# ---- design 1 ----
<file path="src/rtl/rob_recovery_ctrl.sv">
// -----------------------------------------------------------------------------
// rob_recovery_ctrl
//
// Sequences branch-mispredict recovery after the ROB flush. On branch_haz the
// squashed physical tags and the correct target PC are captured. Dispatch is
// stalled while the nonzero tags are handed back to the free list, up to N_WAY
// per cycle, in ascending ROB-index order. A one-cycle fetch redirect then
// closes the sequence.
//
// Handshake: a return lane transfers on a cycle where fl_ret_valid[k]=1 and
// fl_ready=1. While fl_ready=0 the lane outputs hold steady and no state
// changes. fl_ret_valid never depends on fl_ready.
//
// Ports:
//   clock, reset_n   rising-edge clock, asynchronous active-low reset
//   branch_haz       ROB flush pulse; br_target_pc / free_list_haz valid with it
//   fl_ready         free list accepts the presented lanes this cycle
//   fl_ret_valid/tag per-lane tag return (unused lanes are valid=0, tag=0)
//   stall_dispatch   branch_haz | busy; combinational so the flush cycle stalls
//   redirect_valid/pc one-cycle fetch redirect
//   busy             FSM is not IDLE (state observation point)
//   recov_err        sticky: branch_haz arrived while busy
// -----------------------------------------------------------------------------
module rob_recovery_ctrl #(
    parameter int N_ROB    = 32,
    parameter int N_WAY    = 2,
    parameter int CDB_BITS = 6,
    parameter int XLEN     = 32
) (
    input  logic                      clock,
    input  logic                      reset_n,
    input  logic                      branch_haz,
    input  logic [XLEN-1:0]           br_target_pc,
    input  logic [N_ROB*CDB_BITS-1:0] free_list_haz,
    input  logic                      fl_ready,
    output logic [N_WAY-1:0]          fl_ret_valid,
    output logic [N_WAY*CDB_BITS-1:0] fl_ret_tag,
    output logic                      stall_dispatch,
    output logic                      redirect_valid,
    output logic [XLEN-1:0]           redirect_pc,
    output logic                      busy,
    output logic                      recov_err
);

    localparam int IDX_W = (N_ROB > 1) ? $clog2(N_ROB) : 1;

    typedef enum logic [1:0] {
        S_IDLE     = 2'd0,
        S_DRAIN    = 2'd1,
        S_REDIRECT = 2'd2
    } state_e;

    state_e              state_q;
    logic [N_ROB-1:0]    pend_q;
    logic [CDB_BITS-1:0] tags_q [N_ROB];
    logic [XLEN-1:0]     pc_q;
    logic                recov_err_q;

    // Pending mask for a fresh capture: one bit per nonzero incoming tag.
    logic [N_ROB-1:0] cap_pend;

    always_comb begin
        cap_pend = '0;
        for (int i = 0; i < N_ROB; i++) begin
            cap_pend[i] = |free_list_haz[i*CDB_BITS +: CDB_BITS];
        end
    end

    // Lane k picks the lowest pending bit not already taken by lanes 0..k-1.
    // The descending scan leaves the lowest set index in lane_idx.
    logic [N_ROB-1:0] avail;
    logic [N_ROB-1:0] sel_mask;
    logic [N_WAY-1:0] lane_vld;
    logic [IDX_W-1:0] lane_idx [N_WAY];

    always_comb begin
        avail    = pend_q;
        sel_mask = '0;
        lane_vld = '0;
        for (int k = 0; k < N_WAY; k++) begin
            lane_idx[k] = '0;
            for (int i = N_ROB - 1; i >= 0; i--) begin
                if (avail[i]) begin
                    lane_idx[k] = IDX_W'(i);
                end
            end
            lane_vld[k] = |avail;
            if (lane_vld[k]) begin
                avail[lane_idx[k]]    = 1'b0;
                sel_mask[lane_idx[k]] = 1'b1;
            end
        end
    end

    // Mask left after this cycle's lanes are accepted.
    logic [N_ROB-1:0] pend_after;
    assign pend_after = pend_q & ~sel_mask;

    always_ff @(posedge clock or negedge reset_n) begin
        if (!reset_n) begin
            state_q     <= S_IDLE;
            pend_q      <= '0;
            pc_q        <= '0;
            recov_err_q <= 1'b0;
            for (int i = 0; i < N_ROB; i++) begin
                tags_q[i] <= '0;
            end
        end else begin
            // A second flush while recovering cannot be honoured; flag it.
            if (branch_haz && (state_q != S_IDLE)) begin
                recov_err_q <= 1'b1;
            end
            case (state_q)
                S_IDLE: begin
                    if (branch_haz) begin
                        for (int i = 0; i < N_ROB; i++) begin
                            tags_q[i] <= free_list_haz[i*CDB_BITS +: CDB_BITS];
                        end
                        pend_q  <= cap_pend;
                        pc_q    <= br_target_pc;
                        state_q <= (|cap_pend) ? S_DRAIN : S_REDIRECT;
                    end
                end
                S_DRAIN: begin
                    if (fl_ready) begin
                        pend_q <= pend_after;
                        if (pend_after == '0) begin
                            state_q <= S_REDIRECT;
                        end
                    end
                end
                S_REDIRECT: begin
                    state_q <= S_IDLE;
                end
                default: begin
                    state_q <= S_IDLE;
                end
            endcase
        end
    end

    // Return lanes decode purely from registered state.
    always_comb begin
        fl_ret_valid = '0;
        fl_ret_tag   = '0;
        if (state_q == S_DRAIN) begin
            for (int k = 0; k < N_WAY; k++) begin
                if (lane_vld[k]) begin
                    fl_ret_valid[k]                         = 1'b1;
                    fl_ret_tag[k*CDB_BITS +: CDB_BITS]      = tags_q[lane_idx[k]];
                end
            end
        end
    end

    assign busy           = (state_q != S_IDLE);
    assign stall_dispatch = branch_haz | busy;
    assign redirect_valid = (state_q == S_REDIRECT);
    assign redirect_pc    = (state_q == S_REDIRECT) ? pc_q : '0;
    assign recov_err      = recov_err_q;

endmodule

</file>
<file path="config.mk">
export PLATFORM = sky130hd
export DESIGN_NAME = rob_recovery_ctrl
export DESIGN_NICKNAME = d
export VERILOG_FILES = /design/src/rtl/rob_recovery_ctrl.sv
export SDC_FILE = /design/constraint.sdc
export NUM_CORES = 1
export LEC_CHECK = 0
export ABC_AREA = 1
export CORE_MARGIN = 3
export CORE_UTILIZATION = 35
export CTS_CLUSTER_SIZE = 24
export DETAILED_ROUTE_END_ITERATION = 8
export REMOVE_ABC_BUFFERS = 1
export SLEW_MARGIN = 40
export SYNTH_ARGS = -nofsm -noshare
export SYNTH_HDL_FRONTEND = slang
export SYNTH_SLANG_ARGS = --single-unit
</file>
<file path="constraint.sdc">
create_clock -name clock -period 5.45 [get_ports clock]
set_input_delay 0.545 -clock clock [delete_from_list [all_inputs] [get_ports clock]]
set_output_delay 0.545 -clock clock [all_outputs]
set_load 0.01 [all_outputs]
</file>
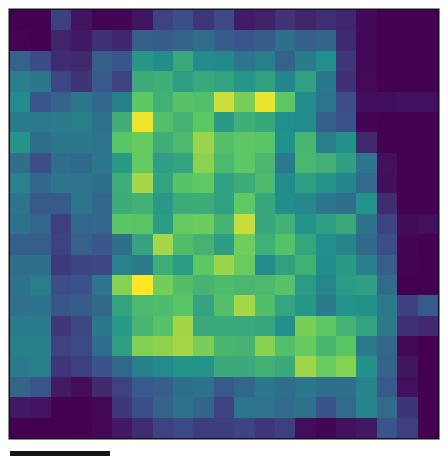
design_1/wire_density.png
The bar under the picture is 50 um long. 21 x 21 tiles, from dark purple (low) to yellow (high), scaled to the fullest tile. Values are wire area over tile area, all layers added.
emptiest ninth of the die = upper right
nearly empty tiles = 12%
mean over tiles = 0.25
tiles over half the peak = 35%

==> results.py <==
# Synthesis and PnR figures
metrics = {
    "run_status": {
        "outcome": "complete, but fails checks",
        "failed_checks": "setup timing",
    },
    "global_route": {
        "grt_pass1_wl_um": 97900,
    },
    "synth": {
        "top_area_cell": "dfrtp_1",
        "ys_sh_adder_pct": 0,
        "yosysWarnings": 0,
    },
    "sta": {
        "worst_slack_ps": -1160,
        "finalSetupViolCount": 9,
        "fmax_ghz": 0.151,
        "worst_pin_slew_ps": 777,
        "finalClockPeriodUsage_pct": 121,
    },
    "power_and_ir_drop": {
        "powerClk_mw": 2.12,
    },
    "layout": {
        "n_all_buffers": 598,
    },
    "die": {
        "tap_cells": 577,
    },
    "setup_path": {
        "critPathSlowestCell": "dfrtp_1",
    },
}
[registers in the layout, summed over array words and instances (netlist names)]
signal     flops
state_q        2
pend_q        32
recov_err      1
pc_q          32
tags_q       192
[stage by stage]
| stage | setup TNS, ps | power, mW | area, um2 |
|---|---|---|---|
| 6_report | -7000 | 19.4 | 23100 |
| 5_1_grt | -15430 | 20.4 | 23100 |
| 4_1_cts | -6760 | 17.5 | 22100 |
| 3_5_place_dp | -6950 | 14.0 | 20200 |
| 3_3_place_gp | -6540 | 14.0 | 20200 |
| 2_1_floorplan | -329440 | 8.40 | 14700 |

# ---- design 2 ----
--- src/rtl/mempool_pkg.sv ---
// Shared types and default timing constants for the MemPool boot/completion sequencer.
package mempool_pkg;

  localparam int unsigned DefAddrWidth     = 32;
  localparam int unsigned DefStaggerCycles = 4;
  localparam int unsigned DefIdleCycles    = 8;
  localparam int unsigned DefTimeoutCycles = 2**20;

  typedef logic [DefAddrWidth-1:0] addr_t;

  typedef enum logic [2:0] {
    IDLE,
    STAGGER,
    RUN,
    DRAIN,
    DONE,
    TIMEOUT
  } boot_state_e;

endpackage

--- src/rtl/mempool_idle_monitor.sv ---
// Tracks which enabled cores have ever been seen busy and counts consecutive
// all-idle cycles once every core has been seen busy at least once.
module mempool_idle_monitor
  import mempool_pkg::*;
#(
  parameter int unsigned NumCores   = 16,
  parameter int unsigned IdleCycles = DefIdleCycles
) (
  input  logic                clk_i,
  input  logic                rst_i,
  input  logic [NumCores-1:0] busy_i,
  input  logic [NumCores-1:0] enable_i,
  input  logic                clear_i,
  output logic                all_idle_o,
  output logic                idle_done_o
);

  localparam int unsigned     CntW    = $clog2(IdleCycles + 1);
  localparam logic [CntW-1:0] CntLast = CntW'(IdleCycles - 1);
  localparam logic [CntW-1:0] CntMax  = CntW'(IdleCycles);

  logic [NumCores-1:0] seen_q, seen_d;
  logic [CntW-1:0]     cnt_q, cnt_d;

  // A never-seen-busy core blocks completion, so cores still in reset are not mistaken for idle.
  always_comb begin
    seen_d      = clear_i ? '0 : (seen_q | (busy_i & enable_i));
    all_idle_o  = (|enable_i) && (&seen_q) && !(|busy_i);
    idle_done_o = all_idle_o && (cnt_q == CntLast);
    cnt_d       = cnt_q;
    if (clear_i || !all_idle_o) begin
      cnt_d = '0;
    end else if (cnt_q != CntMax) begin
      cnt_d = cnt_q + 1'b1;
    end
  end

  always_ff @(posedge clk_i or posedge rst_i) begin
    if (rst_i) begin
      seen_q <= '0;
      cnt_q  <= '0;
    end else begin
      seen_q <= seen_d;
      cnt_q  <= cnt_d;
    end
  end

endmodule

--- src/rtl/mempool_boot_ctrl.sv ---
// Boot sequencer: latches the boot address, staggers per-core fetch enables and
// detects completion. MEMPOOL_BOOT_CTRL_WATCHDOG_EN builds the watchdog/TIMEOUT path.
module mempool_boot_ctrl
  import mempool_pkg::*;
#(
  parameter int unsigned NumCores      = 16,
  parameter int unsigned AddrWidth     = DefAddrWidth,
  parameter int unsigned StaggerCycles = DefStaggerCycles,
  parameter int unsigned IdleCycles    = DefIdleCycles,
  parameter int unsigned TimeoutCycles = DefTimeoutCycles
) (
  input  logic                 clk_i,
  input  logic                 rst_i,
  input  logic                 start_i,
  input  logic [AddrWidth-1:0] boot_addr_i,
  input  logic [NumCores-1:0]  busy_i,
  output logic [NumCores-1:0]  fetch_enable_o,
  output logic [AddrWidth-1:0] boot_addr_o,
  output logic                 running_o,
  output logic                 done_o,
  output logic                 timeout_o
);

  localparam int unsigned     StgW      = (StaggerCycles > 1) ? $clog2(StaggerCycles) : 1;
  localparam int unsigned     IdxW      = (NumCores > 1) ? $clog2(NumCores) : 1;
  localparam logic [StgW-1:0] StgReload = StgW'(StaggerCycles - 1);
  localparam logic [IdxW-1:0] IdxLast   = IdxW'(NumCores - 1);

  boot_state_e          state_q, state_d;
  logic [NumCores-1:0]  fen_q, fen_d;
  logic [AddrWidth-1:0] addr_q, addr_d;
  logic [StgW-1:0]      stg_q, stg_d;
  logic [IdxW-1:0]      idx_q, idx_d;
  logic                 running_q, running_d;
  logic                 done_q, done_d;
  logic                 accept, all_idle, idle_done;

`ifdef MEMPOOL_BOOT_CTRL_WATCHDOG_EN
  localparam int unsigned    WdW    = $clog2(TimeoutCycles + 1);
  localparam logic [WdW-1:0] WdLast = WdW'(TimeoutCycles - 1);
  localparam logic [WdW-1:0] WdMax  = WdW'(TimeoutCycles);
  logic [WdW-1:0] wd_q, wd_d;
  logic           timeout_q, timeout_d;
`endif

  mempool_idle_monitor #(
    .NumCores  (NumCores),
    .IdleCycles(IdleCycles)
  ) i_idle_monitor (
    .clk_i      (clk_i),
    .rst_i      (rst_i),
    .busy_i     (busy_i),
    .enable_i   (fen_q),
    .clear_i    (accept),
    .all_idle_o (all_idle),
    .idle_done_o(idle_done)
  );

  always_comb begin
    state_d = state_q;
    fen_d   = fen_q;
    addr_d  = addr_q;
    stg_d   = stg_q;
    idx_d   = idx_q;
    accept  = 1'b0;
    case (state_q)
      IDLE, DONE, TIMEOUT: begin
        if (start_i) begin
          accept  = 1'b1;
          addr_d  = boot_addr_i;
          stg_d   = '0;
          idx_d   = '0;
          state_d = STAGGER;
        end
      end
      STAGGER: begin
        if (stg_q == '0) begin
          fen_d = fen_q | (NumCores'(1) << idx_q);
          if (idx_q == IdxLast) begin
            state_d = RUN;
          end else begin
            idx_d = idx_q + 1'b1;
            stg_d = StgReload;
          end
        end else begin
          stg_d = stg_q - 1'b1;
        end
      end
      RUN: begin
        if (idle_done) begin
          state_d = DONE;
        end else if (all_idle) begin
          state_d = DRAIN;
        end
      end
      DRAIN: begin
        if (!all_idle) begin
          state_d = RUN;
        end else if (idle_done) begin
          state_d = DONE;
        end
      end
      default: state_d = IDLE;
    endcase

`ifdef MEMPOOL_BOOT_CTRL_WATCHDOG_EN
    wd_d = wd_q;
    if (accept) begin
      wd_d = '0;
    end else if ((state_q inside {STAGGER, RUN, DRAIN}) && (wd_q != WdMax)) begin
      wd_d = wd_q + 1'b1;
    end
    // Completion takes priority over a watchdog expiry in the same cycle.
    if ((state_q inside {STAGGER, RUN, DRAIN}) && (wd_q == WdLast) && (state_d != DONE)) begin
      state_d = TIMEOUT;
    end
    timeout_d = (state_d == TIMEOUT);
`endif

    if (state_d inside {DONE, TIMEOUT}) begin
      fen_d = '0;
    end
    done_d    = (state_d == DONE);
    running_d = |fen_d;
  end

  always_ff @(posedge clk_i or posedge rst_i) begin
    if (rst_i) begin
      state_q   <= IDLE;
      fen_q     <= '0;
      addr_q    <= '0;
      stg_q     <= '0;
      idx_q     <= '0;
      running_q <= 1'b0;
      done_q    <= 1'b0;
    end else begin
      state_q   <= state_d;
      fen_q     <= fen_d;
      addr_q    <= addr_d;
      stg_q     <= stg_d;
      idx_q     <= idx_d;
      running_q <= running_d;
      done_q    <= done_d;
    end
  end

`ifdef MEMPOOL_BOOT_CTRL_WATCHDOG_EN
  always_ff @(posedge clk_i or posedge rst_i) begin
    if (rst_i) begin
      wd_q      <= '0;
      timeout_q <= 1'b0;
    end else begin
      wd_q      <= wd_d;
      timeout_q <= timeout_d;
    end
  end

  always_comb timeout_o = timeout_q;
`else
  logic unused_timeout_cycles;
  always_comb unused_timeout_cycles = ^TimeoutCycles;
  always_comb timeout_o = 1'b0;
`endif

  always_comb begin
    fetch_enable_o = fen_q;
    boot_addr_o    = addr_q;
    running_o      = running_q;
    done_o         = done_q;
  end

endmodule

--- config.mk ---
export PLATFORM = sky130hd
export DESIGN_NAME = mempool_boot_ctrl
export DESIGN_NICKNAME = d
export VERILOG_FILES = /design/src/rtl/mempool_pkg.sv /design/src/rtl/mempool_idle_monitor.sv /design/src/rtl/mempool_boot_ctrl.sv
export SDC_FILE = /design/constraint.sdc
export NUM_CORES = 1
export LEC_CHECK = 0
export CAP_MARGIN = 15
export CORE_UTILIZATION = 51
export DETAILED_ROUTE_END_ITERATION = 16
export PLACE_DENSITY = 0.86
export SETUP_SLACK_MARGIN = 0.5
export SYNTH_ARGS = -nofsm -noshare
export SYNTH_HDL_FRONTEND = slang
export SYNTH_SLANG_ARGS = --single-unit
--- constraint.sdc ---
create_clock -name clk_i -period 4.7 [get_ports clk_i]
set_input_delay 0.94 -clock clk_i [delete_from_list [all_inputs] [get_ports clk_i]]
set_output_delay 0.94 -clock clk_i [all_outputs]
set_load 0.03 [all_outputs]
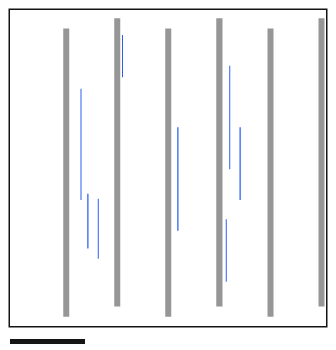
design_2/met4.png
The bar under the picture is 20 um long. Supply wires on this layer in grey.
nets with wire on the layer = 5
main direction = vertical

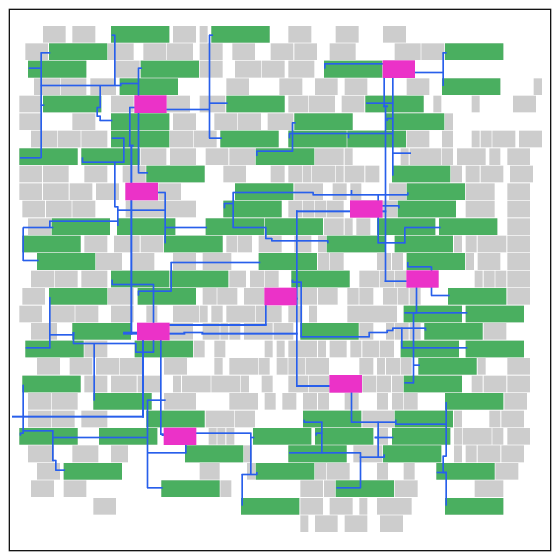
design_2/clock_map.png
blue -> clock wires  # length 901 um
magenta -> cells driving clock nets  # count 9
green -> flip-flops  # count 79
routed clock nets = 10
flops lie = widely spread

==> results.py <==
# Synthesis and PnR figures
metrics = {
    "drt": {
        "dr.pass1.iters": 11,
        "drcViolationCount": 12,
        "vias_per_cell": 5.79,
    },
    "layout": {
        "n_all_buffers": 104,
        "seq_share_pct": 42.1,
    },
    "die": {
        "fp.dieArea_um2": 7060,
    },
    "synth": {
        "yosys.area_share.xor_xnor_pct": 0.511,
        "synth_flops": 79,
        "compound_area_share_pct": 8.35,
    },
    "global_route": {
        "antenna_found_initial": 0,
    },
    "min_path": {
        "hold_path_class": "reg -> reg",
    },
    "sta": {
        "skew_ps": 8.22,
    },
    "setup_path": {
        "reg2reg_to": "idx_q[2]",
    },
    "place": {
        "io_buffers": 100,
    },
    "run_status": {
        "outcome": "complete, but fails checks",
        "failed_checks": "DRC",
    },
}
## power groups by stage
stage          combinational, mW  sequential, mW  clock, mW
3_5_place_dp              0.0658           0.693          0
2_1_floorplan             0.0170           0.693          0
6_report                  0.0651           0.679      0.523
3_3_place_gp              0.0641           0.693          0
4_1_cts                   0.0663           0.679      0.530
5_1_grt                   0.0714           0.679      0.562
## per-layer routing
layer	up-vias	part of all wire (%)	track usage [%]
met1	1305	42	32.7
met4	0	2.0	9.87
li1	1220	-	-
met5	-	0	0
met3	20	8.0	6.82
met2	128	48	39.7

# ---- design 3 ----
design_3/clock_map.png
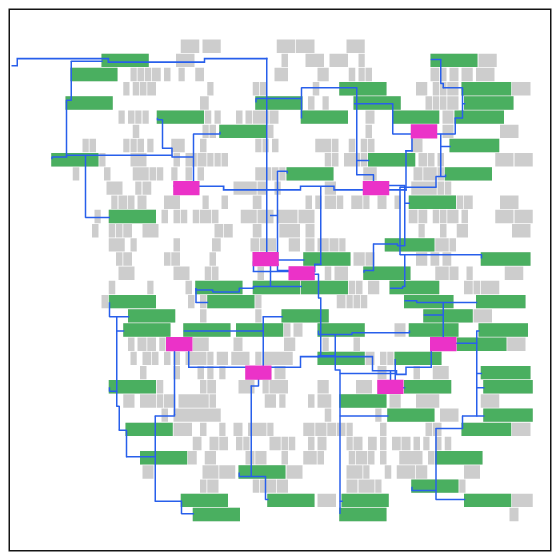
design_3/registers.png
Other sequential cells in the stronger grey, the rest of the logic in the fainter grey.
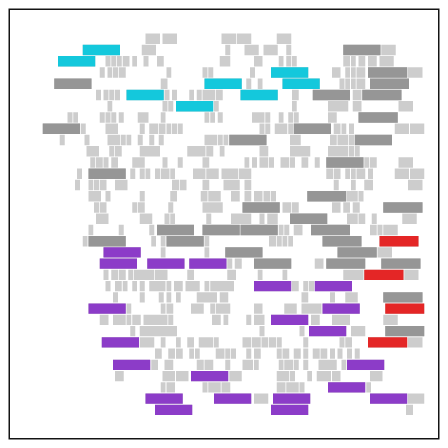
<file path="config.mk">
export PLATFORM = sky130hd
export DESIGN_NAME = keypad_matrix_responder
export DESIGN_NICKNAME = d
export VERILOG_FILES = /design/src/rtl/keypad_matrix_responder.sv
export SDC_FILE = /design/constraint.sdc
export NUM_CORES = 1
export LEC_CHECK = 0
export ABC_AREA = 1
export CAP_MARGIN = 20
export CELL_PAD_IN_SITES_DETAIL_PLACEMENT = 0
export CELL_PAD_IN_SITES_GLOBAL_PLACEMENT = 1
export CORE_MARGIN = 3
export CORE_UTILIZATION = 35
export DETAILED_ROUTE_END_ITERATION = 10
export PLACE_DENSITY = 0.67
export SLEW_MARGIN = 40
export SYNTH_ARGS = -nofsm -noshare
export SYNTH_HDL_FRONTEND = slang
export SYNTH_SLANG_ARGS = --single-unit
</file>
<file path="constraint.sdc">
create_clock -name clk -period 5 [get_ports clk]
set_input_delay 0.75 -clock clk [delete_from_list [all_inputs] [get_ports clk]]
set_output_delay 0.75 -clock clk [all_outputs]
set_load 0.005 [all_outputs]
</file>
<file path="src/rtl/keypad_matrix_responder.sv">
// 4x4 keypad-matrix responder: presses one key for a programmed number of column scans, then releases it.
// Define KPAD_BOUNCE_EN to add contact-bounce phases around each press (BOUNCE_IN before, BOUNCE_OUT after).
module keypad_matrix_responder #(
  parameter int GAP_SCANS      = 4,
  parameter int TIMEOUT_CYCLES = 1048576,
  parameter int SYNC_STAGES    = 2
) (
  input  logic       clk,
  input  logic       rst,
  input  logic       cmd_valid,
  output logic       cmd_ready,
  input  logic [3:0] cmd_code,
  input  logic [7:0] cmd_hold,
  input  logic [3:0] col,
  output logic [3:0] row,
  output logic       pressed,
  output logic       done,
  output logic       timeout
);

  // Command handshake: a command transfers on a cycle where cmd_valid && cmd_ready;
  // cmd_ready is high only while idle, and valid without ready is dropped, never queued.

  localparam int TW = $clog2(TIMEOUT_CYCLES) + 1;
  localparam logic [TW-1:0] TIMEOUT_LAST = TW'(TIMEOUT_CYCLES - 1);
  localparam logic [7:0] GAP_LAST = (GAP_SCANS > 0) ? 8'(GAP_SCANS - 1) : 8'd0;

  localparam logic [2:0] S_IDLE       = 3'd0;
  localparam logic [2:0] S_BOUNCE_IN  = 3'd1;
  localparam logic [2:0] S_PRESS      = 3'd2;
  localparam logic [2:0] S_BOUNCE_OUT = 3'd3;
  localparam logic [2:0] S_GAP        = 3'd4;

  logic [3:0]    sync_q [SYNC_STAGES];
  logic [3:0]    col_s;
  logic [3:0]    col_s_d;
  logic [2:0]    state, state_n;
  logic [3:0]    code_q, code_n;
  logic [7:0]    hold_q, hold_n;
  logic [7:0]    cnt_q, cnt_n;
  logic [TW-1:0] tcnt_q, tcnt_n;
  logic          vis_q, vis_n;
  logic          done_n, timeout_n;
  logic          scan_ev, expired;
  logic [3:0]    row_n;

  // Columns idle high, so the synchroniser resets to 4'hF to avoid a phantom falling edge.
  always_ff @(posedge clk or negedge rst) begin
    if (!rst) begin
      for (int i = 0; i < SYNC_STAGES; i++) sync_q[i] <= 4'hF;
      col_s_d <= 4'hF;
    end else begin
      sync_q[0] <= col;
      for (int i = 1; i < SYNC_STAGES; i++) sync_q[i] <= sync_q[i-1];
      col_s_d <= col_s;
    end
  end

  assign col_s   = sync_q[SYNC_STAGES-1];
  assign scan_ev = col_s_d[code_q[1:0]] & ~col_s[code_q[1:0]];
  assign expired = (tcnt_q == TIMEOUT_LAST);

  always_comb begin
    state_n   = state;
    code_n    = code_q;
    hold_n    = hold_q;
    cnt_n     = cnt_q;
    vis_n     = vis_q;
    done_n    = 1'b0;
    timeout_n = 1'b0;
    tcnt_n    = (state == S_IDLE || scan_ev) ? '0 : tcnt_q + TW'(1);

    case (state)
      S_IDLE: begin
        if (cmd_valid) begin
          code_n = cmd_code;
          hold_n = (cmd_hold == 8'd0) ? 8'd1 : cmd_hold;
          cnt_n  = 8'd0;
          tcnt_n = '0;
          vis_n  = 1'b1;
`ifdef KPAD_BOUNCE_EN
          state_n = S_BOUNCE_IN;
`else
          state_n = S_PRESS;
`endif
        end
      end
`ifdef KPAD_BOUNCE_EN
      // Visible on odd events; the fourth (hidden) event hands over to PRESS.
      S_BOUNCE_IN: begin
        if (scan_ev) begin
          vis_n = ~cnt_q[0];
          if (cnt_q == 8'd3) begin
            state_n = S_PRESS;
            cnt_n   = 8'd0;
          end else begin
            cnt_n = cnt_q + 8'd1;
          end
        end
      end
`endif
      // Event hold+1 hides the key in its own cycle so the scanner saw it exactly hold times.
      S_PRESS: begin
        if (scan_ev) begin
          if (cnt_q == hold_q) begin
            vis_n = 1'b0;
`ifdef KPAD_BOUNCE_EN
            state_n = S_BOUNCE_OUT;
            cnt_n   = 8'd1;
`else
            cnt_n = 8'd0;
            if (GAP_SCANS == 0) begin
              state_n = S_IDLE;
              done_n  = 1'b1;
            end else begin
              state_n = S_GAP;
            end
`endif
          end else begin
            vis_n = 1'b1;
            cnt_n = cnt_q + 8'd1;
          end
        end
      end
`ifdef KPAD_BOUNCE_EN
      // The PRESS exit event counts as the first (hidden) release event.
      S_BOUNCE_OUT: begin
        if (scan_ev) begin
          vis_n = cnt_q[0];
          if (cnt_q == 8'd3) begin
            cnt_n = 8'd0;
            if (GAP_SCANS == 0) begin
              vis_n   = 1'b0;
              state_n = S_IDLE;
              done_n  = 1'b1;
            end else begin
              state_n = S_GAP;
            end
          end else begin
            cnt_n = cnt_q + 8'd1;
          end
        end
      end
`endif
      S_GAP: begin
        if (scan_ev) begin
          vis_n = 1'b0;
          if (cnt_q == GAP_LAST) begin
            cnt_n   = 8'd0;
            state_n = S_IDLE;
            done_n  = 1'b1;
          end else begin
            cnt_n = cnt_q + 8'd1;
          end
        end
      end
      default: begin
        state_n = S_IDLE;
        vis_n   = 1'b0;
        cnt_n   = 8'd0;
      end
    endcase

    // A scan event in the expiry cycle restarts the count instead of aborting.
    if (state != S_IDLE && !scan_ev && expired) begin
      vis_n     = 1'b0;
      cnt_n     = 8'd0;
      tcnt_n    = '0;
      state_n   = S_IDLE;
      done_n    = 1'b0;
      timeout_n = 1'b1;
    end

    row_n = 4'hF;
    if (vis_n && !col_s[code_n[1:0]]) row_n[code_n[3:2]] = 1'b0;
  end

  always_ff @(posedge clk or negedge rst) begin
    if (!rst) begin
      state     <= S_IDLE;
      code_q    <= 4'd0;
      hold_q    <= 8'd0;
      cnt_q     <= 8'd0;
      tcnt_q    <= '0;
      vis_q     <= 1'b0;
      row       <= 4'hF;
      cmd_ready <= 1'b1;
      done      <= 1'b0;
      timeout   <= 1'b0;
    end else begin
      state     <= state_n;
      code_q    <= code_n;
      hold_q    <= hold_n;
      cnt_q     <= cnt_n;
      tcnt_q    <= tcnt_n;
      vis_q     <= vis_n;
      row       <= row_n;
      cmd_ready <= (state_n == S_IDLE);
      done      <= done_n;
      timeout   <= timeout_n;
    end
  end

  assign pressed = vis_q;

endmodule

</file>
==> results.py <==
# Synthesis and PnR figures
metrics = {
    "drt": {
        "wl_met2_um": 3260,
    },
    "die": {
        "tap_cells": 126,
        "die_w_um": 103,
        "fp.dieArea_um2": 10700,
        "coreArea_um2": 8980,
        "fp.dieH_um": 103,
    },
    "power_and_ir_drop": {
        "swShare_pct": 29.5,
        "vdd_ir_drop_max_uv": 110,
        "pg_seq_mw": 0.589,
    },
    "clocking": {
        "cts_sinks": 64,
        "hold_buffers": 0,
        "post_cts_buffers": 0,
        "clk_latency_ps": 350,
    },
    "setup_path": {
        "critPathSlowestCell": "clkdlybuf4s50_1",
        "path_class": "in -> reg",
    },
    "place": {
        "gp_congestion": 0.794,
        "dp_hpwl_um": 5320,
    },
    "synth": {
        "yosysMostFrequentCell": "nand2_1",
        "top_area_share_pct": 35.4,
        "area_leaders": "dfrtp_1, dfstp_2, nand2_1",
        "ys_sh_simple_pct": 33.4,
    },
    "sta": {
        "fmax_ghz": 0.446,
        "worst_slack_ps": 2760,
    },
    "run_status": {
        "outcome": "complete, no violations",
    },
    "global_route": {
        "grt_pass1_wl_um": 12700,
        "grt.busiest_layer": "met2",
    },
}
About design_3/clock_map.png:
green -> flip-flops  # count 64
magenta -> cells driving clock nets  # count 9
blue -> clock wires  # length 945 um
routed clock nets = 10

About design_3/registers.png:
cyan -> hold_q  # flops 8
red -> sync_q  # flops 4
purple -> tcnt_q  # flops 21
not coloured = 31

final timing paths:
path	startpoint	end	slack [ps]	cells after the start
max	cmd_valid	row[1]	2760	9
min	sync_q[4]	col_s[0]	350	0
max reg2reg	col_s[3]	cmd_ready	2830	8
min reg2reg	sync_q[4]	col_s[0]	350	0
max in group asynchronous	rst	cnt_q[1]	4110	2
min in group asynchronous	rst	tcnt_q[4]	460	2
flip-flops by register name, summed over array words and instances, names as in the netlist:
register,flops
code_q,4
cnt_q,8
col_s_d,4
timeout,1
hold_q,8
col_s,4
row,4
state,3
tcnt_q,21
pressed,1
cmd_ready,1
sync_q,4
done,1

# ---- design 4 ----
## config.mk

```make
export PLATFORM = sky130hd
export DESIGN_NAME = video_acc_cmd_issuer
export DESIGN_NICKNAME = d
export VERILOG_FILES = /design/src/rtl/video_acc_cmd_issuer.sv
export SDC_FILE = /design/constraint.sdc
export NUM_CORES = 1
export LEC_CHECK = 0
export ABC_CLOCK_PERIOD_IN_PS = 3700
export CORE_UTILIZATION = 44
export CTS_CLUSTER_SIZE = 10
export DETAILED_ROUTE_END_ITERATION = 10
export PLACE_DENSITY_LB_ADDON = 0.3
export SYNTH_ARGS = -nofsm -noshare
export SYNTH_HDL_FRONTEND = slang
export SYNTH_SLANG_ARGS = --single-unit
```

## constraint.sdc

```tcl
create_clock -name aclk -period 3.7 [get_ports aclk]
set_input_delay 0.555 -clock aclk [delete_from_list [all_inputs] [get_ports aclk]]
set_output_delay 0.555 -clock aclk [all_outputs]
set_load 0.02 [all_outputs]
```

## src/rtl/video_acc_cmd_issuer.sv

```systemverilog
// video_acc_cmd_issuer
//   NASTI-Lite initiator feeding the accelerator command MMIO window. Each
//   64-bit DataMoverCommand accepted on cmd_* is written as two 32-bit words
//   (low at +0/+8, then high at +4/+12) to the source or destination queue.
//   Queue credit is tracked locally and refreshed by polling the occupancy
//   register of the queue (+0 src, +8 dest) whenever the credit runs out.
//
// Ports
//   aclk, aresetn              clock, async active-low reset
//   cmd_valid/cmd_ready        command handshake
//   cmd_dest                   0 = source queue, 1 = destination queue
//   cmd_data[63:0]             packed command, bit 0 = LSB of low word
//   busy                       FSM not idle
//   err, err_resp[1:0]         sticky error flag and first bad response code
//   m_nasti_aw_*/w_*/b_*       write channels (lite subset, one beat)
//   m_nasti_ar_*/r_*           read channels (lite subset, one beat)
//   stat_issued, stat_polls    only when VACC_ISSUE_STATS_EN is defined
//
// Build option
//   VACC_ISSUE_STATS_EN        adds the stat_issued/stat_polls counters

module video_acc_cmd_issuer #(
  parameter logic [63:0] BASE_ADDR = 64'h0,
  parameter int unsigned BUF_DEPTH = 7,
  parameter int unsigned POLL_GAP  = 16
) (
  input  logic        aclk,
  input  logic        aresetn,
  input  logic        cmd_valid,
  output logic        cmd_ready,
  input  logic        cmd_dest,
  input  logic [63:0] cmd_data,
  output logic        busy,
  output logic        err,
  output logic [1:0]  err_resp,
`ifdef VACC_ISSUE_STATS_EN
  output logic [31:0] stat_issued,
  output logic [31:0] stat_polls,
`endif
  output logic        m_nasti_aw_valid,
  input  logic        m_nasti_aw_ready,
  output logic [63:0] m_nasti_aw_addr,
  output logic [7:0]  m_nasti_aw_len,
  output logic [2:0]  m_nasti_aw_size,
  output logic [2:0]  m_nasti_aw_prot,
  output logic        m_nasti_w_valid,
  input  logic        m_nasti_w_ready,
  output logic [31:0] m_nasti_w_data,
  output logic [3:0]  m_nasti_w_strb,
  output logic        m_nasti_w_last,
  input  logic        m_nasti_b_valid,
  output logic        m_nasti_b_ready,
  input  logic [1:0]  m_nasti_b_resp,
  output logic        m_nasti_ar_valid,
  input  logic        m_nasti_ar_ready,
  output logic [63:0] m_nasti_ar_addr,
  output logic [7:0]  m_nasti_ar_len,
  output logic [2:0]  m_nasti_ar_size,
  output logic [2:0]  m_nasti_ar_prot,
  input  logic        m_nasti_r_valid,
  output logic        m_nasti_r_ready,
  input  logic [31:0] m_nasti_r_data,
  input  logic [1:0]  m_nasti_r_resp
);

  localparam logic [3:0] S_IDLE   = 4'd0;
  localparam logic [3:0] S_POLL_A = 4'd1;
  localparam logic [3:0] S_POLL_R = 4'd2;
  localparam logic [3:0] S_GAP    = 4'd3;
  localparam logic [3:0] S_WLO_A  = 4'd4;
  localparam logic [3:0] S_WLO_B  = 4'd5;
  localparam logic [3:0] S_WHI_A  = 4'd6;
  localparam logic [3:0] S_WHI_B  = 4'd7;
  localparam logic [3:0] S_ERROR  = 4'd8;

  localparam int unsigned OCC_W = BUF_DEPTH + 1;
  localparam logic [OCC_W-1:0] CAP = {1'b1, {BUF_DEPTH{1'b0}}};
  localparam int unsigned GAP_W = (POLL_GAP > 1) ? $clog2(POLL_GAP) : 1;
  localparam logic [GAP_W-1:0] GAP_LAST = GAP_W'(POLL_GAP - 1);

  logic [3:0]       state_q, state_d;
  logic             q_q, q_d;
  logic [63:0]      cmd_q, cmd_d;
  logic [OCC_W-1:0] free_src_q, free_src_d;
  logic [OCC_W-1:0] free_dst_q, free_dst_d;
  logic             aw_done_q, aw_done_d;
  logic             w_done_q, w_done_d;
  logic [GAP_W-1:0] gap_q, gap_d;
  logic             err_q, err_d;
  logic [1:0]       err_resp_q, err_resp_d;

  logic [OCC_W-1:0] free_req, free_cur, occ, poll_free, free_val;
  logic             free_wr, wr_phase_a, hi_half, aw_done_n, w_done_n;
  logic             unused_rdata;

  assign free_req  = cmd_dest ? free_dst_q : free_src_q;
  assign free_cur  = q_q ? free_dst_q : free_src_q;
  // A stale-high occupancy only lowers credit; anything at or above capacity is "full".
  assign occ       = m_nasti_r_data[BUF_DEPTH:0];
  assign poll_free = (occ >= CAP) ? '0 : CAP - occ;
  assign unused_rdata = ^m_nasti_r_data[31:BUF_DEPTH+1];

  assign wr_phase_a = (state_q == S_WLO_A) || (state_q == S_WHI_A);
  assign hi_half    = (state_q == S_WHI_A);
  assign aw_done_n  = aw_done_q | (m_nasti_aw_valid & m_nasti_aw_ready);
  assign w_done_n   = w_done_q  | (m_nasti_w_valid  & m_nasti_w_ready);

  assign cmd_ready = (state_q == S_IDLE) && (free_req != '0);
  assign busy      = (state_q != S_IDLE);
  assign err       = err_q;
  assign err_resp  = err_resp_q;

  assign m_nasti_aw_valid = wr_phase_a && !aw_done_q;
  assign m_nasti_aw_addr  = BASE_ADDR + {60'b0, q_q, hi_half, 2'b00};
  assign m_nasti_aw_len   = '0;
  assign m_nasti_aw_size  = 3'b010;
  assign m_nasti_aw_prot  = '0;
  assign m_nasti_w_valid  = wr_phase_a && !w_done_q;
  assign m_nasti_w_data   = hi_half ? cmd_q[63:32] : cmd_q[31:0];
  assign m_nasti_w_strb   = '1;
  assign m_nasti_w_last   = 1'b1;
  assign m_nasti_b_ready  = (state_q == S_WLO_B) || (state_q == S_WHI_B);
  assign m_nasti_ar_valid = (state_q == S_POLL_A);
  assign m_nasti_ar_addr  = BASE_ADDR + {60'b0, q_q, 3'b000};
  assign m_nasti_ar_len   = '0;
  assign m_nasti_ar_size  = 3'b010;
  assign m_nasti_ar_prot  = '0;
  assign m_nasti_r_ready  = (state_q == S_POLL_R);

  always_comb begin
    state_d    = state_q;
    q_d        = q_q;
    cmd_d      = cmd_q;
    free_src_d = free_src_q;
    free_dst_d = free_dst_q;
    aw_done_d  = aw_done_q;
    w_done_d   = w_done_q;
    gap_d      = gap_q;
    err_d      = err_q;
    err_resp_d = err_resp_q;
    free_wr    = 1'b0;
    free_val   = free_cur;

    case (state_q)
      S_IDLE: begin
        if (cmd_valid) begin
          q_d = cmd_dest;
          if (free_req != '0) begin
            cmd_d   = cmd_data;
            state_d = S_WLO_A;
          end else begin
            state_d = S_POLL_A;
          end
        end
      end
      S_POLL_A: if (m_nasti_ar_ready) state_d = S_POLL_R;
      S_POLL_R: begin
        if (m_nasti_r_valid) begin
          if (m_nasti_r_resp != 2'b00) begin
            state_d    = S_ERROR;
            err_d      = 1'b1;
            err_resp_d = m_nasti_r_resp;
          end else begin
            free_wr  = 1'b1;
            free_val = poll_free;
            gap_d    = '0;
            state_d  = (poll_free != '0) ? S_IDLE : S_GAP;
          end
        end
      end
      S_GAP: begin
        if (gap_q == GAP_LAST) begin
          gap_d   = '0;
          state_d = S_POLL_A;
        end else begin
          gap_d = gap_q + 1'b1;
        end
      end
      // AW and W complete independently; move on once both have handshaken.
      S_WLO_A, S_WHI_A: begin
        if (aw_done_n && w_done_n) begin
          aw_done_d = 1'b0;
          w_done_d  = 1'b0;
          state_d   = hi_half ? S_WHI_B : S_WLO_B;
        end else begin
          aw_done_d = aw_done_n;
          w_done_d  = w_done_n;
        end
      end
      S_WLO_B, S_WHI_B: begin
        if (m_nasti_b_valid) begin
          if (m_nasti_b_resp != 2'b00) begin
            state_d    = S_ERROR;
            err_d      = 1'b1;
            err_resp_d = m_nasti_b_resp;
          end else if (state_q == S_WLO_B) begin
            state_d = S_WHI_A;
          end else begin
            free_wr  = 1'b1;
            free_val = (free_cur != '0) ? free_cur - 1'b1 : '0;
            state_d  = S_IDLE;
          end
        end
      end
      S_ERROR: state_d = S_ERROR;
      default: state_d = S_IDLE;
    endcase

    if (free_wr) begin
      if (q_q) free_dst_d = free_val;
      else     free_src_d = free_val;
    end
  end

  always_ff @(posedge aclk or negedge aresetn) begin
    if (!aresetn) begin
      state_q    <= S_IDLE;
      q_q        <= 1'b0;
      cmd_q      <= '0;
      free_src_q <= '0;
      free_dst_q <= '0;
      aw_done_q  <= 1'b0;
      w_done_q   <= 1'b0;
      gap_q      <= '0;
      err_q      <= 1'b0;
      err_resp_q <= '0;
    end else begin
      state_q    <= state_d;
      q_q        <= q_d;
      cmd_q      <= cmd_d;
      free_src_q <= free_src_d;
      free_dst_q <= free_dst_d;
      aw_done_q  <= aw_done_d;
      w_done_q   <= w_done_d;
      gap_q      <= gap_d;
      err_q      <= err_d;
      err_resp_q <= err_resp_d;
    end
  end

`ifdef VACC_ISSUE_STATS_EN
  logic [31:0] issued_q, polls_q;
  logic        issue_ok;

  assign issue_ok = (state_q == S_WHI_B) && m_nasti_b_valid && (m_nasti_b_resp == 2'b00);

  always_ff @(posedge aclk or negedge aresetn) begin
    if (!aresetn) begin
      issued_q <= '0;
      polls_q  <= '0;
    end else begin
      if (issue_ok) issued_q <= issued_q + 32'd1;
      if (m_nasti_ar_valid && m_nasti_ar_ready) polls_q <= polls_q + 32'd1;
    end
  end

  assign stat_issued = issued_q;
  assign stat_polls  = polls_q;
`endif

endmodule

```

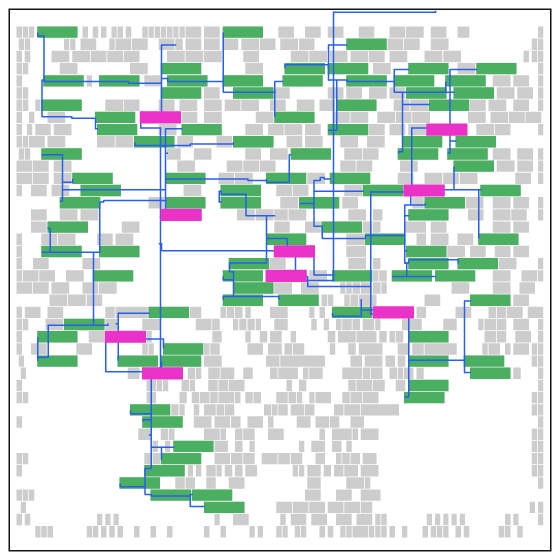
design_4/clock_map.png
green -> flip-flops  # count 94
magenta -> cells driving clock nets  # count 9
blue -> clock wires  # length 1150 um
routed clock nets = 10

-- how the worst max path moves through the flow --
stage                    start            endpoint  slack, ps  depth (start not counted)
finish              state_q[2]  m_nasti_w_data[13]        170                          5
floorplan           state_q[0]  m_nasti_w_data[10]       1270                          6
global placement    state_q[2]   m_nasti_w_data[5]        630                          5
CTS                 state_q[2]   m_nasti_w_data[5]        160                          5
detailed placement  state_q[2]   m_nasti_w_data[5]        530                          5
global route        state_q[2]  m_nasti_w_data[31]         40                          5
-- where the power goes --
part	switching [mW]	internal [mW]
combinational	1.49	1.54
clock	0.408	0.486
sequential	0.400	1.54
total	2.30	3.57
==> results.py <==
# Synthesis and PnR figures
metrics = {
    "run_status": {
        "outcome": "complete, no violations",
    },
    "power_and_ir_drop": {
        "leakage_nw": 3.24,
    },
    "layout": {
        "final_area_um2": 7320,
        "inv_count": 8,
        "clockBufferCount": 10,
        "nets": 822,
        "n_antenna_cell": 0,
        "utilization_pct": 54.4,
        "combGateArea_um2": 3060,
        "reg.largest.list": "cmd_q x64, free_dst_q x8, free_src_q x8",
        "sh_comb_area_pct": 41.9,
        "drive_gt1_share_pct": 19.9,
        "dominant-cell-class": "combinational gates",
        "regMostFlops": "cmd_q",
        "comb_cells": 462,
    },
    "drt": {
        "vias": 4245,
        "drt_iter0_markers": 253,
        "dr.max_layer_used": "met4",
        "drt-met1-wl_um": 5220,
    },
    "place": {
        "gp_congestion": 0.909,
        "placedCellCount": 875,
    },
    "clocking": {
        "clk_latency_ps": 340,
        "cts_resized": 0,
        "cts_sinks": 94,
    },
    "die": {
        "rows": 42,
        "fp-utilization_pct": 46.0,
        "fp.dieH_um": 121,
        "coreArea_um2": 13500,
        "ios": 312,
    },
    "synth": {
        "synth_flops": 94,
        "yosysMostFrequentCell": "buf_4",
        "edf_count": 0,
        "syn_area_um2": 6180,
        "ys_sh_simple_pct": 10.3,
        "synthArstFlopShare_pct": 100,
        "top_area_share_pct": 38.0,
    },
    "setup_path": {
        "startpoint_type": "register",
        "reg2reg_to": "free_src_q[3]",
        "crit_path_end_kind": "primary output",
    },
    "sta": {
        "worst_slack_ps": 172,
        "final-max-slew-violation-count": 0,
        "fmax_ghz": 0.283,
        "rsz0062_at_grt": "false",
        "fin_setup_tns_ps": 0,
    },
    "global_route": {
        "grt_max_degree": 75,
        "grt_pass1_wl_um": 20000,
        "use_met2_pct": 30.1,
    },
    "min_path": {
        "hold_path_class": "in -> async",
    },
}

# ---- design 5 ----
===== src/rtl/stopwatch_ctrl.sv =====
`timescale 1ns/1ps
// stopwatch_ctrl
//   MM:SS stopwatch controller with run/pause/clear buttons and an optional
//   lap (display freeze) feature.
//
//   Optional feature macro: STOPWATCH_LAP_EN
//     defined   : a lap edge in RUN or PAUSE toggles a display freeze that
//                 shows a snapshot while counting continues internally.
//     undefined : lap is ignored and the outputs always show live digits.
//
// Parameters
//   TICK_DIV    clk cycles per counted second (>= 2)
// Ports
//   clk         rising-edge clock
//   rst         asynchronous, active-low reset
//   start_stop  debounced button; rising edge toggles run/pause
//   clear       debounced button; rising edge returns to idle from pause
//   lap         debounced button; rising edge toggles display freeze
//   sec_lo/sec_hi/min_lo/min_hi  displayed BCD digits
//   running     high while in RUN (registered)
//   overflow    sticky, set on the 59:59 -> 00:00 wrap
module stopwatch_ctrl #(
    parameter int unsigned TICK_DIV = 50000000
) (
    input  logic       clk,
    input  logic       rst,
    input  logic       start_stop,
    input  logic       clear,
    input  logic       lap,
    output logic [3:0] sec_lo,
    output logic [3:0] sec_hi,
    output logic [3:0] min_lo,
    output logic [3:0] min_hi,
    output logic       running,
    output logic       overflow
);

    localparam int unsigned PW = (TICK_DIV > 2) ? $clog2(TICK_DIV) : 1;
    localparam logic [PW-1:0] PRESC_MAX = PW'(TICK_DIV - 1);

    typedef enum logic [1:0] {
        IDLE  = 2'd0,
        RUN   = 2'd1,
        PAUSE = 2'd2
    } state_t;

    state_t        state_q, state_d;
    logic          armed_q, armed_d;
    logic          start_btn_q, start_btn_d;
    logic          clear_btn_q, clear_btn_d;
    logic [PW-1:0] presc_q, presc_d;
    logic [3:0]    sec_lo_q, sec_lo_d;
    logic [3:0]    sec_hi_q, sec_hi_d;
    logic [3:0]    min_lo_q, min_lo_d;
    logic [3:0]    min_hi_q, min_hi_d;
    logic          overflow_q, overflow_d;
    logic          running_q, running_d;

    logic start_edge;
    logic clear_edge;
    logic enter_idle;
    logic sec_tick;

    // The first clock after reset release only loads the button registers,
    // so a button held through reset release never looks like an edge.
    assign armed_d     = 1'b1;
    assign start_btn_d = start_stop;
    assign clear_btn_d = clear;
    assign start_edge  = armed_q & start_stop & ~start_btn_q;
    assign clear_edge  = armed_q & clear & ~clear_btn_q;

    // Next-state logic
    always_comb begin
        state_d = state_q;
        case (state_q)
            IDLE:    if (start_edge) state_d = RUN;
            RUN:     if (start_edge) state_d = PAUSE;
            PAUSE: begin
                if (clear_edge)      state_d = IDLE;
                else if (start_edge) state_d = RUN;
            end
            default: state_d = IDLE;
        endcase
    end

    assign enter_idle = (state_q != IDLE) && (state_d == IDLE);
    assign running_d  = (state_d == RUN);

    // Prescaler: advances only in RUN, holds in PAUSE
    assign sec_tick = (state_q == RUN) && (presc_q == PRESC_MAX);

    always_comb begin
        presc_d = presc_q;
        if (enter_idle) begin
            presc_d = '0;
        end else if (state_q == RUN) begin
            presc_d = sec_tick ? '0 : presc_q + PW'(1);
        end
    end

    // Digit cascade; '>=' comparisons keep digits inside their range even
    // from an out-of-range value.
    always_comb begin
        sec_lo_d   = sec_lo_q;
        sec_hi_d   = sec_hi_q;
        min_lo_d   = min_lo_q;
        min_hi_d   = min_hi_q;
        overflow_d = overflow_q;
        if (enter_idle) begin
            sec_lo_d   = '0;
            sec_hi_d   = '0;
            min_lo_d   = '0;
            min_hi_d   = '0;
            overflow_d = 1'b0;
        end else if (sec_tick) begin
            if (sec_lo_q < 4'd9) begin
                sec_lo_d = sec_lo_q + 4'd1;
            end else begin
                sec_lo_d = '0;
                if (sec_hi_q < 4'd5) begin
                    sec_hi_d = sec_hi_q + 4'd1;
                end else begin
                    sec_hi_d = '0;
                    if (min_lo_q < 4'd9) begin
                        min_lo_d = min_lo_q + 4'd1;
                    end else begin
                        min_lo_d = '0;
                        if (min_hi_q < 4'd5) begin
                            min_hi_d = min_hi_q + 4'd1;
                        end else begin
                            min_hi_d   = '0;
                            overflow_d = 1'b1;
                        end
                    end
                end
            end
        end
    end

    always_ff @(posedge clk or negedge rst) begin
        if (!rst) begin
            state_q     <= IDLE;
            armed_q     <= 1'b0;
            start_btn_q <= 1'b0;
            clear_btn_q <= 1'b0;
            presc_q     <= '0;
            sec_lo_q    <= '0;
            sec_hi_q    <= '0;
            min_lo_q    <= '0;
            min_hi_q    <= '0;
            overflow_q  <= 1'b0;
            running_q   <= 1'b0;
        end else begin
            state_q     <= state_d;
            armed_q     <= armed_d;
            start_btn_q <= start_btn_d;
            clear_btn_q <= clear_btn_d;
            presc_q     <= presc_d;
            sec_lo_q    <= sec_lo_d;
            sec_hi_q    <= sec_hi_d;
            min_lo_q    <= min_lo_d;
            min_hi_q    <= min_hi_d;
            overflow_q  <= overflow_d;
            running_q   <= running_d;
        end
    end

    assign running  = running_q;
    assign overflow = overflow_q;

`ifdef STOPWATCH_LAP_EN
    logic        lap_btn_q, lap_btn_d;
    logic        freeze_q, freeze_d;
    logic [15:0] snap_q, snap_d;
    logic        lap_edge;

    assign lap_btn_d = lap;
    assign lap_edge  = armed_q & lap & ~lap_btn_q;

    // Snapshot holds the digits visible at the lap edge that sets freeze.
    always_comb begin
        freeze_d = freeze_q;
        snap_d   = snap_q;
        if (enter_idle) begin
            freeze_d = 1'b0;
        end else if (lap_edge && (state_q != IDLE)) begin
            freeze_d = ~freeze_q;
            if (!freeze_q) begin
                snap_d = {min_hi_q, min_lo_q, sec_hi_q, sec_lo_q};
            end
        end
    end

    always_ff @(posedge clk or negedge rst) begin
        if (!rst) begin
            lap_btn_q <= 1'b0;
            freeze_q  <= 1'b0;
            snap_q    <= '0;
        end else begin
            lap_btn_q <= lap_btn_d;
            freeze_q  <= freeze_d;
            snap_q    <= snap_d;
        end
    end

    always_comb begin
        if (freeze_q) begin
            {min_hi, min_lo, sec_hi, sec_lo} = snap_q;
        end else begin
            {min_hi, min_lo, sec_hi, sec_lo} = {min_hi_q, min_lo_q, sec_hi_q, sec_lo_q};
        end
    end
`else
    logic lap_unused;
    assign lap_unused = lap;

    always_comb begin
        {min_hi, min_lo, sec_hi, sec_lo} = {min_hi_q, min_lo_q, sec_hi_q, sec_lo_q};
    end
`endif

endmodule


===== config.mk =====
export PLATFORM = sky130hd
export DESIGN_NAME = stopwatch_ctrl
export DESIGN_NICKNAME = d
export VERILOG_FILES = /design/src/rtl/stopwatch_ctrl.sv
export SDC_FILE = /design/constraint.sdc
export NUM_CORES = 1
export LEC_CHECK = 0
export CORE_MARGIN = 5
export CORE_UTILIZATION = 52
export DETAILED_ROUTE_END_ITERATION = 7
export GPL_TIMING_DRIVEN = 1
export PLACE_DENSITY = 0.8
export RECOVER_POWER = 100
export SKIP_CTS_REPAIR_TIMING = 1
export SLEW_MARGIN = 20
export SYNTH_ARGS = -nofsm -noshare
export SYNTH_HDL_FRONTEND = slang
export SYNTH_SLANG_ARGS = --single-unit

===== constraint.sdc =====
create_clock -name clk -period 2.4 [get_ports clk]
set_input_delay 0.6 -clock clk [delete_from_list [all_inputs] [get_ports clk]]
set_output_delay 0.6 -clock clk [all_outputs]
set_load 0.005 [all_outputs]

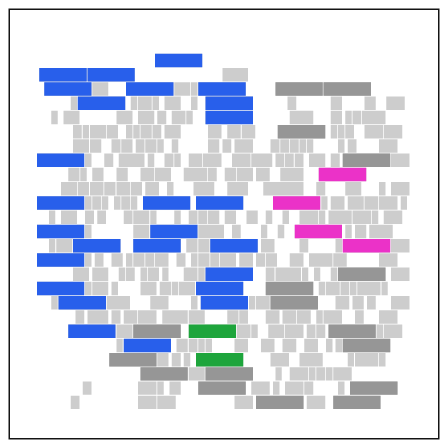
design_5/registers.png
Other sequential cells in the stronger grey, the rest of the logic in the fainter grey.
green -> state_q  # flops 2
blue -> presc_q  # flops 26
magenta -> min_lo  # flops 4, where middle right

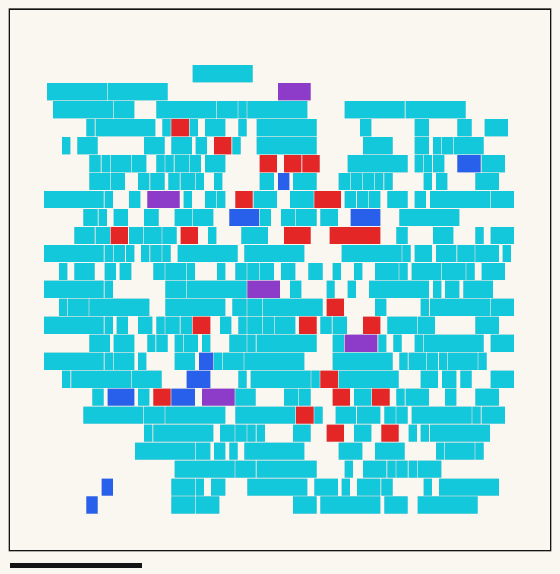
design_5/drive_strength.png
The bar under the picture is 20 um long.
purple -> drive 6 and up  # cells 5, share 1.5%, most used clkbuf_8
cyan -> drive 1 or less  # cells 289, share 89%, most used dfrtp_1
red -> drive 3 to 4  # cells 22, share 6.7%, most used buf_4
blue -> drive 2  # cells 10, share 3.1%

==> results.py <==
# Synthesis and PnR figures
metrics = {
    "setup_path": {
        "crit_path_max_incr_delay_ps": 520,
        "path_cells": "or4b_1, or4_4, nor4_4, buf_4, mux2i_1, nor2_1",
        "r2r_slack_ps": 180,
        "crit_path_end_kind": "register",
        "path_class": "reg -> reg",
    },
    "synth": {
        "synthArstFlopShare_pct": 100,
        "ys_area_um2": 2680,
        "area_leaders": "dfrtp_1, nor2_1, ha_1",
        "top_area_cell": "dfrtp_1",
    },
    "layout": {
        "n_all_buffers": 44,
        "regMostFlops": "presc_q",
        "ff_latch_area_um2": 1230,
        "final_cell_mix": "dfrtp_1, nor2_1, dlygate4sd3_1, buf_4",
    },
    "clocking": {
        "path_clk_slew_ps": 90,
    },
    "drt": {
        "drcViolationCount": 0,
        "dr.pass1.iters": 4,
        "ant_nets": 0,
        "vias": 2218,
    },
    "die": {
        "fp-utilization_pct": 53.1,
        "coreArea_um2": 5040,
        "rows": 26,
        "die_w_um": 81.7,
        "fp.dieH_um": 81.7,
    },
    "run_status": {
        "outcome": "complete, no violations",
    },
    "global_route": {
        "grt_max_degree": 50,
        "antenna_found_initial": 0,
    },
    "sta": {
        "hold_slack_ps": 493,
    },
}
where the power goes:
part	switching (mW)	internal [mW]
clock	0.256	0.192
sequential	0.237	1.03
combinational	0.509	0.496
total	1.00	1.72
through the flow:
step,utilization [%],power [mW]
6_report,62.7,2.72
5_1_grt,62.7,2.96
4_1_cts,63.2,2.82
3_5_place_dp,61.8,2.36
3_3_place_gp,61.8,2.30
2_1_floorplan,-,1.85
per-layer routing:
metal  routed length [um]  up-vias  GRT usage (%)
li1                     -     1092              -
met1                 2590     1060           24.4
met2                 2900       57           34.2
met3                  291        9           4.17
met4                   85        0           8.31
met5                    0        -              0

# ---- design 6 ----
design_6/registers.png
Other sequential cells in the stronger grey, the rest of the logic in the fainter grey.
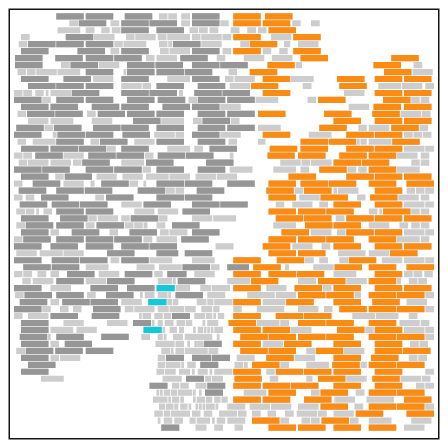
design_6/clock_map.png
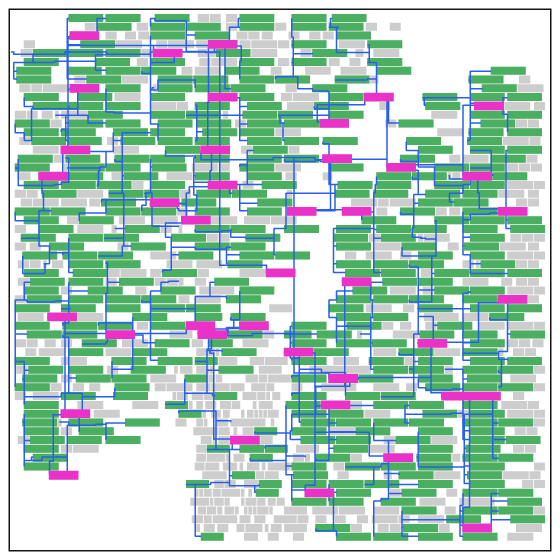
`src/rtl/noc_local_port_buf_pkg.sv`:
```
// Shared NoC flit definitions for the local port buffer: field widths, flit layout and burst-bit helper.
// Also holds the flit width and burst-bit position used by the port and its FIFOs.
package noc_local_port_buf_pkg;

    localparam int NOC_HEADER_SIZE  = 16;
    localparam int NOC_PAYLOAD_SIZE = 32;
    localparam int NOC_FLIT_SIZE    = NOC_HEADER_SIZE + NOC_PAYLOAD_SIZE;
    localparam int NOC_BURST_BIT    = NOC_HEADER_SIZE - 1;

    typedef struct packed {
        logic [NOC_HEADER_SIZE-1:0]  header;
        logic [NOC_PAYLOAD_SIZE-1:0] payload;
    } flit_t;

    // A set burst bit means more flits of the same packet follow.
    function automatic logic is_burst(input flit_t flit);
        return flit.header[NOC_BURST_BIT];
    endfunction

endpackage

```
`src/rtl/noc_flit_fifo.sv`:
```
// Synchronous first-word-fall-through FIFO; writes are blocked while full, reads while empty.
// Pointers carry one extra wrap bit so full and empty are distinguishable.
module noc_flit_fifo #(
    parameter int DEPTH = 4,
    parameter int WIDTH = 8
) (
    input  logic             clk_i,
    input  logic             reset_i,
    input  logic             push_i,
    input  logic             pop_i,
    input  logic [WIDTH-1:0] din_i,
    output logic [WIDTH-1:0] dout_o,
    output logic             full_o,
    output logic             empty_o
);

    localparam int AW = $clog2(DEPTH);
    localparam logic [AW:0] PTR_ONE = {{AW{1'b0}}, 1'b1};

    logic [WIDTH-1:0] mem_q [DEPTH];
    logic [AW:0]      wr_ptr_q, wr_ptr_d;
    logic [AW:0]      rd_ptr_q, rd_ptr_d;
    logic             do_push, do_pop;

    assign empty_o = (wr_ptr_q == rd_ptr_q);
    assign full_o  = (wr_ptr_q[AW] != rd_ptr_q[AW]) && (wr_ptr_q[AW-1:0] == rd_ptr_q[AW-1:0]);
    assign dout_o  = mem_q[rd_ptr_q[AW-1:0]];

    assign do_push = push_i & ~full_o;
    assign do_pop  = pop_i & ~empty_o;

    always_comb begin
        wr_ptr_d = wr_ptr_q;
        rd_ptr_d = rd_ptr_q;
        if (do_push) wr_ptr_d = wr_ptr_q + PTR_ONE;
        if (do_pop)  rd_ptr_d = rd_ptr_q + PTR_ONE;
    end

    // NOTE: sequential state uses non-blocking assignments so every flop samples pre-edge values.
    always_ff @(posedge clk_i) begin
        if (reset_i) begin
            wr_ptr_q <= '0;
            rd_ptr_q <= '0;
        end else begin
            wr_ptr_q <= wr_ptr_d;
            rd_ptr_q <= rd_ptr_d;
        end
    end

    // NOTE: storage is deliberately not reset; empty pointers make stale contents unobservable.
    always_ff @(posedge clk_i) begin
        if (do_push) mem_q[wr_ptr_q[AW-1:0]] <= din_i;
    end

endmodule

```
`src/rtl/noc_local_port_buf.sv`:
```
// Router-side local NoC port: TX FIFO (interface -> router) and RX FIFO (router -> interface) with burst tracking.
// Optional 32-bit per-direction flit counters are built when NOC_PORT_STATS_EN is defined.
module noc_local_port_buf
    import noc_local_port_buf_pkg::*;
#(
    parameter int TX_DEPTH = 4,
    parameter int RX_DEPTH = 4
) (
    input  logic                        clk_i,
    input  logic                        reset_i,
    input  logic [NOC_HEADER_SIZE-1:0]  nif_header_i,
    input  logic [NOC_PAYLOAD_SIZE-1:0] nif_payload_i,
    input  logic                        nif_flit_avail_q_i,
    output logic                        nif_rdreq_o,
    output logic [NOC_HEADER_SIZE-1:0]  rtr_header_o,
    output logic [NOC_PAYLOAD_SIZE-1:0] rtr_payload_o,
    output logic                        rtr_wrreq_o,
    input  logic                        rtr_stall_i,
    input  logic [NOC_HEADER_SIZE-1:0]  rtr_header_i,
    input  logic [NOC_PAYLOAD_SIZE-1:0] rtr_payload_i,
    input  logic                        rtr_wrreq_i,
    output logic                        rtr_stall_o,
    output logic [NOC_HEADER_SIZE-1:0]  nif_header_o,
    output logic [NOC_PAYLOAD_SIZE-1:0] nif_payload_o,
    output logic                        nif_wrreq_o,
    input  logic                        nif_stall_i,
    output logic                        tx_burst_open_o,
    output logic                        rx_burst_open_o
`ifdef NOC_PORT_STATS_EN
    ,
    output logic [31:0]                 tx_flit_cnt_o,
    output logic [31:0]                 rx_flit_cnt_o
`endif
);

    flit_t tx_din, tx_dout, rx_din, rx_dout;
    logic  tx_full, tx_empty, tx_pop;
    logic  rx_full, rx_empty, rx_push, rx_pop;
    logic  tx_burst_open_q, tx_burst_open_d;
    logic  rx_burst_open_q, rx_burst_open_d;

    // TX: pull from the interface whenever it offers a flit and there is room.
    assign nif_rdreq_o   = ~nif_flit_avail_q_i & ~tx_full;
    assign tx_din        = {nif_header_i, nif_payload_i};
    assign rtr_wrreq_o   = ~tx_empty;
    assign tx_pop        = rtr_wrreq_o & ~rtr_stall_i;
    assign rtr_header_o  = tx_dout.header;
    assign rtr_payload_o = tx_dout.payload;

    // RX: a flit offered while stalled is simply not taken; the router keeps it.
    assign rtr_stall_o   = rx_full;
    assign rx_din        = {rtr_header_i, rtr_payload_i};
    assign rx_push       = rtr_wrreq_i & ~rx_full;
    assign nif_wrreq_o   = ~rx_empty;
    assign rx_pop        = nif_wrreq_o & ~nif_stall_i;
    assign nif_header_o  = rx_dout.header;
    assign nif_payload_o = rx_dout.payload;

    noc_flit_fifo #(.DEPTH(TX_DEPTH), .WIDTH(NOC_FLIT_SIZE)) u_tx_fifo (
        .clk_i   (clk_i),
        .reset_i (reset_i),
        .push_i  (nif_rdreq_o),
        .pop_i   (tx_pop),
        .din_i   (tx_din),
        .dout_o  (tx_dout),
        .full_o  (tx_full),
        .empty_o (tx_empty)
    );

    noc_flit_fifo #(.DEPTH(RX_DEPTH), .WIDTH(NOC_FLIT_SIZE)) u_rx_fifo (
        .clk_i   (clk_i),
        .reset_i (reset_i),
        .push_i  (rx_push),
        .pop_i   (rx_pop),
        .din_i   (rx_din),
        .dout_o  (rx_dout),
        .full_o  (rx_full),
        .empty_o (rx_empty)
    );

    always_comb begin
        tx_burst_open_d = tx_burst_open_q;
        rx_burst_open_d = rx_burst_open_q;
        if (tx_pop) tx_burst_open_d = is_burst(tx_dout);
        if (rx_pop) rx_burst_open_d = is_burst(rx_dout);
    end

    always_ff @(posedge clk_i) begin
        if (reset_i) begin
            tx_burst_open_q <= 1'b0;
            rx_burst_open_q <= 1'b0;
        end else begin
            tx_burst_open_q <= tx_burst_open_d;
            rx_burst_open_q <= rx_burst_open_d;
        end
    end

    assign tx_burst_open_o = tx_burst_open_q;
    assign rx_burst_open_o = rx_burst_open_q;

`ifdef NOC_PORT_STATS_EN
    logic [31:0] tx_flit_cnt_q, tx_flit_cnt_d;
    logic [31:0] rx_flit_cnt_q, rx_flit_cnt_d;

    // Counters wrap naturally at 2^32.
    always_comb begin
        tx_flit_cnt_d = tx_flit_cnt_q;
        rx_flit_cnt_d = rx_flit_cnt_q;
        if (tx_pop) tx_flit_cnt_d = tx_flit_cnt_q + 32'd1;
        if (rx_pop) rx_flit_cnt_d = rx_flit_cnt_q + 32'd1;
    end

    always_ff @(posedge clk_i) begin
        if (reset_i) begin
            tx_flit_cnt_q <= '0;
            rx_flit_cnt_q <= '0;
        end else begin
            tx_flit_cnt_q <= tx_flit_cnt_d;
            rx_flit_cnt_q <= rx_flit_cnt_d;
        end
    end

    assign tx_flit_cnt_o = tx_flit_cnt_q;
    assign rx_flit_cnt_o = rx_flit_cnt_q;
`endif

endmodule

```
`config.mk`:
```
export PLATFORM = sky130hd
export DESIGN_NAME = noc_local_port_buf
export DESIGN_NICKNAME = d
export VERILOG_FILES = /design/src/rtl/noc_local_port_buf_pkg.sv /design/src/rtl/noc_flit_fifo.sv /design/src/rtl/noc_local_port_buf.sv
export SDC_FILE = /design/constraint.sdc
export NUM_CORES = 1
export LEC_CHECK = 0
export CAP_MARGIN = 5
export CORE_MARGIN = 1
export CORE_UTILIZATION = 55
export CTS_BUF_LIST = sky130_fd_sc_hd__clkbuf_16
export CTS_CLUSTER_DIAMETER = 150
export DETAILED_ROUTE_END_ITERATION = 10
export PLACE_DENSITY = 0.8
export SYNTH_ARGS = -nofsm -noshare
export SYNTH_HDL_FRONTEND = slang
export SYNTH_SLANG_ARGS = --single-unit
```
`constraint.sdc`:
```
create_clock -name clk_i -period 3.6 [get_ports clk_i]
set_input_delay 0.9 -clock clk_i [delete_from_list [all_inputs] [get_ports clk_i]]
set_output_delay 0.9 -clock clk_i [all_outputs]
set_load 0.005 [all_outputs]
```
==> results.py <==
# Synthesis and PnR figures
metrics = {
    "run_status": {
        "outcome": "complete, no violations",
    },
    "synth": {
        "edf_count": 384,
        "synthCells": 617,
        "ys_area_um2": 15000,
        "syn-num-nets": 729,
        "ys_sh_simple_pct": 1.31,
        "synthArstFlopShare_pct": 0,
        "ff_type": "edfxtp_1",
        "synthTopCellsByCount": "edfxtp_1, mux4_2, dfxtp_1",
        "syn_avg_cell_area_um2": 24.3,
        "ys_sh_mux_pct": 15.3,
        "yosysWarnings": 0,
        "top_area_share_pct": 77.0,
    },
    "place": {
        "dp_hpwl_um": 17200,
    },
    "drt": {
        "drt_iter0_markers": 457,
        "routed_wl_um": 28900,
        "dr.pass1.iters": 5,
        "wl_per_cell_um": 23.6,
        "vias": 7072,
    },
    "sta": {
        "rsz0062_at_grt": "false",
        "skew_ps": 29.8,
        "worst_slack_ps": 185,
        "final-max-slew-violation-count": 0,
    },
    "clocking": {
        "cts_resized": 0,
        "cts_sinks": 402,
        "tritoncts": "done",
        "post_cts_buffers": 0,
        "clk_latency_ps": 530,
        "hold_buffers": 0,
        "clock-root-buffer": "clkbuf_16",
    },
    "layout": {
        "comb_cells": 180,
        "utilization_pct": 70.5,
        "clockBufferCount": 40,
        "n_antenna_cell": 3,
        "inv_count": 13,
        "nFillCells": 1549,
        "ff_latch_area_um2": 11900,
        "final_common_cell": "edfxtp_1",
        "clk_share_pct": 6.77,
        "final_area_um2": 18900,
    },
    "job": {
        "cap_violations": 0,
        "tool_warnings": 33,
    },
    "die": {
        "fp.dieH_um": 167,
        "fp.dieArea_um2": 27900,
        "tap_cells": 341,
        "die_w_um": 167,
        "fp-utilization_pct": 55.9,
        "coreArea_um2": 26800,
    },
    "setup_path": {
        "critPathSlowestCell": "dfxtp_4",
        "path_class": "reg -> out",
        "cp_data_arrival_time_ps": 2520,
        "path_cells": "buf_4, mux4_2, clkdlybuf4s50_1",
        "r2r_slack_ps": 1700,
        "crit_path_max_incr_delay_ps": 680,
        "reg2reg_to": "u_rx_fifo.mem_q[0][16]",
        "startpoint_type": "register",
    },
    "global_route": {
        "grt.overflow.total": 0,
        "grt_max_degree": 49,
        "track_usage_pct": 21.4,
    },
    "min_path": {
        "hold_path_class": "reg -> reg",
    },
    "power_and_ir_drop": {
        "power.group.top": "sequential cells",
        "powerDensity_nw_per_um2": 618,
        "p_total_mw": 11.7,
        "seqPwrFrac_pct": 47.7,
        "comb_power_mw": 2.07,
    },
}
Notes on design_6/registers.png above:
orange -> u_tx_fifo.mem_q  # flops 192
cyan -> u_rx_fifo.rd_ptr_q  # flops 3

Notes on design_6/clock_map.png above:
magenta -> cells driving clock nets  # count 40
blue -> clock wires  # length 4090 um
green -> flip-flops  # count 402
flops lie = widely spread
routed clock nets = 41

-- metal layers --
| layer | up-vias | wire length [um] | global-route usage (%) |
|---|---|---|---|
| li1 | 3087 | - | - |
| met1 | 3672 | 10800 | 26.5 |
| met2 | 262 | 15000 | 36.3 |
| met3 | 49 | 2450 | 6.61 |
| met4 | 2 | 625 | 6.32 |
| met5 | - | 11 | 0 |
-- critical path: cells and delay by family, from the launching register on --
family / cells / cell delay, ps
muxes: 1 / 520
DFF: 1 / 680
buffers and inverters: 2 / 780

# ---- design 7 ----
design_7/drive_strength.png
The bar under the picture is 20 um long.
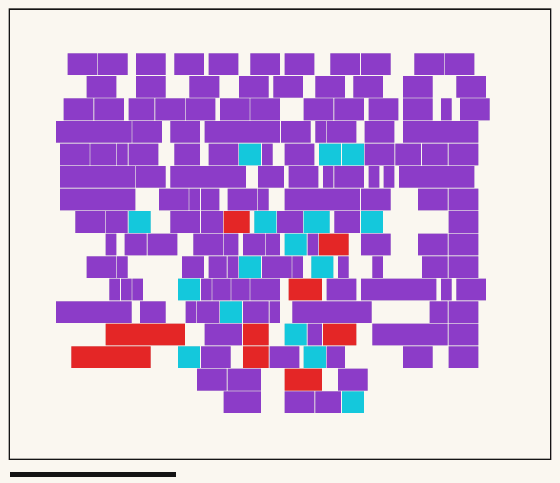
design_7/wire_density.png
The bar under the picture is 20 um long. 13 x 11 tiles, from dark purple (low) to yellow (high), scaled to the fullest tile. Values are wire area over tile area, all layers added.
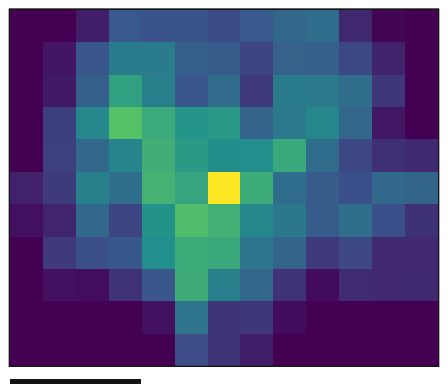
`src/rtl/stream_mux_rr_if.sv`:
```
// Handshake bundle between N input streams and the single registered output stream.
// The slave modport is the multiplexer's view; master is the surrounding logic.
interface stream_mux_rr_if #(
  parameter int N = 4,
  parameter int W = 8
);
  localparam int SW = (N > 1) ? $clog2(N) : 1;

  logic            mode;
  logic [SW-1:0]   sel;
  logic [N*W-1:0]  in_data;
  logic [N-1:0]    in_valid;
  logic [N-1:0]    in_ready;
  logic [W-1:0]    out_data;
  logic [SW-1:0]   out_chan;
  logic            out_valid;
  logic            out_ready;

  modport slave (
    input  mode, sel, in_data, in_valid, out_ready,
    output in_ready, out_data, out_chan, out_valid
  );

  modport master (
    output mode, sel, in_data, in_valid, out_ready,
    input  in_ready, out_data, out_chan, out_valid
  );
endinterface

```
`src/rtl/stream_mux_rr.sv`:
```
// N-to-1 stream multiplexer with fixed-select or round-robin arbitration and a
// one-entry registered output stage that sustains one beat per cycle.
module stream_mux_rr #(
  parameter int N = 4,
  parameter int W = 8
) (
  input  logic              clk,
  input  logic              rst_n,
  stream_mux_rr_if.slave    bus
);
  localparam int SW = (N > 1) ? $clog2(N) : 1;

  logic [W-1:0]  out_data_q,  out_data_d;
  logic [SW-1:0] out_chan_q,  out_chan_d;
  logic          out_valid_q, out_valid_d;
  logic [SW-1:0] ptr_q,       ptr_d;

  logic          load_en;
  logic          grant_vld;
  logic [SW-1:0] grant_idx;
  logic          xfer;

  assign load_en = !out_valid_q || bus.out_ready;

  // NOTE: every combinational output gets a default first so no path leaves it unassigned (no latch).
  always_comb begin
    int idx;
    grant_vld = 1'b0;
    grant_idx = '0;
    idx       = 0;
    if (!bus.mode) begin
      // Comparing against each legal index means an out-of-range sel simply never matches.
      for (int i = 0; i < N; i++) begin
        if (bus.sel == SW'(i) && bus.in_valid[i]) begin
          grant_vld = 1'b1;
          grant_idx = SW'(i);
        end
      end
    end else begin
      for (int k = 1; k <= N; k++) begin
        idx = (int'(ptr_q) + k) % N;
        if (!grant_vld && bus.in_valid[idx]) begin
          grant_vld = 1'b1;
          grant_idx = SW'(idx);
        end
      end
    end
  end

  // rst_n gates the handshake so no upstream beat is accepted while the register is held clear.
  assign xfer = rst_n && load_en && grant_vld;

  always_comb begin
    bus.in_ready = '0;
    if (xfer) bus.in_ready[grant_idx] = 1'b1;
  end

  always_comb begin
    out_data_d  = out_data_q;
    out_chan_d  = out_chan_q;
    out_valid_d = out_valid_q;
    ptr_d       = ptr_q;
    if (xfer) begin
      out_data_d  = bus.in_data[int'(grant_idx)*W +: W];
      out_chan_d  = grant_idx;
      out_valid_d = 1'b1;
      ptr_d       = grant_idx;
    end else if (bus.out_ready) begin
      out_valid_d = 1'b0;
    end
  end

  // NOTE: the data register is reset as well so out_data reads a defined zero while in reset.
  always_ff @(posedge clk or negedge rst_n) begin
    if (!rst_n) begin
      out_data_q  <= '0;
      out_chan_q  <= '0;
      out_valid_q <= 1'b0;
      ptr_q       <= SW'(N - 1);
    end else begin
      // NOTE: non-blocking assignments so all registers update from pre-edge values.
      out_data_q  <= out_data_d;
      out_chan_q  <= out_chan_d;
      out_valid_q <= out_valid_d;
      ptr_q       <= ptr_d;
    end
  end

  assign bus.out_data  = out_data_q;
  assign bus.out_chan  = out_chan_q;
  assign bus.out_valid = out_valid_q;
endmodule

```
`src/flat_wrapper.sv`:
```
// flat-port wrapper written by rule: the top's interface ports become plain ports
module stream_mux_rr_flat 
#(
  parameter int N = 4,
  parameter int W = 8
)
  (clk, rst_n, bus_mode, bus_sel, bus_in_data, bus_in_valid, bus_out_ready, bus_in_ready, bus_out_data, bus_out_chan, bus_out_valid);
  stream_mux_rr_if #(.N(N), .W(W)) bus_i ();
  input  logic clk;
  input  logic rst_n;
  input wire logic [$bits(bus_i.mode)-1:0] bus_mode;
  input wire logic [$bits(bus_i.sel)-1:0] bus_sel;
  input wire logic [$bits(bus_i.in_data)-1:0] bus_in_data;
  input wire logic [$bits(bus_i.in_valid)-1:0] bus_in_valid;
  input wire logic [$bits(bus_i.out_ready)-1:0] bus_out_ready;
  output wire logic [$bits(bus_i.in_ready)-1:0] bus_in_ready;
  output wire logic [$bits(bus_i.out_data)-1:0] bus_out_data;
  output wire logic [$bits(bus_i.out_chan)-1:0] bus_out_chan;
  output wire logic [$bits(bus_i.out_valid)-1:0] bus_out_valid;
  assign bus_i.mode = bus_mode;
  assign bus_i.sel = bus_sel;
  assign bus_i.in_data = bus_in_data;
  assign bus_i.in_valid = bus_in_valid;
  assign bus_i.out_ready = bus_out_ready;
  assign bus_in_ready = bus_i.in_ready;
  assign bus_out_data = bus_i.out_data;
  assign bus_out_chan = bus_i.out_chan;
  assign bus_out_valid = bus_i.out_valid;
  stream_mux_rr #(.N(N), .W(W)) u_core (.clk(clk), .rst_n(rst_n), .bus(bus_i));
endmodule
```
`config.mk`:
```
export PLATFORM = sky130hd
export DESIGN_NAME = stream_mux_rr_flat
export DESIGN_NICKNAME = d
export VERILOG_FILES = /design/src/rtl/stream_mux_rr_if.sv /design/src/rtl/stream_mux_rr.sv /design/src/flat_wrapper.sv
export SDC_FILE = /design/constraint.sdc
export NUM_CORES = 1
export LEC_CHECK = 0
export ABC_CLOCK_PERIOD_IN_PS = 3400
export CORE_ASPECT_RATIO = 0.8
export CORE_MARGIN = 5
export CORE_UTILIZATION = 40
export DETAILED_ROUTE_END_ITERATION = 8
export HOLD_SLACK_MARGIN = 0.08
export PLACE_DENSITY = 0.82
export RECOVER_POWER = 25
export SYNTH_ARGS = -nofsm -noshare
export SYNTH_HDL_FRONTEND = slang
export SYNTH_SLANG_ARGS = --single-unit
```
`constraint.sdc`:
```
create_clock -name clk -period 3.4 [get_ports clk]
set_input_delay 0.68 -clock clk [delete_from_list [all_inputs] [get_ports clk]]
set_output_delay 0.68 -clock clk [all_outputs]
set_load 0.005 [all_outputs]
```
==> results.py <==
# Synthesis and PnR figures
metrics = {
    "run_status": {
        "outcome": "complete, no violations",
    },
    "synth": {
        "synthCells": 95,
        "yosysWarnings": 0,
        "synthArstFlopShare_pct": 100,
    },
    "setup_path": {
        "path_max_fanout": 4,
        "startpoint_type": "input pin",
        "path_cells": "clkdlybuf4s50_1, buf_4, mux2i_1, o221a_1, a21oi_2, nand2_1, nor3_1, clkdlybuf4s50_1",
        "ff2ff_path_depth": 7,
    },
    "global_route": {
        "grt.busiest_layer": "met2",
        "met1_usage_pct": 21.5,
        "grt.overflow.total": 0,
    },
    "clocking": {
        "cts_buffer_depth": 2,
        "clock-root-buffer": "clkbuf_4",
        "post_cts_buffers": 0,
    },
    "layout": {
        "ff_latch_area_um2": 328,
        "final_cell_mix": "clkdlybuf4s50_1, nand2_1, mux2i_1, buf_4, dfrtp_1",
        "largest_reg_flops": 8,
    },
    "drt": {
        "dr.max_layer_used": "met4",
        "dr.pass1.iters": 4,
        "drt_iter0_markers": 23,
    },
    "sta": {
        "finalClockPeriodUsage_pct": 98.3,
        "fmax_ghz": 0.299,
        "finalSetupViolCount": 0,
    },
    "power_and_ir_drop": {
        "power.group.top": "combinational cells",
    },
}
About design_7/drive_strength.png:
cyan -> drive 3 to 4  # cells 16, share 9.8%, most used buf_4
red -> drive 2  # cells 9, share 5.5%
purple -> drive 1 or less  # cells 138, share 85%, most used clkdlybuf4s50_1

About design_7/wire_density.png:
nearly empty tiles = 22%
tiles over half the peak = 13%
mean over tiles = 0.14
densest ninth of the die = centre

final cells by class:
class                   instances  area share (%)
multi-input cells              77            36.1
clock buffers                   4            1.61
flip-flops and latches         13            20.0
well taps                      27            2.06
repair buffers                 69            40.2
stage by stage:
step | hold slack (ps) | power (mW) | setup WS (ps) | TNS [ps]
after floorplan | 384 | 0.391 | 890 | 0
after global placement | 463 | 0.551 | -10.7 | -11.7
after detailed placement | 472 | 0.564 | -33.1 | -62.4
after CTS | 496 | 0.668 | 18.8 | 0
after global routing | 526 | 0.704 | 1.54 | 0
final | 487 | 0.660 | 59.2 | 0

# ---- design 8 ----
design_8/met4.png
The bar under the picture is 100 um long. Supply wires on this layer in grey.
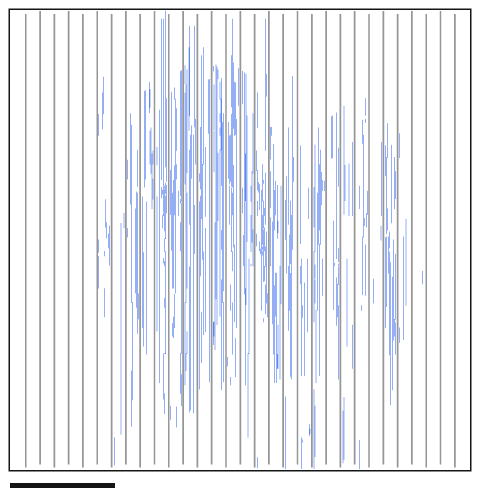
design_8/registers.png
Other cells in grey.
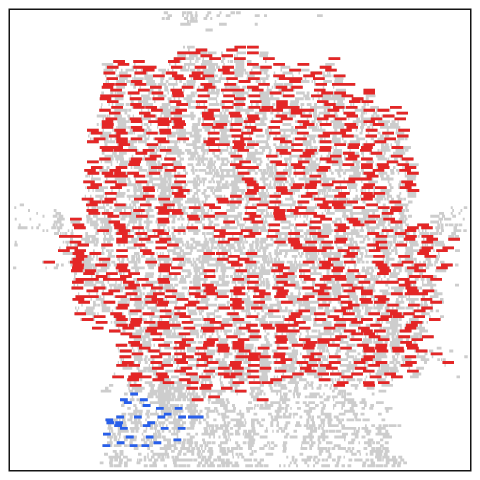
design_8/final_placement.png
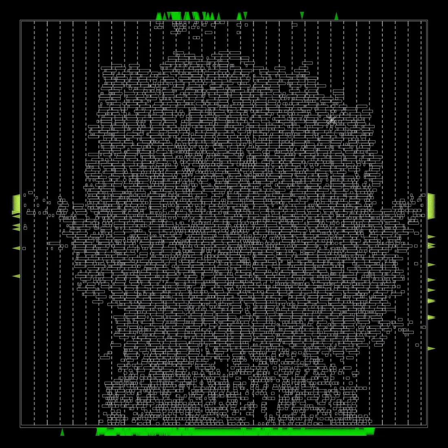
## src/rtl/wb_grf_pkg.sv

```systemverilog
// Pipeline defines shared by the writeback stage: writeback source codes,
// the hard-wired zero register index and the link offset for jal/jalr.
package wb_grf_pkg;

  typedef enum logic [2:0] {
    WB_ALU  = 3'd0,
    WB_DM   = 3'd1,
    WB_PC   = 3'd2,
    WB_EXT  = 3'd3,
    WB_CMP  = 3'd4,
    WB_MD   = 3'd5,
    WB_CP0  = 3'd6,
    WB_NONE = 3'd7
  } wb_sel_e;

  localparam logic [4:0]  REG_ZERO    = 5'd0;
  localparam logic [31:0] PC_LINK_OFS = 32'd8;

endpackage

```

## src/rtl/wb_grf_core.sv

```systemverilog
// Raw general register file: registers 1..DEPTH-1, one write port, two
// read ports without bypass. Register 0 is not stored and reads as zero.
module grf_core #(
  parameter int DEPTH = 32
) (
  input  logic        clk,
  input  logic        reset,
  input  logic        we,
  input  logic [4:0]  waddr,
  input  logic [31:0] wdata,
  input  logic [4:0]  raddr1,
  input  logic [4:0]  raddr2,
  output logic [31:0] rdata1,
  output logic [31:0] rdata2
);
  import wb_grf_pkg::*;

  logic [31:0] regs_q [1:DEPTH-1];

  // NOTE: the architectural state must be cleared on reset, so this memory
  // carries a reset loop and will map to flops rather than a RAM macro.
  // NOTE: non-blocking assignments keep every register update in this block
  // ordered against readers sampling on the same edge.
  always_ff @(posedge clk) begin
    if (reset) begin
      for (int i = 1; i < DEPTH; i++) regs_q[i] <= '0;
    end else if (we && waddr != REG_ZERO) begin
      regs_q[waddr] <= wdata;
    end
  end

  assign rdata1 = (raddr1 == REG_ZERO) ? '0 : regs_q[raddr1];
  assign rdata2 = (raddr2 == REG_ZERO) ? '0 : regs_q[raddr2];

endmodule

```

## src/rtl/wb_grf.sv

```systemverilog
// Writeback stage: picks the result to retire, commits it to the register
// file, bypasses it to the D-stage read ports and publishes a commit record.
module wb_grf #(
  parameter int          DEPTH       = 32,
  parameter logic [31:0] PC_LINK_OFS = wb_grf_pkg::PC_LINK_OFS
) (
  input  logic        clk,
  input  logic        reset,
  input  logic [31:0] W_PC,
  input  logic [4:0]  W_A3,
  input  logic [2:0]  W_WBSel,
  input  logic [31:0] W_ALU_O,
  input  logic [31:0] W_DM_O,
  input  logic [31:0] W_EXT_O,
  input  logic [31:0] W_CMP_O,
  input  logic [31:0] W_MD_O,
  input  logic [31:0] W_CP0_O,
  input  logic [4:0]  D_A1,
  input  logic [4:0]  D_A2,
  output logic [31:0] D_RD1,
  output logic [31:0] D_RD2,
  output logic        wb_we,
  output logic [4:0]  wb_addr,
  output logic [31:0] wb_data,
  output logic [31:0] wb_pc,
  output logic [31:0] commit_cnt
);
  import wb_grf_pkg::*;

  logic [31:0] raw_rd1;
  logic [31:0] raw_rd2;
  logic [31:0] cnt_q;

  // NOTE: every output of this always_comb gets a default first, so no
  // selector value can leave it unassigned and infer a latch.
  always_comb begin
    wb_data = '0;
    unique case (wb_sel_e'(W_WBSel))
      WB_ALU:  wb_data = W_ALU_O;
      WB_DM:   wb_data = W_DM_O;
      WB_PC:   wb_data = W_PC + PC_LINK_OFS;
      WB_EXT:  wb_data = W_EXT_O;
      WB_CMP:  wb_data = W_CMP_O;
      WB_MD:   wb_data = W_MD_O;
      WB_CP0:  wb_data = W_CP0_O;
      WB_NONE: wb_data = '0;
      default: wb_data = '0;
    endcase
  end

  // Bubbles, stores and $0 targets retire without touching state; reset
  // drops whatever sits in W that cycle.
  assign wb_we   = !reset && (W_WBSel != WB_NONE) && (W_A3 != REG_ZERO);
  assign wb_addr = W_A3;
  assign wb_pc   = W_PC;

  grf_core #(.DEPTH(DEPTH)) u_core (
    .clk    (clk),
    .reset  (reset),
    .we     (wb_we),
    .waddr  (W_A3),
    .wdata  (wb_data),
    .raddr1 (D_A1),
    .raddr2 (D_A2),
    .rdata1 (raw_rd1),
    .rdata2 (raw_rd2)
  );

  // Write-through: a reader of the register being committed this cycle sees
  // the new value, since the array only updates at the coming edge.
  assign D_RD1 = (D_A1 == REG_ZERO)              ? '0      :
                 (wb_we && D_A1 == W_A3)         ? wb_data : raw_rd1;
  assign D_RD2 = (D_A2 == REG_ZERO)              ? '0      :
                 (wb_we && D_A2 == W_A3)         ? wb_data : raw_rd2;

  always_ff @(posedge clk) begin
    if (reset) begin
      cnt_q <= '0;
    end else if (wb_we) begin
      cnt_q <= cnt_q + 32'd1;
    end
  end

  assign commit_cnt = cnt_q;

endmodule

```

## config.mk

```make
export PLATFORM = sky130hd
export DESIGN_NAME = wb_grf
export DESIGN_NICKNAME = d
export VERILOG_FILES = /design/src/rtl/wb_grf_pkg.sv /design/src/rtl/wb_grf_core.sv /design/src/rtl/wb_grf.sv
export SDC_FILE = /design/constraint.sdc
export NUM_CORES = 2
export LEC_CHECK = 0
export CAP_MARGIN = 20
export CORE_UTILIZATION = 30
export DETAILED_ROUTE_END_ITERATION = 6
export SLEW_MARGIN = 20
export SYNTH_ARGS = -nofsm -noshare
export SYNTH_HDL_FRONTEND = slang
export SYNTH_SLANG_ARGS = --single-unit
export TNS_END_PERCENT = 30
```

## constraint.sdc

```tcl
create_clock -name clk -period 3.81 [get_ports clk]
set_input_delay 0.762 -clock clk [delete_from_list [all_inputs] [get_ports clk]]
set_output_delay 0.762 -clock clk [all_outputs]
set_load 0.01 [all_outputs]
```

==> results.py <==
# Synthesis and PnR figures
metrics = {
    "synth": {
        "ff_type": "edfxtp_1",
        "ys_sh_adder_pct": 0.0442,
        "logic_family": "multiplexers",
        "ys_types": 74,
        "syn_avg_cell_area_um2": 13.0,
        "synthCells": 4363,
    },
    "sta": {
        "finalCriticalPeriod_ps": 3970,
        "fin_setup_tns_ps": -740,
        "hold_slack_ps": 505,
        "finalSetupViolCount": 13,
        "fmax_ghz": 0.252,
        "worst_slack_ps": -156,
    },
    "layout": {
        "combGateArea_um2": 24600,
        "dominant-cell-class": "flip-flops and latches",
        "ff_latch_area_um2": 31400,
        "inv_count": 49,
        "final_common_cell": "nor2_1",
        "sh_comb_area_pct": 32.4,
        "clk_share_pct": 5.15,
        "clockBufferCount": 137,
    },
    "drt": {
        "ant_nets": 0,
        "routed_wl_um": 260000,
        "drcViolationCount": 2,
        "vias_per_cell": 5.83,
        "vias": 46200,
        "drt-met1-wl_um": 95200,
        "dr.max_layer_used": "met5",
    },
    "clocking": {
        "tritoncts": "done",
        "cts_sinks": 1056,
        "post_cts_buffers": 44,
        "cts_buffer_depth": 3,
        "hold_buffers": 0,
        "cts_made_buffers": 117,
        "clock-root-buffer": "clkbuf_16",
    },
    "die": {
        "ios": 410,
    },
    "power_and_ir_drop": {
        "powerDensity_nw_per_um2": 419,
        "leakage_nw": 27.9,
        "p_total_mw": 31.8,
    },
    "setup_path": {
        "path_buffers": 5,
        "path_cells": "buf_12, buf_16, buf_4, mux4_2, a22oi_1, nand2_1, a2111oi_1, buf_4, a211oi_1, clkdlybuf4s15_1",
        "critPathTopFamily": "buffers and inverters",
        "rr_startpoint": "commit_cnt[2]",
        "startpoint_type": "input pin",
        "path_class": "in -> out",
    },
    "global_route": {
        "grt.overflow.total": 0,
        "grt_pass1_vias": 45300,
        "grt_pass1_wl_um": 354000,
    },
    "place": {
        "place_worst_setup_slack_ps": -1310,
        "gp_congestion": 0.989,
    },
    "min_path": {
        "holdPathStages": 2,
    },
    "run_status": {
        "outcome": "complete, but fails checks",
        "failed_checks": "DRC, setup timing",
    },
    "job": {
        "cap_violations": 0,
    },
}
Notes on design_8/met4.png above:
longest straight run = 288 um
share of all routed wire = 7.2%
main direction = vertical
wire length on this layer = 18800 um
nets with wire on the layer = 222

Notes on design_8/registers.png above:
red -> u_core.regs_q  # flops 1024
blue -> commit_cnt  # flops 32

Notes on design_8/final_placement.png above:
flop share of the area: 41.3%
final std cells w/o fill: 7934
Seq Cell Count: 1056

==> worst reg2reg max path, delay by kind of cell, from the launching register on <==
family | cells | cell delay, ps
compound gates | 1 | 160
flops | 1 | 440
simple gates | 4 | 1450
==> sequential cells by signal (all words and copies together), names as in the netlist <==
register       flops
commit_cnt        32
u_core.regs_q   1024
==> power by group <==
group / internal (mW) / total, mW / switching (mW)
clock: 6.78 / 11.8 / 4.98
combinational: 2.78 / 6.28 / 3.51
sequential: 13.4 / 13.8 / 0.359
total: 23.0 / 31.8 / 8.85

# ---- design 9 ----
design_9/registers.png
Other sequential cells in the stronger grey, the rest of the logic in the fainter grey.
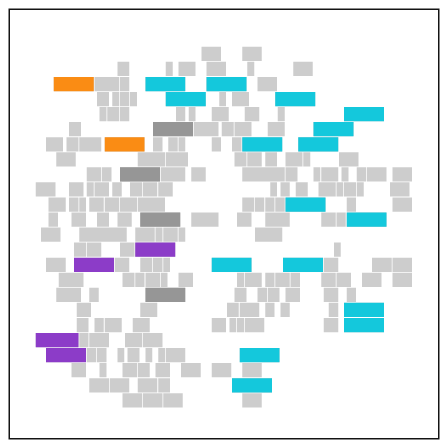
$ cat config.mk
export PLATFORM = sky130hd
export DESIGN_NAME = alu_control_pipe
export DESIGN_NICKNAME = d
export VERILOG_FILES = /design/src/rtl/alu_control_pipe.sv
export SDC_FILE = /design/constraint.sdc
export NUM_CORES = 1
export LEC_CHECK = 0
export CORE_MARGIN = 4
export CORE_UTILIZATION = 27
export DETAILED_ROUTE_END_ITERATION = 8
export HOLD_SLACK_MARGIN = 0.15
export PLACE_DENSITY = 0.5
export SLEW_MARGIN = 30
export SYNTH_ARGS = -nofsm -noshare
export SYNTH_HDL_FRONTEND = slang
export SYNTH_SLANG_ARGS = --single-unit
$ cat constraint.sdc
create_clock -name clk -period 1.8 [get_ports clk]
set_input_delay 0.36 -clock clk [delete_from_list [all_inputs] [get_ports clk]]
set_output_delay 0.36 -clock clk [all_outputs]
set_load 0.02 [all_outputs]
$ cat src/rtl/alu_control_pipe.sv
// Registered, handshaked ALU control decoder: opcode in, ALU operation code out,
// with an issue stall of MC_CYCLES cycles after a multi-cycle operation is handed off.
module alu_control_pipe #(
  parameter int               OPC_W     = 8,
  parameter int               OP_W      = 4,
  parameter logic [OP_W-1:0]  DIS_CODE  = 4'hF,
  parameter logic [OP_W-1:0]  MC_OP     = 4'h8,
  parameter int               MC_CYCLES = 3,
  parameter int               CNT_W     = 16
) (
  input  logic             clk,
  input  logic             rst_n,
  input  logic             in_valid,
  output logic             in_ready,
  input  logic [OPC_W-1:0] alu_instruction,
  input  logic             alu_en,
  output logic             out_valid,
  input  logic             out_ready,
  output logic [OP_W-1:0]  alu_operation,
  output logic             illegal_op,
  output logic             busy,
  output logic [CNT_W-1:0] op_count
);

  // Handshake: a transfer happens on a rising edge where valid & ready are both 1.
  // valid never waits on ready; held data stays stable while valid=1 and ready=0.

  typedef enum logic [1:0] {IDLE = 2'd0, HOLD = 2'd1, WAIT = 2'd2} state_t;

  localparam bit MC_ON = (MC_CYCLES != 0);
  localparam int SC_W  = (MC_CYCLES > 2) ? $clog2(MC_CYCLES) : 1;

  state_t          state, state_nxt;
  logic [SC_W-1:0] stall_cnt;
  logic            en_q;
  logic [OP_W-1:0] dec_op;
  logic            dec_ill;
  logic            accept, handoff, mc_held;

  assign accept  = in_valid & in_ready;
  assign handoff = out_valid & out_ready;
  assign mc_held = MC_ON && (state == HOLD) && en_q && !illegal_op && (alu_operation == MC_OP);

  // Opcodes compared at full OPC_W width.
  always_comb begin
    dec_op  = '0;
    dec_ill = 1'b0;
    if (!alu_en) begin
      dec_op = DIS_CODE;
    end else begin
      case (alu_instruction)
        OPC_W'('h06): dec_op = OP_W'(0);
        OPC_W'('h07): dec_op = OP_W'(1);
        OPC_W'('h08): dec_op = OP_W'(2);
        OPC_W'('h09): dec_op = OP_W'(3);
        OPC_W'('h0A): dec_op = OP_W'(4);
        OPC_W'('h0B): dec_op = OP_W'(5);
        OPC_W'('h0C): dec_op = OP_W'(6);
        OPC_W'('h0D): dec_op = OP_W'(7);
        OPC_W'('h0F): dec_op = OP_W'(8);
        default:      dec_ill = 1'b1;
      endcase
    end
  end

  always_ff @(posedge clk) begin
    if (!rst_n) state <= IDLE;
    else        state <= state_nxt;
  end

  always_comb begin
    state_nxt = state;
    case (state)
      IDLE: if (accept) state_nxt = HOLD;
      HOLD: begin
        if (handoff) begin
          if (mc_held)     state_nxt = WAIT;
          else if (accept) state_nxt = HOLD;
          else             state_nxt = IDLE;
        end
      end
      WAIT: if (stall_cnt == '0) state_nxt = IDLE;
      default: state_nxt = IDLE;
    endcase
  end

  always_comb begin
    in_ready  = 1'b0;
    out_valid = 1'b0;
    busy      = 1'b0;
    case (state)
      IDLE: in_ready = 1'b1;
      HOLD: begin
        out_valid = 1'b1;
        in_ready  = out_ready & ~mc_held;
      end
      WAIT: busy = 1'b1;
      default: ;
    endcase
  end

  always_ff @(posedge clk) begin
    if (!rst_n) begin
      alu_operation <= DIS_CODE;
      illegal_op    <= 1'b0;
      en_q          <= 1'b0;
      stall_cnt     <= '0;
      op_count      <= '0;
    end else begin
      if (accept) begin
        alu_operation <= dec_op;
        illegal_op    <= dec_ill;
        en_q          <= alu_en;
      end
      // Counter holds MC_CYCLES-1 on entry so WAIT lasts exactly MC_CYCLES cycles.
      if (handoff && mc_held)
        stall_cnt <= SC_W'(MC_CYCLES - 1);
      else if (state == WAIT && stall_cnt != '0)
        stall_cnt <= stall_cnt - 1'b1;
      if (handoff && en_q && !illegal_op)
        op_count <= op_count + 1'b1;
    end
  end

endmodule

==> results.py <==
# Synthesis and PnR figures
metrics = {
    "run_status": {
        "outcome": "complete, no violations",
    },
    "synth": {
        "syn_area_um2": 1300,
        "top_area_share_pct": 40.2,
        "ys_cells": 150,
        "synthCells": 150,
        "area_leaders": "dfxtp_1, a21oi_1, nand3_1",
        "yosys.area_share.xor_xnor_pct": 6.76,
        "compound_area_share_pct": 13.0,
        "yosysWarnings": 0,
        "ys_sh_simple_pct": 30.8,
        "ys_sh_mux_pct": 3.19,
        "yosysMostFrequentCell": "dfxtp_1",
        "ys_sh_adder_pct": 1.93,
        "synthArstFlopShare_pct": 0,
        "ys_area_um2": 1300,
        "syn-num-nets": 165,
    },
    "drt": {
        "ant_nets": 0,
        "vias_per_cell": 4.98,
        "dr.max_layer_used": "met4",
    },
    "clocking": {
        "cts_buffer_depth": 2,
        "cts_max_level": 1,
        "cts_made_buffers": 3,
        "cts_sinks": 26,
        "clock-root-buffer": "clkbuf_8",
        "hold_buffers": 0,
    },
    "power_and_ir_drop": {
        "powerClk_mw": 0.383,
        "leakage_nw": 0.729,
        "vdd_ir_drop_max_uv": 356,
        "p_total_mw": 1.15,
        "seqPwrFrac_pct": 51.9,
        "powerDensity_nw_per_um2": 598,
        "pg_seq_mw": 0.599,
    },
    "sta": {
        "skew_ps": 5.51,
        "worst_pin_slew_ps": 384,
        "finalCriticalPeriod_ps": 1740,
        "slew_headroom_pct": 74.2,
        "hold_slack_ps": 483,
    },
    "global_route": {
        "met1_usage_pct": 12.9,
        "grt_pass1_vias": 1330,
        "grt_pass1_wl_um": 5780,
        "use_met2_pct": 21.3,
        "grt.overflow.total": 0,
        "grt_max_degree": 17,
    },
    "die": {
        "fp.dieH_um": 77.3,
        "die_w_um": 77.3,
    },
    "setup_path": {
        "path_max_fanout": 2,
        "cp_data_arrival_time_ps": 1380,
        "ff2ff_path_depth": 5,
        "cp-startpoint": "alu_operation[2]",
        "crit_path_max_incr_delay_ps": 600,
        "cp_data_required_time_ps": 1440,
        "crit_path_end_kind": "primary output",
        "path_class": "reg -> out",
    },
    "place": {
        "gp_congestion": 0.764,
        "place_worst_setup_slack_ps": -244,
        "placedCellCount": 256,
        "io_buffers": 36,
        "dp_hpwl_um": 2650,
    },
    "layout": {
        "nets": 224,
        "final_common_cell": "clkdlybuf4s50_1",
        "final_area_um2": 1930,
        "utilization_pct": 42.8,
        "n_antenna_cell": 0,
        "final_cell_count_no_fill": 260,
    },
    "min_path": {
        "min_from": "stall_cnt[0]",
    },
}
## Picture notes: design_9/registers.png
purple -> alu_operation  # flops 4
orange -> stall_cnt  # flops 2
cyan -> op_count  # flops 16

[cell type report]
class	instances	area [um2]	area share, %
Tap cell	52	65.1	3.37
Sequential cell	26	522	27.0
Clock buffer	4	55.1	2.85
Inverter	7	26.3	1.36
Multi-Input combinational cell	112	731	37.9
Timing Repair Buffer	59	531	27.5
[worst max-delay path: cells and delay by family, from the launching register on]
family,cells,cell delay (ps)
buf+inv,2,740
flops,1,390
[registers in the layout (all words and copies together) (netlist names)]
signal and count:
op_count 16, state 2, illegal_op 1, stall_cnt 2
alu_operation 4, en_q 1

# ---- design 10 ----
design_10/registers.png
Other sequential cells in the stronger grey, the rest of the logic in the fainter grey.
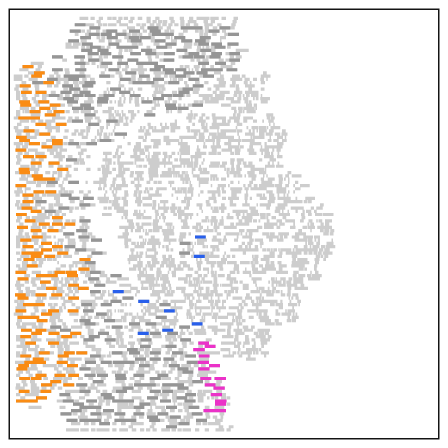
<file path="src/rtl/rijndael_sbox_seq.sv">
// Byte-serial AddRoundKey + SubBytes engine around one masked S-box.
// Masks come from a free-running LFSR and are stripped before each result byte is written.
module rijndael_sbox_seq #(
  parameter int          NBYTES    = 16,
  parameter logic [15:0] LFSR_SEED = 16'hACE1
) (
  input  logic                clk,
  input  logic                rst,
  input  logic                in_valid,
  output logic                in_ready,
  input  logic [8*NBYTES-1:0] din,
  input  logic [8*NBYTES-1:0] key,
  input  logic                mask_en,
  input  logic                seed_load,
  input  logic [15:0]         seed,
  output logic                out_valid,
  input  logic                out_ready,
  output logic [8*NBYTES-1:0] dout,
  output logic                busy
);

  localparam int W  = 8 * NBYTES;
  localparam int IW = (NBYTES > 1) ? $clog2(NBYTES) : 1;
  localparam logic [IW-1:0] LAST = IW'(NBYTES - 1);

  typedef enum logic [1:0] {IDLE, APPLY, CAPTURE, DONE} state_t;

  state_t          state_q, state_d;
  logic [IW-1:0]   idx;
  logic [15:0]     lfsr;
  logic [W-1:0]    din_r, key_r, dout_q;
  logic [7:0]      a_r, m_in_r, m_out_r;
  logic [7:0]      m_in, m_out, sb_out;
  logic            accept, lfsr_fb;

  function automatic logic [7:0] xtime(input logic [7:0] v);
    return {v[6:0], 1'b0} ^ (v[7] ? 8'h1b : 8'h00);
  endfunction

  function automatic logic [7:0] gf_mul(input logic [7:0] x, input logic [7:0] y);
    logic [7:0] p, t;
    p = '0;
    t = x;
    for (int unsigned i = 0; i < 8; i++) begin
      if (y[i]) p = p ^ t;
      t = xtime(t);
    end
    return p;
  endfunction

  // x^254 by square-and-multiply; maps 0 to 0 as the S-box requires.
  function automatic logic [7:0] gf_inv(input logic [7:0] x);
    logic [7:0] t;
    t = gf_mul(gf_mul(x, x), x);        // x^3
    t = gf_mul(gf_mul(t, t), x);        // x^7
    t = gf_mul(gf_mul(t, t), x);        // x^15
    t = gf_mul(gf_mul(t, t), x);        // x^31
    t = gf_mul(gf_mul(t, t), x);        // x^63
    t = gf_mul(gf_mul(t, t), x);        // x^127
    return gf_mul(t, t);                // x^254
  endfunction

  function automatic logic [7:0] sbox(input logic [7:0] x);
    logic [7:0] b;
    b = gf_inv(x);
    return b ^ {b[6:0], b[7]} ^ {b[5:0], b[7:6]} ^ {b[4:0], b[7:5]} ^ {b[3:0], b[7:4]} ^ 8'h63;
  endfunction

  assign m_in     = lfsr[7:0]  & {8{mask_en}};
  assign m_out    = lfsr[15:8] & {8{mask_en}};
  assign sb_out   = sbox(a_r ^ m_in_r) ^ m_out_r;
  assign lfsr_fb  = lfsr[15] ^ lfsr[13] ^ lfsr[12] ^ lfsr[10];

  assign in_ready  = (state_q == IDLE);
  assign busy      = (state_q == APPLY) || (state_q == CAPTURE);
  assign out_valid = (state_q == DONE);
  assign accept    = in_valid & in_ready;
  assign dout      = dout_q;

  always_ff @(posedge clk or posedge rst) begin
    if (rst) state_q <= IDLE;
    else     state_q <= state_d;
  end

  always_comb begin
    state_d = state_q;
    case (state_q)
      IDLE:    if (accept) state_d = APPLY;
      APPLY:   state_d = CAPTURE;
      CAPTURE: state_d = (idx == LAST) ? DONE : APPLY;
      DONE:    if (out_ready) state_d = IDLE;
      default: state_d = IDLE;
    endcase
  end

  always_ff @(posedge clk or posedge rst) begin
    if (rst) begin
      lfsr <= LFSR_SEED;
    end else if (state_q == IDLE && seed_load && seed != '0) begin
      lfsr <= seed;
    end else begin
      lfsr <= {lfsr[14:0], lfsr_fb};
    end
  end

  always_ff @(posedge clk or posedge rst) begin
    if (rst) begin
      idx     <= '0;
      din_r   <= '0;
      key_r   <= '0;
      dout_q  <= '0;
      a_r     <= '0;
      m_in_r  <= '0;
      m_out_r <= '0;
    end else begin
      case (state_q)
        IDLE: begin
          if (accept) begin
            din_r <= din;
            key_r <= key;
            idx   <= '0;
          end
        end
        APPLY: begin
          a_r     <= din_r[{idx, 3'b000} +: 8] ^ key_r[{idx, 3'b000} +: 8] ^ m_in;
          m_in_r  <= m_in;
          m_out_r <= m_out;
        end
        CAPTURE: begin
          dout_q[{idx, 3'b000} +: 8] <= sb_out ^ m_out_r;
          if (idx != LAST) idx <= idx + 1'b1;
        end
        default: ;
      endcase
    end
  end

endmodule

</file>
<file path="config.mk">
export PLATFORM = sky130hd
export DESIGN_NAME = rijndael_sbox_seq
export DESIGN_NICKNAME = d
export VERILOG_FILES = /design/src/rtl/rijndael_sbox_seq.sv
export SDC_FILE = /design/constraint.sdc
export NUM_CORES = 2
export LEC_CHECK = 0
export CORE_MARGIN = 3
export CORE_UTILIZATION = 26
export CTS_BUF_LIST = sky130_fd_sc_hd__clkbuf_8
export CTS_CLUSTER_DIAMETER = 40
export DETAILED_ROUTE_END_ITERATION = 16
export HOLD_SLACK_MARGIN = 0.05
export PLACE_DENSITY_LB_ADDON = 0.3
export SYNTH_ARGS = -nofsm -noshare
export SYNTH_HDL_FRONTEND = slang
export SYNTH_SLANG_ARGS = --single-unit
</file>
<file path="constraint.sdc">
create_clock -name clk -period 44.7 [get_ports clk]
set_input_delay 8.94 -clock clk [delete_from_list [all_inputs] [get_ports clk]]
set_output_delay 8.94 -clock clk [all_outputs]
set_load 0.005 [all_outputs]
</file>
==> results.py <==
# Synthesis and PnR figures
metrics = {
    "setup_path": {
        "ff2ff_path_depth": 77,
        "path_buffers": 7,
        "r2r_slack_ps": 17550,
        "path_max_fanout": 55,
        "cp-startpoint": "m_in_r[7]",
        "cp_data_required_time_ps": 45290,
    },
    "sta": {
        "worst_slack_ps": 17550,
        "finalSetupViolCount": 0,
        "fmax_ghz": 0.0368,
    },
    "clocking": {
        "hold_buffers": 0,
        "cts_resized": 0,
        "cts_buffer_depth": 3,
        "clock-root-buffer": "clkbuf_8",
        "tritoncts": "done",
        "path_clk_slew_ps": 60,
    },
    "synth": {
        "area_leaders": "dfrtp_1, mux2_2, xnor2_1",
        "syn_avg_cell_area_um2": 10.6,
        "edf_count": 0,
        "syn_area_um2": 32900,
        "syn-num-nets": 3414,
        "seq_area_frac_synth_pct": 32.1,
        "synthCells": 3120,
    },
    "global_route": {
        "grt.busiest_layer": "met2",
        "antenna_found_initial": 19,
        "grt_pass1_vias": 25600,
        "met1_usage_pct": 19.2,
        "grt_max_degree": 142,
    },
    "layout": {
        "final_cell_mix": "dfrtp_1, clkdlybuf4s50_1, xnor2_1, mux2_2, nor2_1",
        "area_growth_syn_to_layout_pct": 22.8,
        "nFillCells": 12700,
        "drive_gt1_share_pct": 18.8,
    },
    "die": {
        "ios": 409,
        "rows": 129,
        "fp-utilization_pct": 26.4,
    },
    "drt": {
        "wl_per_cell_um": 20.8,
        "ant_nets": 0,
        "met3_length_um": 7520,
        "drt_iter0_markers": 1754,
    },
    "min_path": {
        "hold_path_class": "reg -> reg",
        "holdPathStages": 2,
    },
    "place": {
        "gp_congestion": 0.843,
    },
    "run_status": {
        "outcome": "complete, no violations",
    },
}
Notes on design_10/registers.png above:
magenta -> lfsr  # flops 16, where bottom centre
orange -> din_r  # flops 128, where a column on the left
blue -> m_in_r  # flops 8

## per-stage QoR
stage	std cells	utilization, %	hold slack (ps)
2_1_floorplan	3120	-	456
5_1_grt	5131	32.4	478
3_3_place_gp	5002	31.1	459
4_1_cts	5129	32.4	473
3_5_place_dp	5002	31.1	464
6_report	5135	32.4	474
## layout make-up
cell class,count,share of cell area [%]
tap,1637,5.06
timing repair buffer,462,11.1
clock buffer,92,3.13
inverter,37,0.362
sequential,422,26.1
antenna,6,0.0371
clock inverter,35,0.964
multi-input combinational,2444,53.2

# ---- design 11 ----
design_11/registers.png
Other sequential cells in the stronger grey, the rest of the logic in the fainter grey.
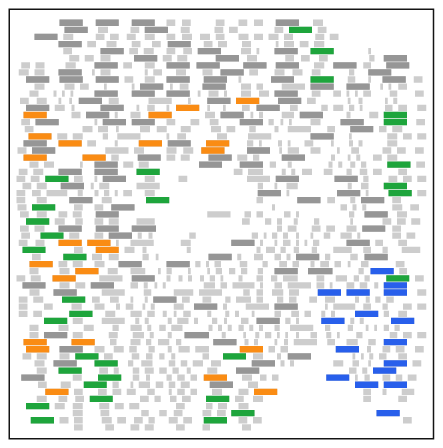
design_11/met4.png
The bar under the picture is 50 um long. Supply wires on this layer in grey.
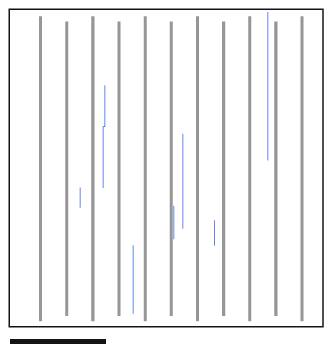
## src/rtl/sgdma_ingress.sv

```systemverilog
// sgdma_ingress: splits input-port packets into linked shared-buffer
// cells and pushes one descriptor per stored packet.
module sgdma_ingress #(
  parameter int DATA_WIDTH = 32,
  parameter int ADDR_WIDTH = 10,
  parameter int NUM_PORTS  = 4,
  parameter int CELL_WORDS = 8,
  localparam int CW_BITS   = $clog2(CELL_WORDS)
) (
  input  logic                          i_clk,
  input  logic                          i_rst_n,
  output logic                          o_rd_en,
  input  logic [DATA_WIDTH-1:0]         i_dat,
  input  logic                          i_empty,
  output logic                          o_fp_rd_en,
  input  logic [ADDR_WIDTH-1:0]         i_fp_ptr,
  input  logic [ADDR_WIDTH:0]           i_fp_count,
  output logic                          o_mmu_wr_req,
  input  logic                          i_mmu_wr_ready,
  output logic [ADDR_WIDTH+CW_BITS-1:0] o_mmu_wr_addr,
  output logic [DATA_WIDTH-1:0]         o_mmu_wr_dat,
  output logic                          o_link_we,
  output logic [ADDR_WIDTH-1:0]         o_link_addr,
  output logic [ADDR_WIDTH-1:0]         o_link_dat,
  output logic [NUM_PORTS-1:0]          o_desc_wr_en,
  output logic [14+ADDR_WIDTH-1:0]      o_desc_dat,
  input  logic [NUM_PORTS-1:0]          i_desc_full,
  output logic [15:0]                   o_pkt_cnt,
  output logic [15:0]                   o_drop_cnt,
  output logic                          o_busy
);

  localparam logic [3:0] S_IDLE  = 4'd0;
  localparam logic [3:0] S_HDR   = 4'd1;
  localparam logic [3:0] S_DROP  = 4'd2;
  localparam logic [3:0] S_ALLOC = 4'd3;
  localparam logic [3:0] S_PTR   = 4'd4;
  localparam logic [3:0] S_DRD   = 4'd5;
  localparam logic [3:0] S_DCAP  = 4'd6;
  localparam logic [3:0] S_DWR   = 4'd7;
  localparam logic [3:0] S_DESC  = 4'd8;

  logic [3:0]            state;
  logic [10:0]           len_q;
  logic [10:0]           rem;
  logic [2:0]            prio_q;
  logic [3:0]            dest_q;
  logic [ADDR_WIDTH-1:0] ptr_q;
  logic [ADDR_WIDTH-1:0] head_q;
  logic [CW_BITS-1:0]    idx;
  logic                  first;

  logic [10:0] h_len;
  logic [2:0]  h_prio;
  logic [3:0]  h_dest;
  logic [11:0] cells;
  logic        full_hit;
  logic        drop;

  assign h_len  = i_dat[17:7];
  assign h_prio = i_dat[6:4];
  assign h_dest = i_dat[3:0];
  assign cells  = ({1'b0, h_len} + 12'(CELL_WORDS - 1)) >> CW_BITS;

  always_comb begin
    full_hit = 1'b0;
    for (int p = 0; p < NUM_PORTS; p++)
      if (32'(h_dest) == p) full_hit = i_desc_full[p];
  end

  // Whole-packet admission: nothing else consumes pointers or queue slots.
  assign drop = (h_len == '0)
             || (32'(h_dest) >= NUM_PORTS)
             || (32'(i_fp_count) < 32'(cells))
             || full_hit;

  assign o_rd_en = i_rst_n && !i_empty &&
    (state == S_IDLE || state == S_DRD ||
     (state == S_DROP && rem != '0));
  assign o_fp_rd_en = (state == S_ALLOC);
  assign o_busy     = (state != S_IDLE);

  always_ff @(posedge i_clk or negedge i_rst_n) begin
    if (!i_rst_n) begin
      state         <= S_IDLE;
      len_q         <= '0;
      rem           <= '0;
      prio_q        <= '0;
      dest_q        <= '0;
      ptr_q         <= '0;
      head_q        <= '0;
      idx           <= '0;
      first         <= 1'b0;
      o_mmu_wr_req  <= 1'b0;
      o_mmu_wr_addr <= '0;
      o_mmu_wr_dat  <= '0;
      o_link_we     <= 1'b0;
      o_link_addr   <= '0;
      o_link_dat    <= '0;
      o_desc_wr_en  <= '0;
      o_desc_dat    <= '0;
      o_pkt_cnt     <= '0;
      o_drop_cnt    <= '0;
    end else begin
      o_link_we    <= 1'b0;
      o_desc_wr_en <= '0;
      unique case (state)
        S_IDLE: if (!i_empty) state <= S_HDR;
        S_HDR: begin
          len_q  <= h_len;
          rem    <= h_len;
          prio_q <= h_prio;
          dest_q <= h_dest;
          first  <= 1'b1;
          state  <= drop ? S_DROP : S_ALLOC;
        end
        S_DROP: begin
          if (rem == '0) begin
            if (o_drop_cnt != 16'hFFFF)
              o_drop_cnt <= o_drop_cnt + 16'd1;
            state <= S_IDLE;
          end else if (!i_empty) begin
            rem <= rem - 11'd1;
          end
        end
        S_ALLOC: state <= S_PTR;
        S_PTR: begin
          ptr_q <= i_fp_ptr;
          if (first) begin
            head_q <= i_fp_ptr;
          end else begin
            o_link_we   <= 1'b1;
            o_link_addr <= ptr_q;
            o_link_dat  <= i_fp_ptr;
          end
          first <= 1'b0;
          idx   <= '0;
          state <= S_DRD;
        end
        S_DRD: if (!i_empty) state <= S_DCAP;
        S_DCAP: begin
          o_mmu_wr_req  <= 1'b1;
          o_mmu_wr_addr <= {ptr_q, idx};
          o_mmu_wr_dat  <= i_dat;
          state         <= S_DWR;
        end
        S_DWR: begin
          if (i_mmu_wr_ready) begin
            o_mmu_wr_req <= 1'b0;
            rem          <= rem - 11'd1;
            idx          <= idx + CW_BITS'(1);
            if (rem == 11'd1) begin
              o_desc_wr_en <= NUM_PORTS'(1) << dest_q;
              o_desc_dat   <= {prio_q, len_q, head_q};
              state        <= S_DESC;
            end else if (&idx) begin
              state <= S_ALLOC;
            end else begin
              state <= S_DRD;
            end
          end
        end
        S_DESC: begin
          if (o_pkt_cnt != 16'hFFFF)
            o_pkt_cnt <= o_pkt_cnt + 16'd1;
          state <= S_IDLE;
        end
        default: state <= S_IDLE;
      endcase
    end
  end

endmodule

```

## config.mk

```make
export PLATFORM = sky130hd
export DESIGN_NAME = sgdma_ingress
export DESIGN_NICKNAME = d
export VERILOG_FILES = /design/src/rtl/sgdma_ingress.sv
export SDC_FILE = /design/constraint.sdc
export NUM_CORES = 1
export LEC_CHECK = 0
export CELL_PAD_IN_SITES_DETAIL_PLACEMENT = 2
export CELL_PAD_IN_SITES_GLOBAL_PLACEMENT = 2
export CORE_AREA = 2 2 160 162
export CTS_CLUSTER_SIZE = 8
export DETAILED_ROUTE_END_ITERATION = 8
export DIE_AREA = 0 0 162 164
export GPL_TIMING_DRIVEN = 1
export PLACE_DENSITY_LB_ADDON = 0.3
export SLEW_MARGIN = 20
export SYNTH_ARGS = -nofsm -noshare
export SYNTH_HDL_FRONTEND = slang
export SYNTH_SLANG_ARGS = --single-unit
```

## constraint.sdc

```tcl
create_clock -name i_clk -period 2.9 [get_ports i_clk]
set_clock_uncertainty 0.15 [all_clocks]
set_input_delay 0.87 -clock i_clk [delete_from_list [all_inputs] [get_ports i_clk]]
set_output_delay 0.87 -clock i_clk [all_outputs]
set_load 0.05 [all_outputs]
```

==> results.py <==
# Synthesis and PnR figures
metrics = {
    "run_status": {
        "outcome": "complete, but fails checks",
        "failed_checks": "setup timing",
    },
    "power_and_ir_drop": {
        "p_total_mw": 11.9,
        "vdd_ir_drop_max_uv": 557,
        "power_frac_clock_pct": 19.5,
        "swShare_pct": 42.8,
    },
    "layout": {
        "sh_comb_area_pct": 29.6,
        "drive_gt1_share_pct": 23.6,
        "area_growth_syn_to_layout_pct": 40.8,
        "nFillCells": 2486,
        "n_all_buffers": 240,
    },
    "synth": {
        "seq_area_frac_synth_pct": 57.2,
        "top_area_share_pct": 57.2,
        "synthTopCellsByCount": "dfrtp_1, mux2_2, nand2_1",
    },
    "clocking": {
        "hold_buffers": 0,
        "cts_buffer_depth": 2,
        "tritoncts": "done",
    },
    "drt": {
        "wl_met2_um": 13600,
        "drcViolationCount": 0,
    },
    "sta": {
        "finalHoldViolations": 0,
        "worst_slack_ps": -27.1,
        "finalSetupViolCount": 1,
    },
    "global_route": {
        "grt.busiest_layer": "met2",
    },
    "setup_path": {
        "endpoint": "o_rd_en",
    },
}
## Picture notes: design_11/registers.png
blue -> o_drop_cnt  # flops 16, where lower right
green -> o_mmu_wr_dat  # flops 32, where widely spread
orange -> o_desc_dat  # flops 24

## Picture notes: design_11/met4.png
main direction = vertical
wire length on this layer = 255 um
share of all routed wire = 1.0%

[cell families after synthesis]
kind of cell / after synthesis / synth area share [%]
buffers and inverters: 44 / 2.18
multiplexers: 123 / 17.3
adder cells (fa/ha/maj): 14 / 2.18
AND-OR/OR-AND: 64 / 5.08
flip-flops: 184 / 57.2
XOR/XNOR: 34 / 3.70
AND/OR/NAND/NOR: 191 / 12.3
[critical path, delay by kind of cell, from the launching register on]
family	cells	cell delay, ps
DFF	1	460
and+or+nand+nor	3	620
buffers and inverters	1	170
AOI/OAI and AO/OA	1	240

# ---- design 12 ----
design_12/clock_map.png
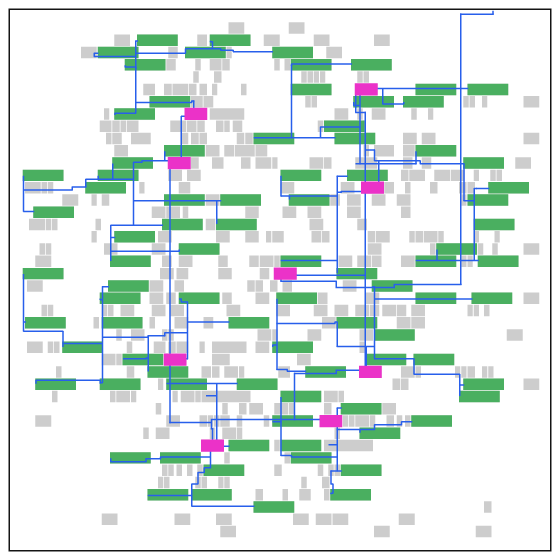
design_12/wire_density.png
The bar under the picture is 20 um long. 24 x 24 tiles, from dark purple (low) to yellow (high), scaled to the fullest tile. Values are wire area over tile area, all layers added.
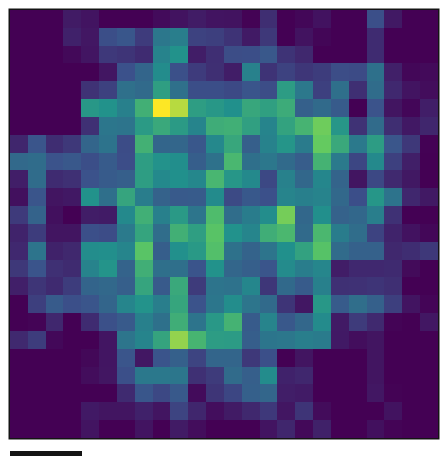
$ cat config.mk
export PLATFORM = sky130hd
export DESIGN_NAME = period_meter
export DESIGN_NICKNAME = d
export VERILOG_FILES = /design/src/rtl/period_meter.sv
export SDC_FILE = /design/constraint.sdc
export NUM_CORES = 1
export LEC_CHECK = 0
export CAP_MARGIN = 20
export CELL_PAD_IN_SITES_DETAIL_PLACEMENT = 0
export CELL_PAD_IN_SITES_GLOBAL_PLACEMENT = 1
export CORE_MARGIN = 2
export CORE_UTILIZATION = 30
export CTS_BUF_LIST = sky130_fd_sc_hd__clkbuf_8
export DETAILED_ROUTE_END_ITERATION = 8
export PLACE_DENSITY_LB_ADDON = 0.2
export SLEW_MARGIN = 10
export SYNTH_ARGS = -nofsm -noshare
export SYNTH_HDL_FRONTEND = slang
export SYNTH_SLANG_ARGS = --single-unit
$ cat constraint.sdc
create_clock -name clock_in -period 4.15 [get_ports clock_in]
set_input_delay 0.83 -clock clock_in [delete_from_list [all_inputs] [get_ports clock_in]]
set_output_delay 0.83 -clock clock_in [all_outputs]
set_load 0.005 [all_outputs]
$ cat src/rtl/period_meter.sv
// period_meter: measures the period of a pulse train in clock_in cycles
// Ports:
//    clock_in   - system clock
//    clear      - asynchronous active-high reset
//    enable     - measurement enable; low parks the block in IDLE
//    pulse_in   - asynchronous pulse train; rising edges delimit periods
//    period_out - last measured period in clock_in cycles
//    valid      - one-cycle strobe when period_out updates
//    overflow   - sticky: no edge arrived within 2^WIDTH-1 cycles
//    locked     - high when the last two measured periods are equal
module period_meter #(
   parameter int WIDTH       = 26,
   parameter int SYNC_STAGES = 2
) (
   input  logic             clock_in,
   input  logic             clear,
   input  logic             enable,
   input  logic             pulse_in,
   output logic [WIDTH-1:0] period_out,
   output logic             valid,
   output logic             overflow,
   output logic             locked
);
   localparam logic [1:0] IDLE    = 2'd0;
   localparam logic [1:0] ARMED   = 2'd1;
   localparam logic [1:0] MEASURE = 2'd2;
   localparam logic [WIDTH-1:0] MAX = '1;
   logic [SYNC_STAGES-1:0] r_sync;
   logic                   r_prev;
   logic [1:0]             r_state;
   logic [WIDTH-1:0]       r_count;
   logic [WIDTH-1:0]       r_last;
   logic                   w_edge;
   assign w_edge = r_sync[SYNC_STAGES-1] & ~r_prev;
   // The synchroniser runs regardless of enable so that re-enabling while
   // pulse_in is already high cannot fabricate an edge.
   always_ff @(posedge clock_in or posedge clear) begin
      if (clear) begin
         r_sync     <= '0;
         r_prev     <= 1'b0;
         r_state    <= IDLE;
         r_count    <= '0;
         r_last     <= '0;
         period_out <= '0;
         valid      <= 1'b0;
         overflow   <= 1'b0;
         locked     <= 1'b0;
      end else begin
         r_sync <= {r_sync[SYNC_STAGES-2:0], pulse_in};
         r_prev <= r_sync[SYNC_STAGES-1];
         valid  <= 1'b0;
         if (r_state == IDLE) begin
            r_count <= '0;
            if (enable) begin
               r_state <= ARMED;
               locked  <= 1'b0;
            end
         end else if (!enable) begin
            r_state <= IDLE;
            r_count <= '0;
            locked  <= 1'b0;
         end else if (r_state == ARMED) begin
            if (w_edge) begin
               r_state <= MEASURE;
               r_count <= {{(WIDTH-1){1'b0}}, 1'b1};
            end
         end else if (w_edge) begin
            // An edge on the terminal count still wins over overflow.
            period_out <= r_count;
            valid      <= 1'b1;
            overflow   <= 1'b0;
            locked     <= (r_last != '0) && (r_count == r_last);
            r_last     <= r_count;
            r_count    <= {{(WIDTH-1){1'b0}}, 1'b1};
         end else if (r_count == MAX) begin
            overflow <= 1'b1;
            locked   <= 1'b0;
            r_last   <= '0;
            r_state  <= ARMED;
            r_count  <= '0;
         end else begin
            r_count <= r_count + 1'b1;
         end
      end
   end
endmodule

==> results.py <==
# Synthesis and PnR figures
metrics = {
    "global_route": {
        "grt_pass1_vias": 2858,
        "met1_usage_pct": 21.4,
        "grt_max_degree": 47,
        "grt.overflow.total": 0,
    },
    "die": {
        "rows": 42,
        "fp-utilization_pct": 30.5,
        "die_w_um": 120,
        "fp.dieArea_um2": 14300,
        "fp.dieH_um": 120,
    },
    "clocking": {
        "path_clk_slew_ps": 90,
        "clock-root-buffer": "clkbuf_8",
        "post_cts_buffers": 0,
        "cts_resized": 0,
        "clk_latency_ps": 370,
        "hold_buffers": 0,
        "cts_buffer_depth": 2,
        "cts_made_buffers": 9,
    },
    "synth": {
        "top_area_share_pct": 53.7,
        "syn-num-nets": 410,
        "ys_cells": 405,
        "ff_type": "dfrtp_1",
        "top_area_cell": "dfrtp_1",
        "synthTopCellsByCount": "dfrtp_1, nand2_1, xnor2_1",
    },
    "place": {
        "placedCellCount": 588,
        "place_worst_setup_slack_ps": 1090,
    },
    "power_and_ir_drop": {
        "vdd_ir_drop_max_uv": 127,
        "swShare_pct": 22.8,
        "p_sw_mw": 0.359,
        "seqPwrFrac_pct": 54.2,
        "leakage_nw": 2.11,
    },
    "layout": {
        "numSequentialCells": 86,
        "sh_comb_area_pct": 35.8,
        "buf_share_pct": 8.13,
        "utilization_pct": 35.6,
        "final_cell_mix": "nand2_1, dfrtp_1, clkdlybuf4s50_1, xnor2_1, nor2_1",
        "combGateArea_um2": 1680,
        "comb_cells": 278,
        "clockBufferCount": 10,
        "final_cell_count_no_fill": 604,
    },
    "run_status": {
        "outcome": "complete, no violations",
    },
    "min_path": {
        "holdPathStages": 0,
        "min_to": "r_sync[1]",
    },
    "setup_path": {
        "critPathSlowestCell": "clkdlybuf4s50_1",
        "cp_data_arrival_time_ps": 2940,
        "startpoint_type": "input pin",
        "path_max_fanout": 21,
    },
    "job": {
        "tool_warnings": 26,
        "cap_violations": 0,
    },
    "drt": {
        "dr.pass1.iters": 4,
        "drcViolationCount": 0,
    },
    "sta": {
        "hold_slack_ps": 354,
    },
}
## Picture notes: design_12/clock_map.png
magenta -> cells driving clock nets  # count 9
blue -> clock wires  # length 1250 um
green -> flip-flops  # count 86
flops lie = widely spread

## Picture notes: design_12/wire_density.png
emptiest ninth of the die = lower right
nearly empty tiles = 23%
densest ninth of the die = centre

==> cells by family after synthesis <==
kind of cell | after synthesis | share of synthesized area [%]
XOR/XNOR | 46 | 10.1
buffers and inverters | 41 | 4.50
multiplexers | 4 | 0.999
AND-OR/OR-AND | 51 | 9.80
adder cells (fa/ha/maj) | 1 | 0.312
AND/OR/NAND/NOR | 176 | 20.6
flip-flops | 86 | 53.7
==> registers in the layout (all words and copies together), names as in the netlist <==
register / flops
period_out: 26
r_count: 26
r_last: 26
r_state: 2
r_sync: 2
locked: 1
overflow: 1
r_prev: 1
valid: 1


==> layout pictures side by side <==
Where the registers sit.
Other sequential cells in the stronger grey, the rest of the logic in the fainter grey.
shot_01.png
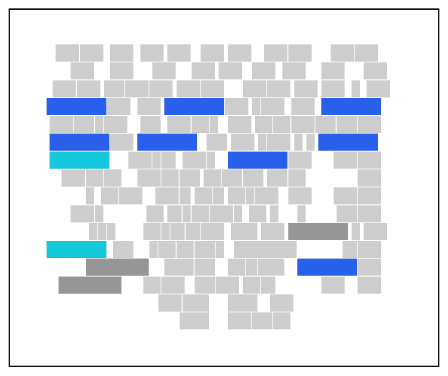
shot_02.png
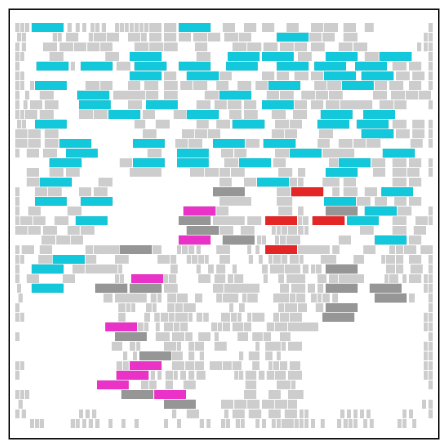
shot_03.png
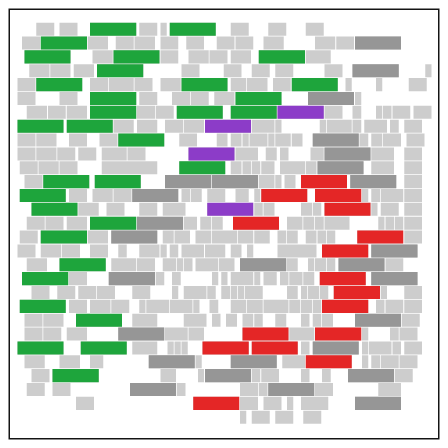
shot_04.png
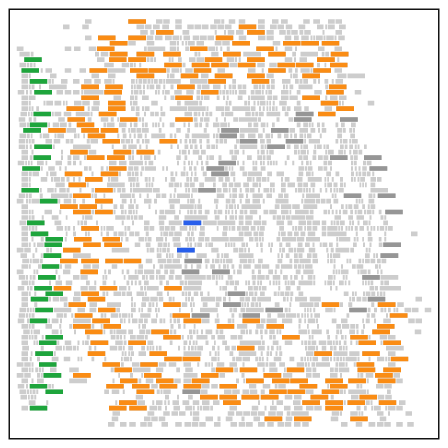
shot_05.png
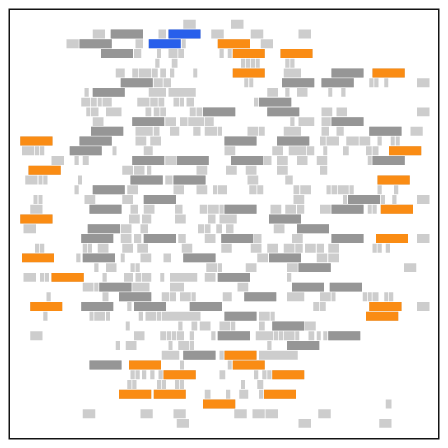
Of these, most cells: shot_04.png
Of these, fewest cells: shot_01.png
design 12: shot_05.png
design 2: shot_03.png
design 1: shot_04.png
design 7: shot_01.png
design 4: shot_02.png

Key to shot_01.png:
blue -> u_core.bus.out_data  # flops 8
cyan -> u_core.bus.out_chan  # flops 2


==> gallery <==
M4 wires.
(a)
The bar under the picture is 50 um long. Supply wires on this layer in grey.
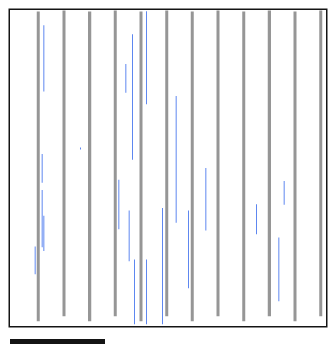
(b)
The bar under the picture is 100 um long. Supply wires on this layer in grey.
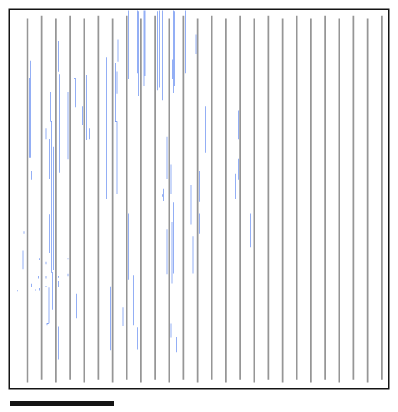
(c)
The bar under the picture is 20 um long. Supply wires on this layer in grey.
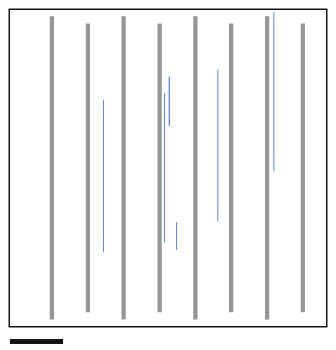
(d)
The bar under the picture is 20 um long. Supply wires on this layer in grey.
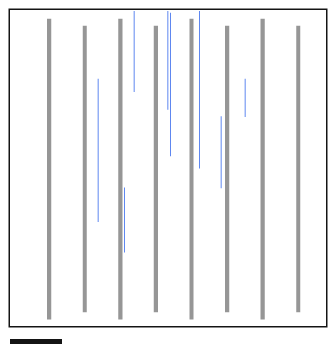
(e)
The bar under the picture is 50 um long. Supply wires on this layer in grey.
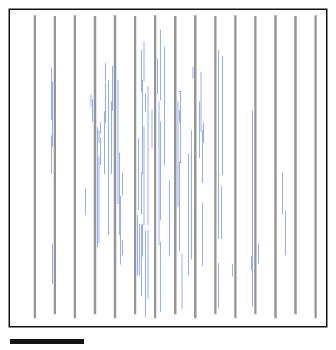
| from | picture |
|---|---|
| design 6 | (a) |
| design 1 | (e) |
| design 12 | (c) |
| design 10 | (b) |
| design 4 | (d) |
- largest die: (b)

No activity file was given, so power comes from the tool's default toggle rates.
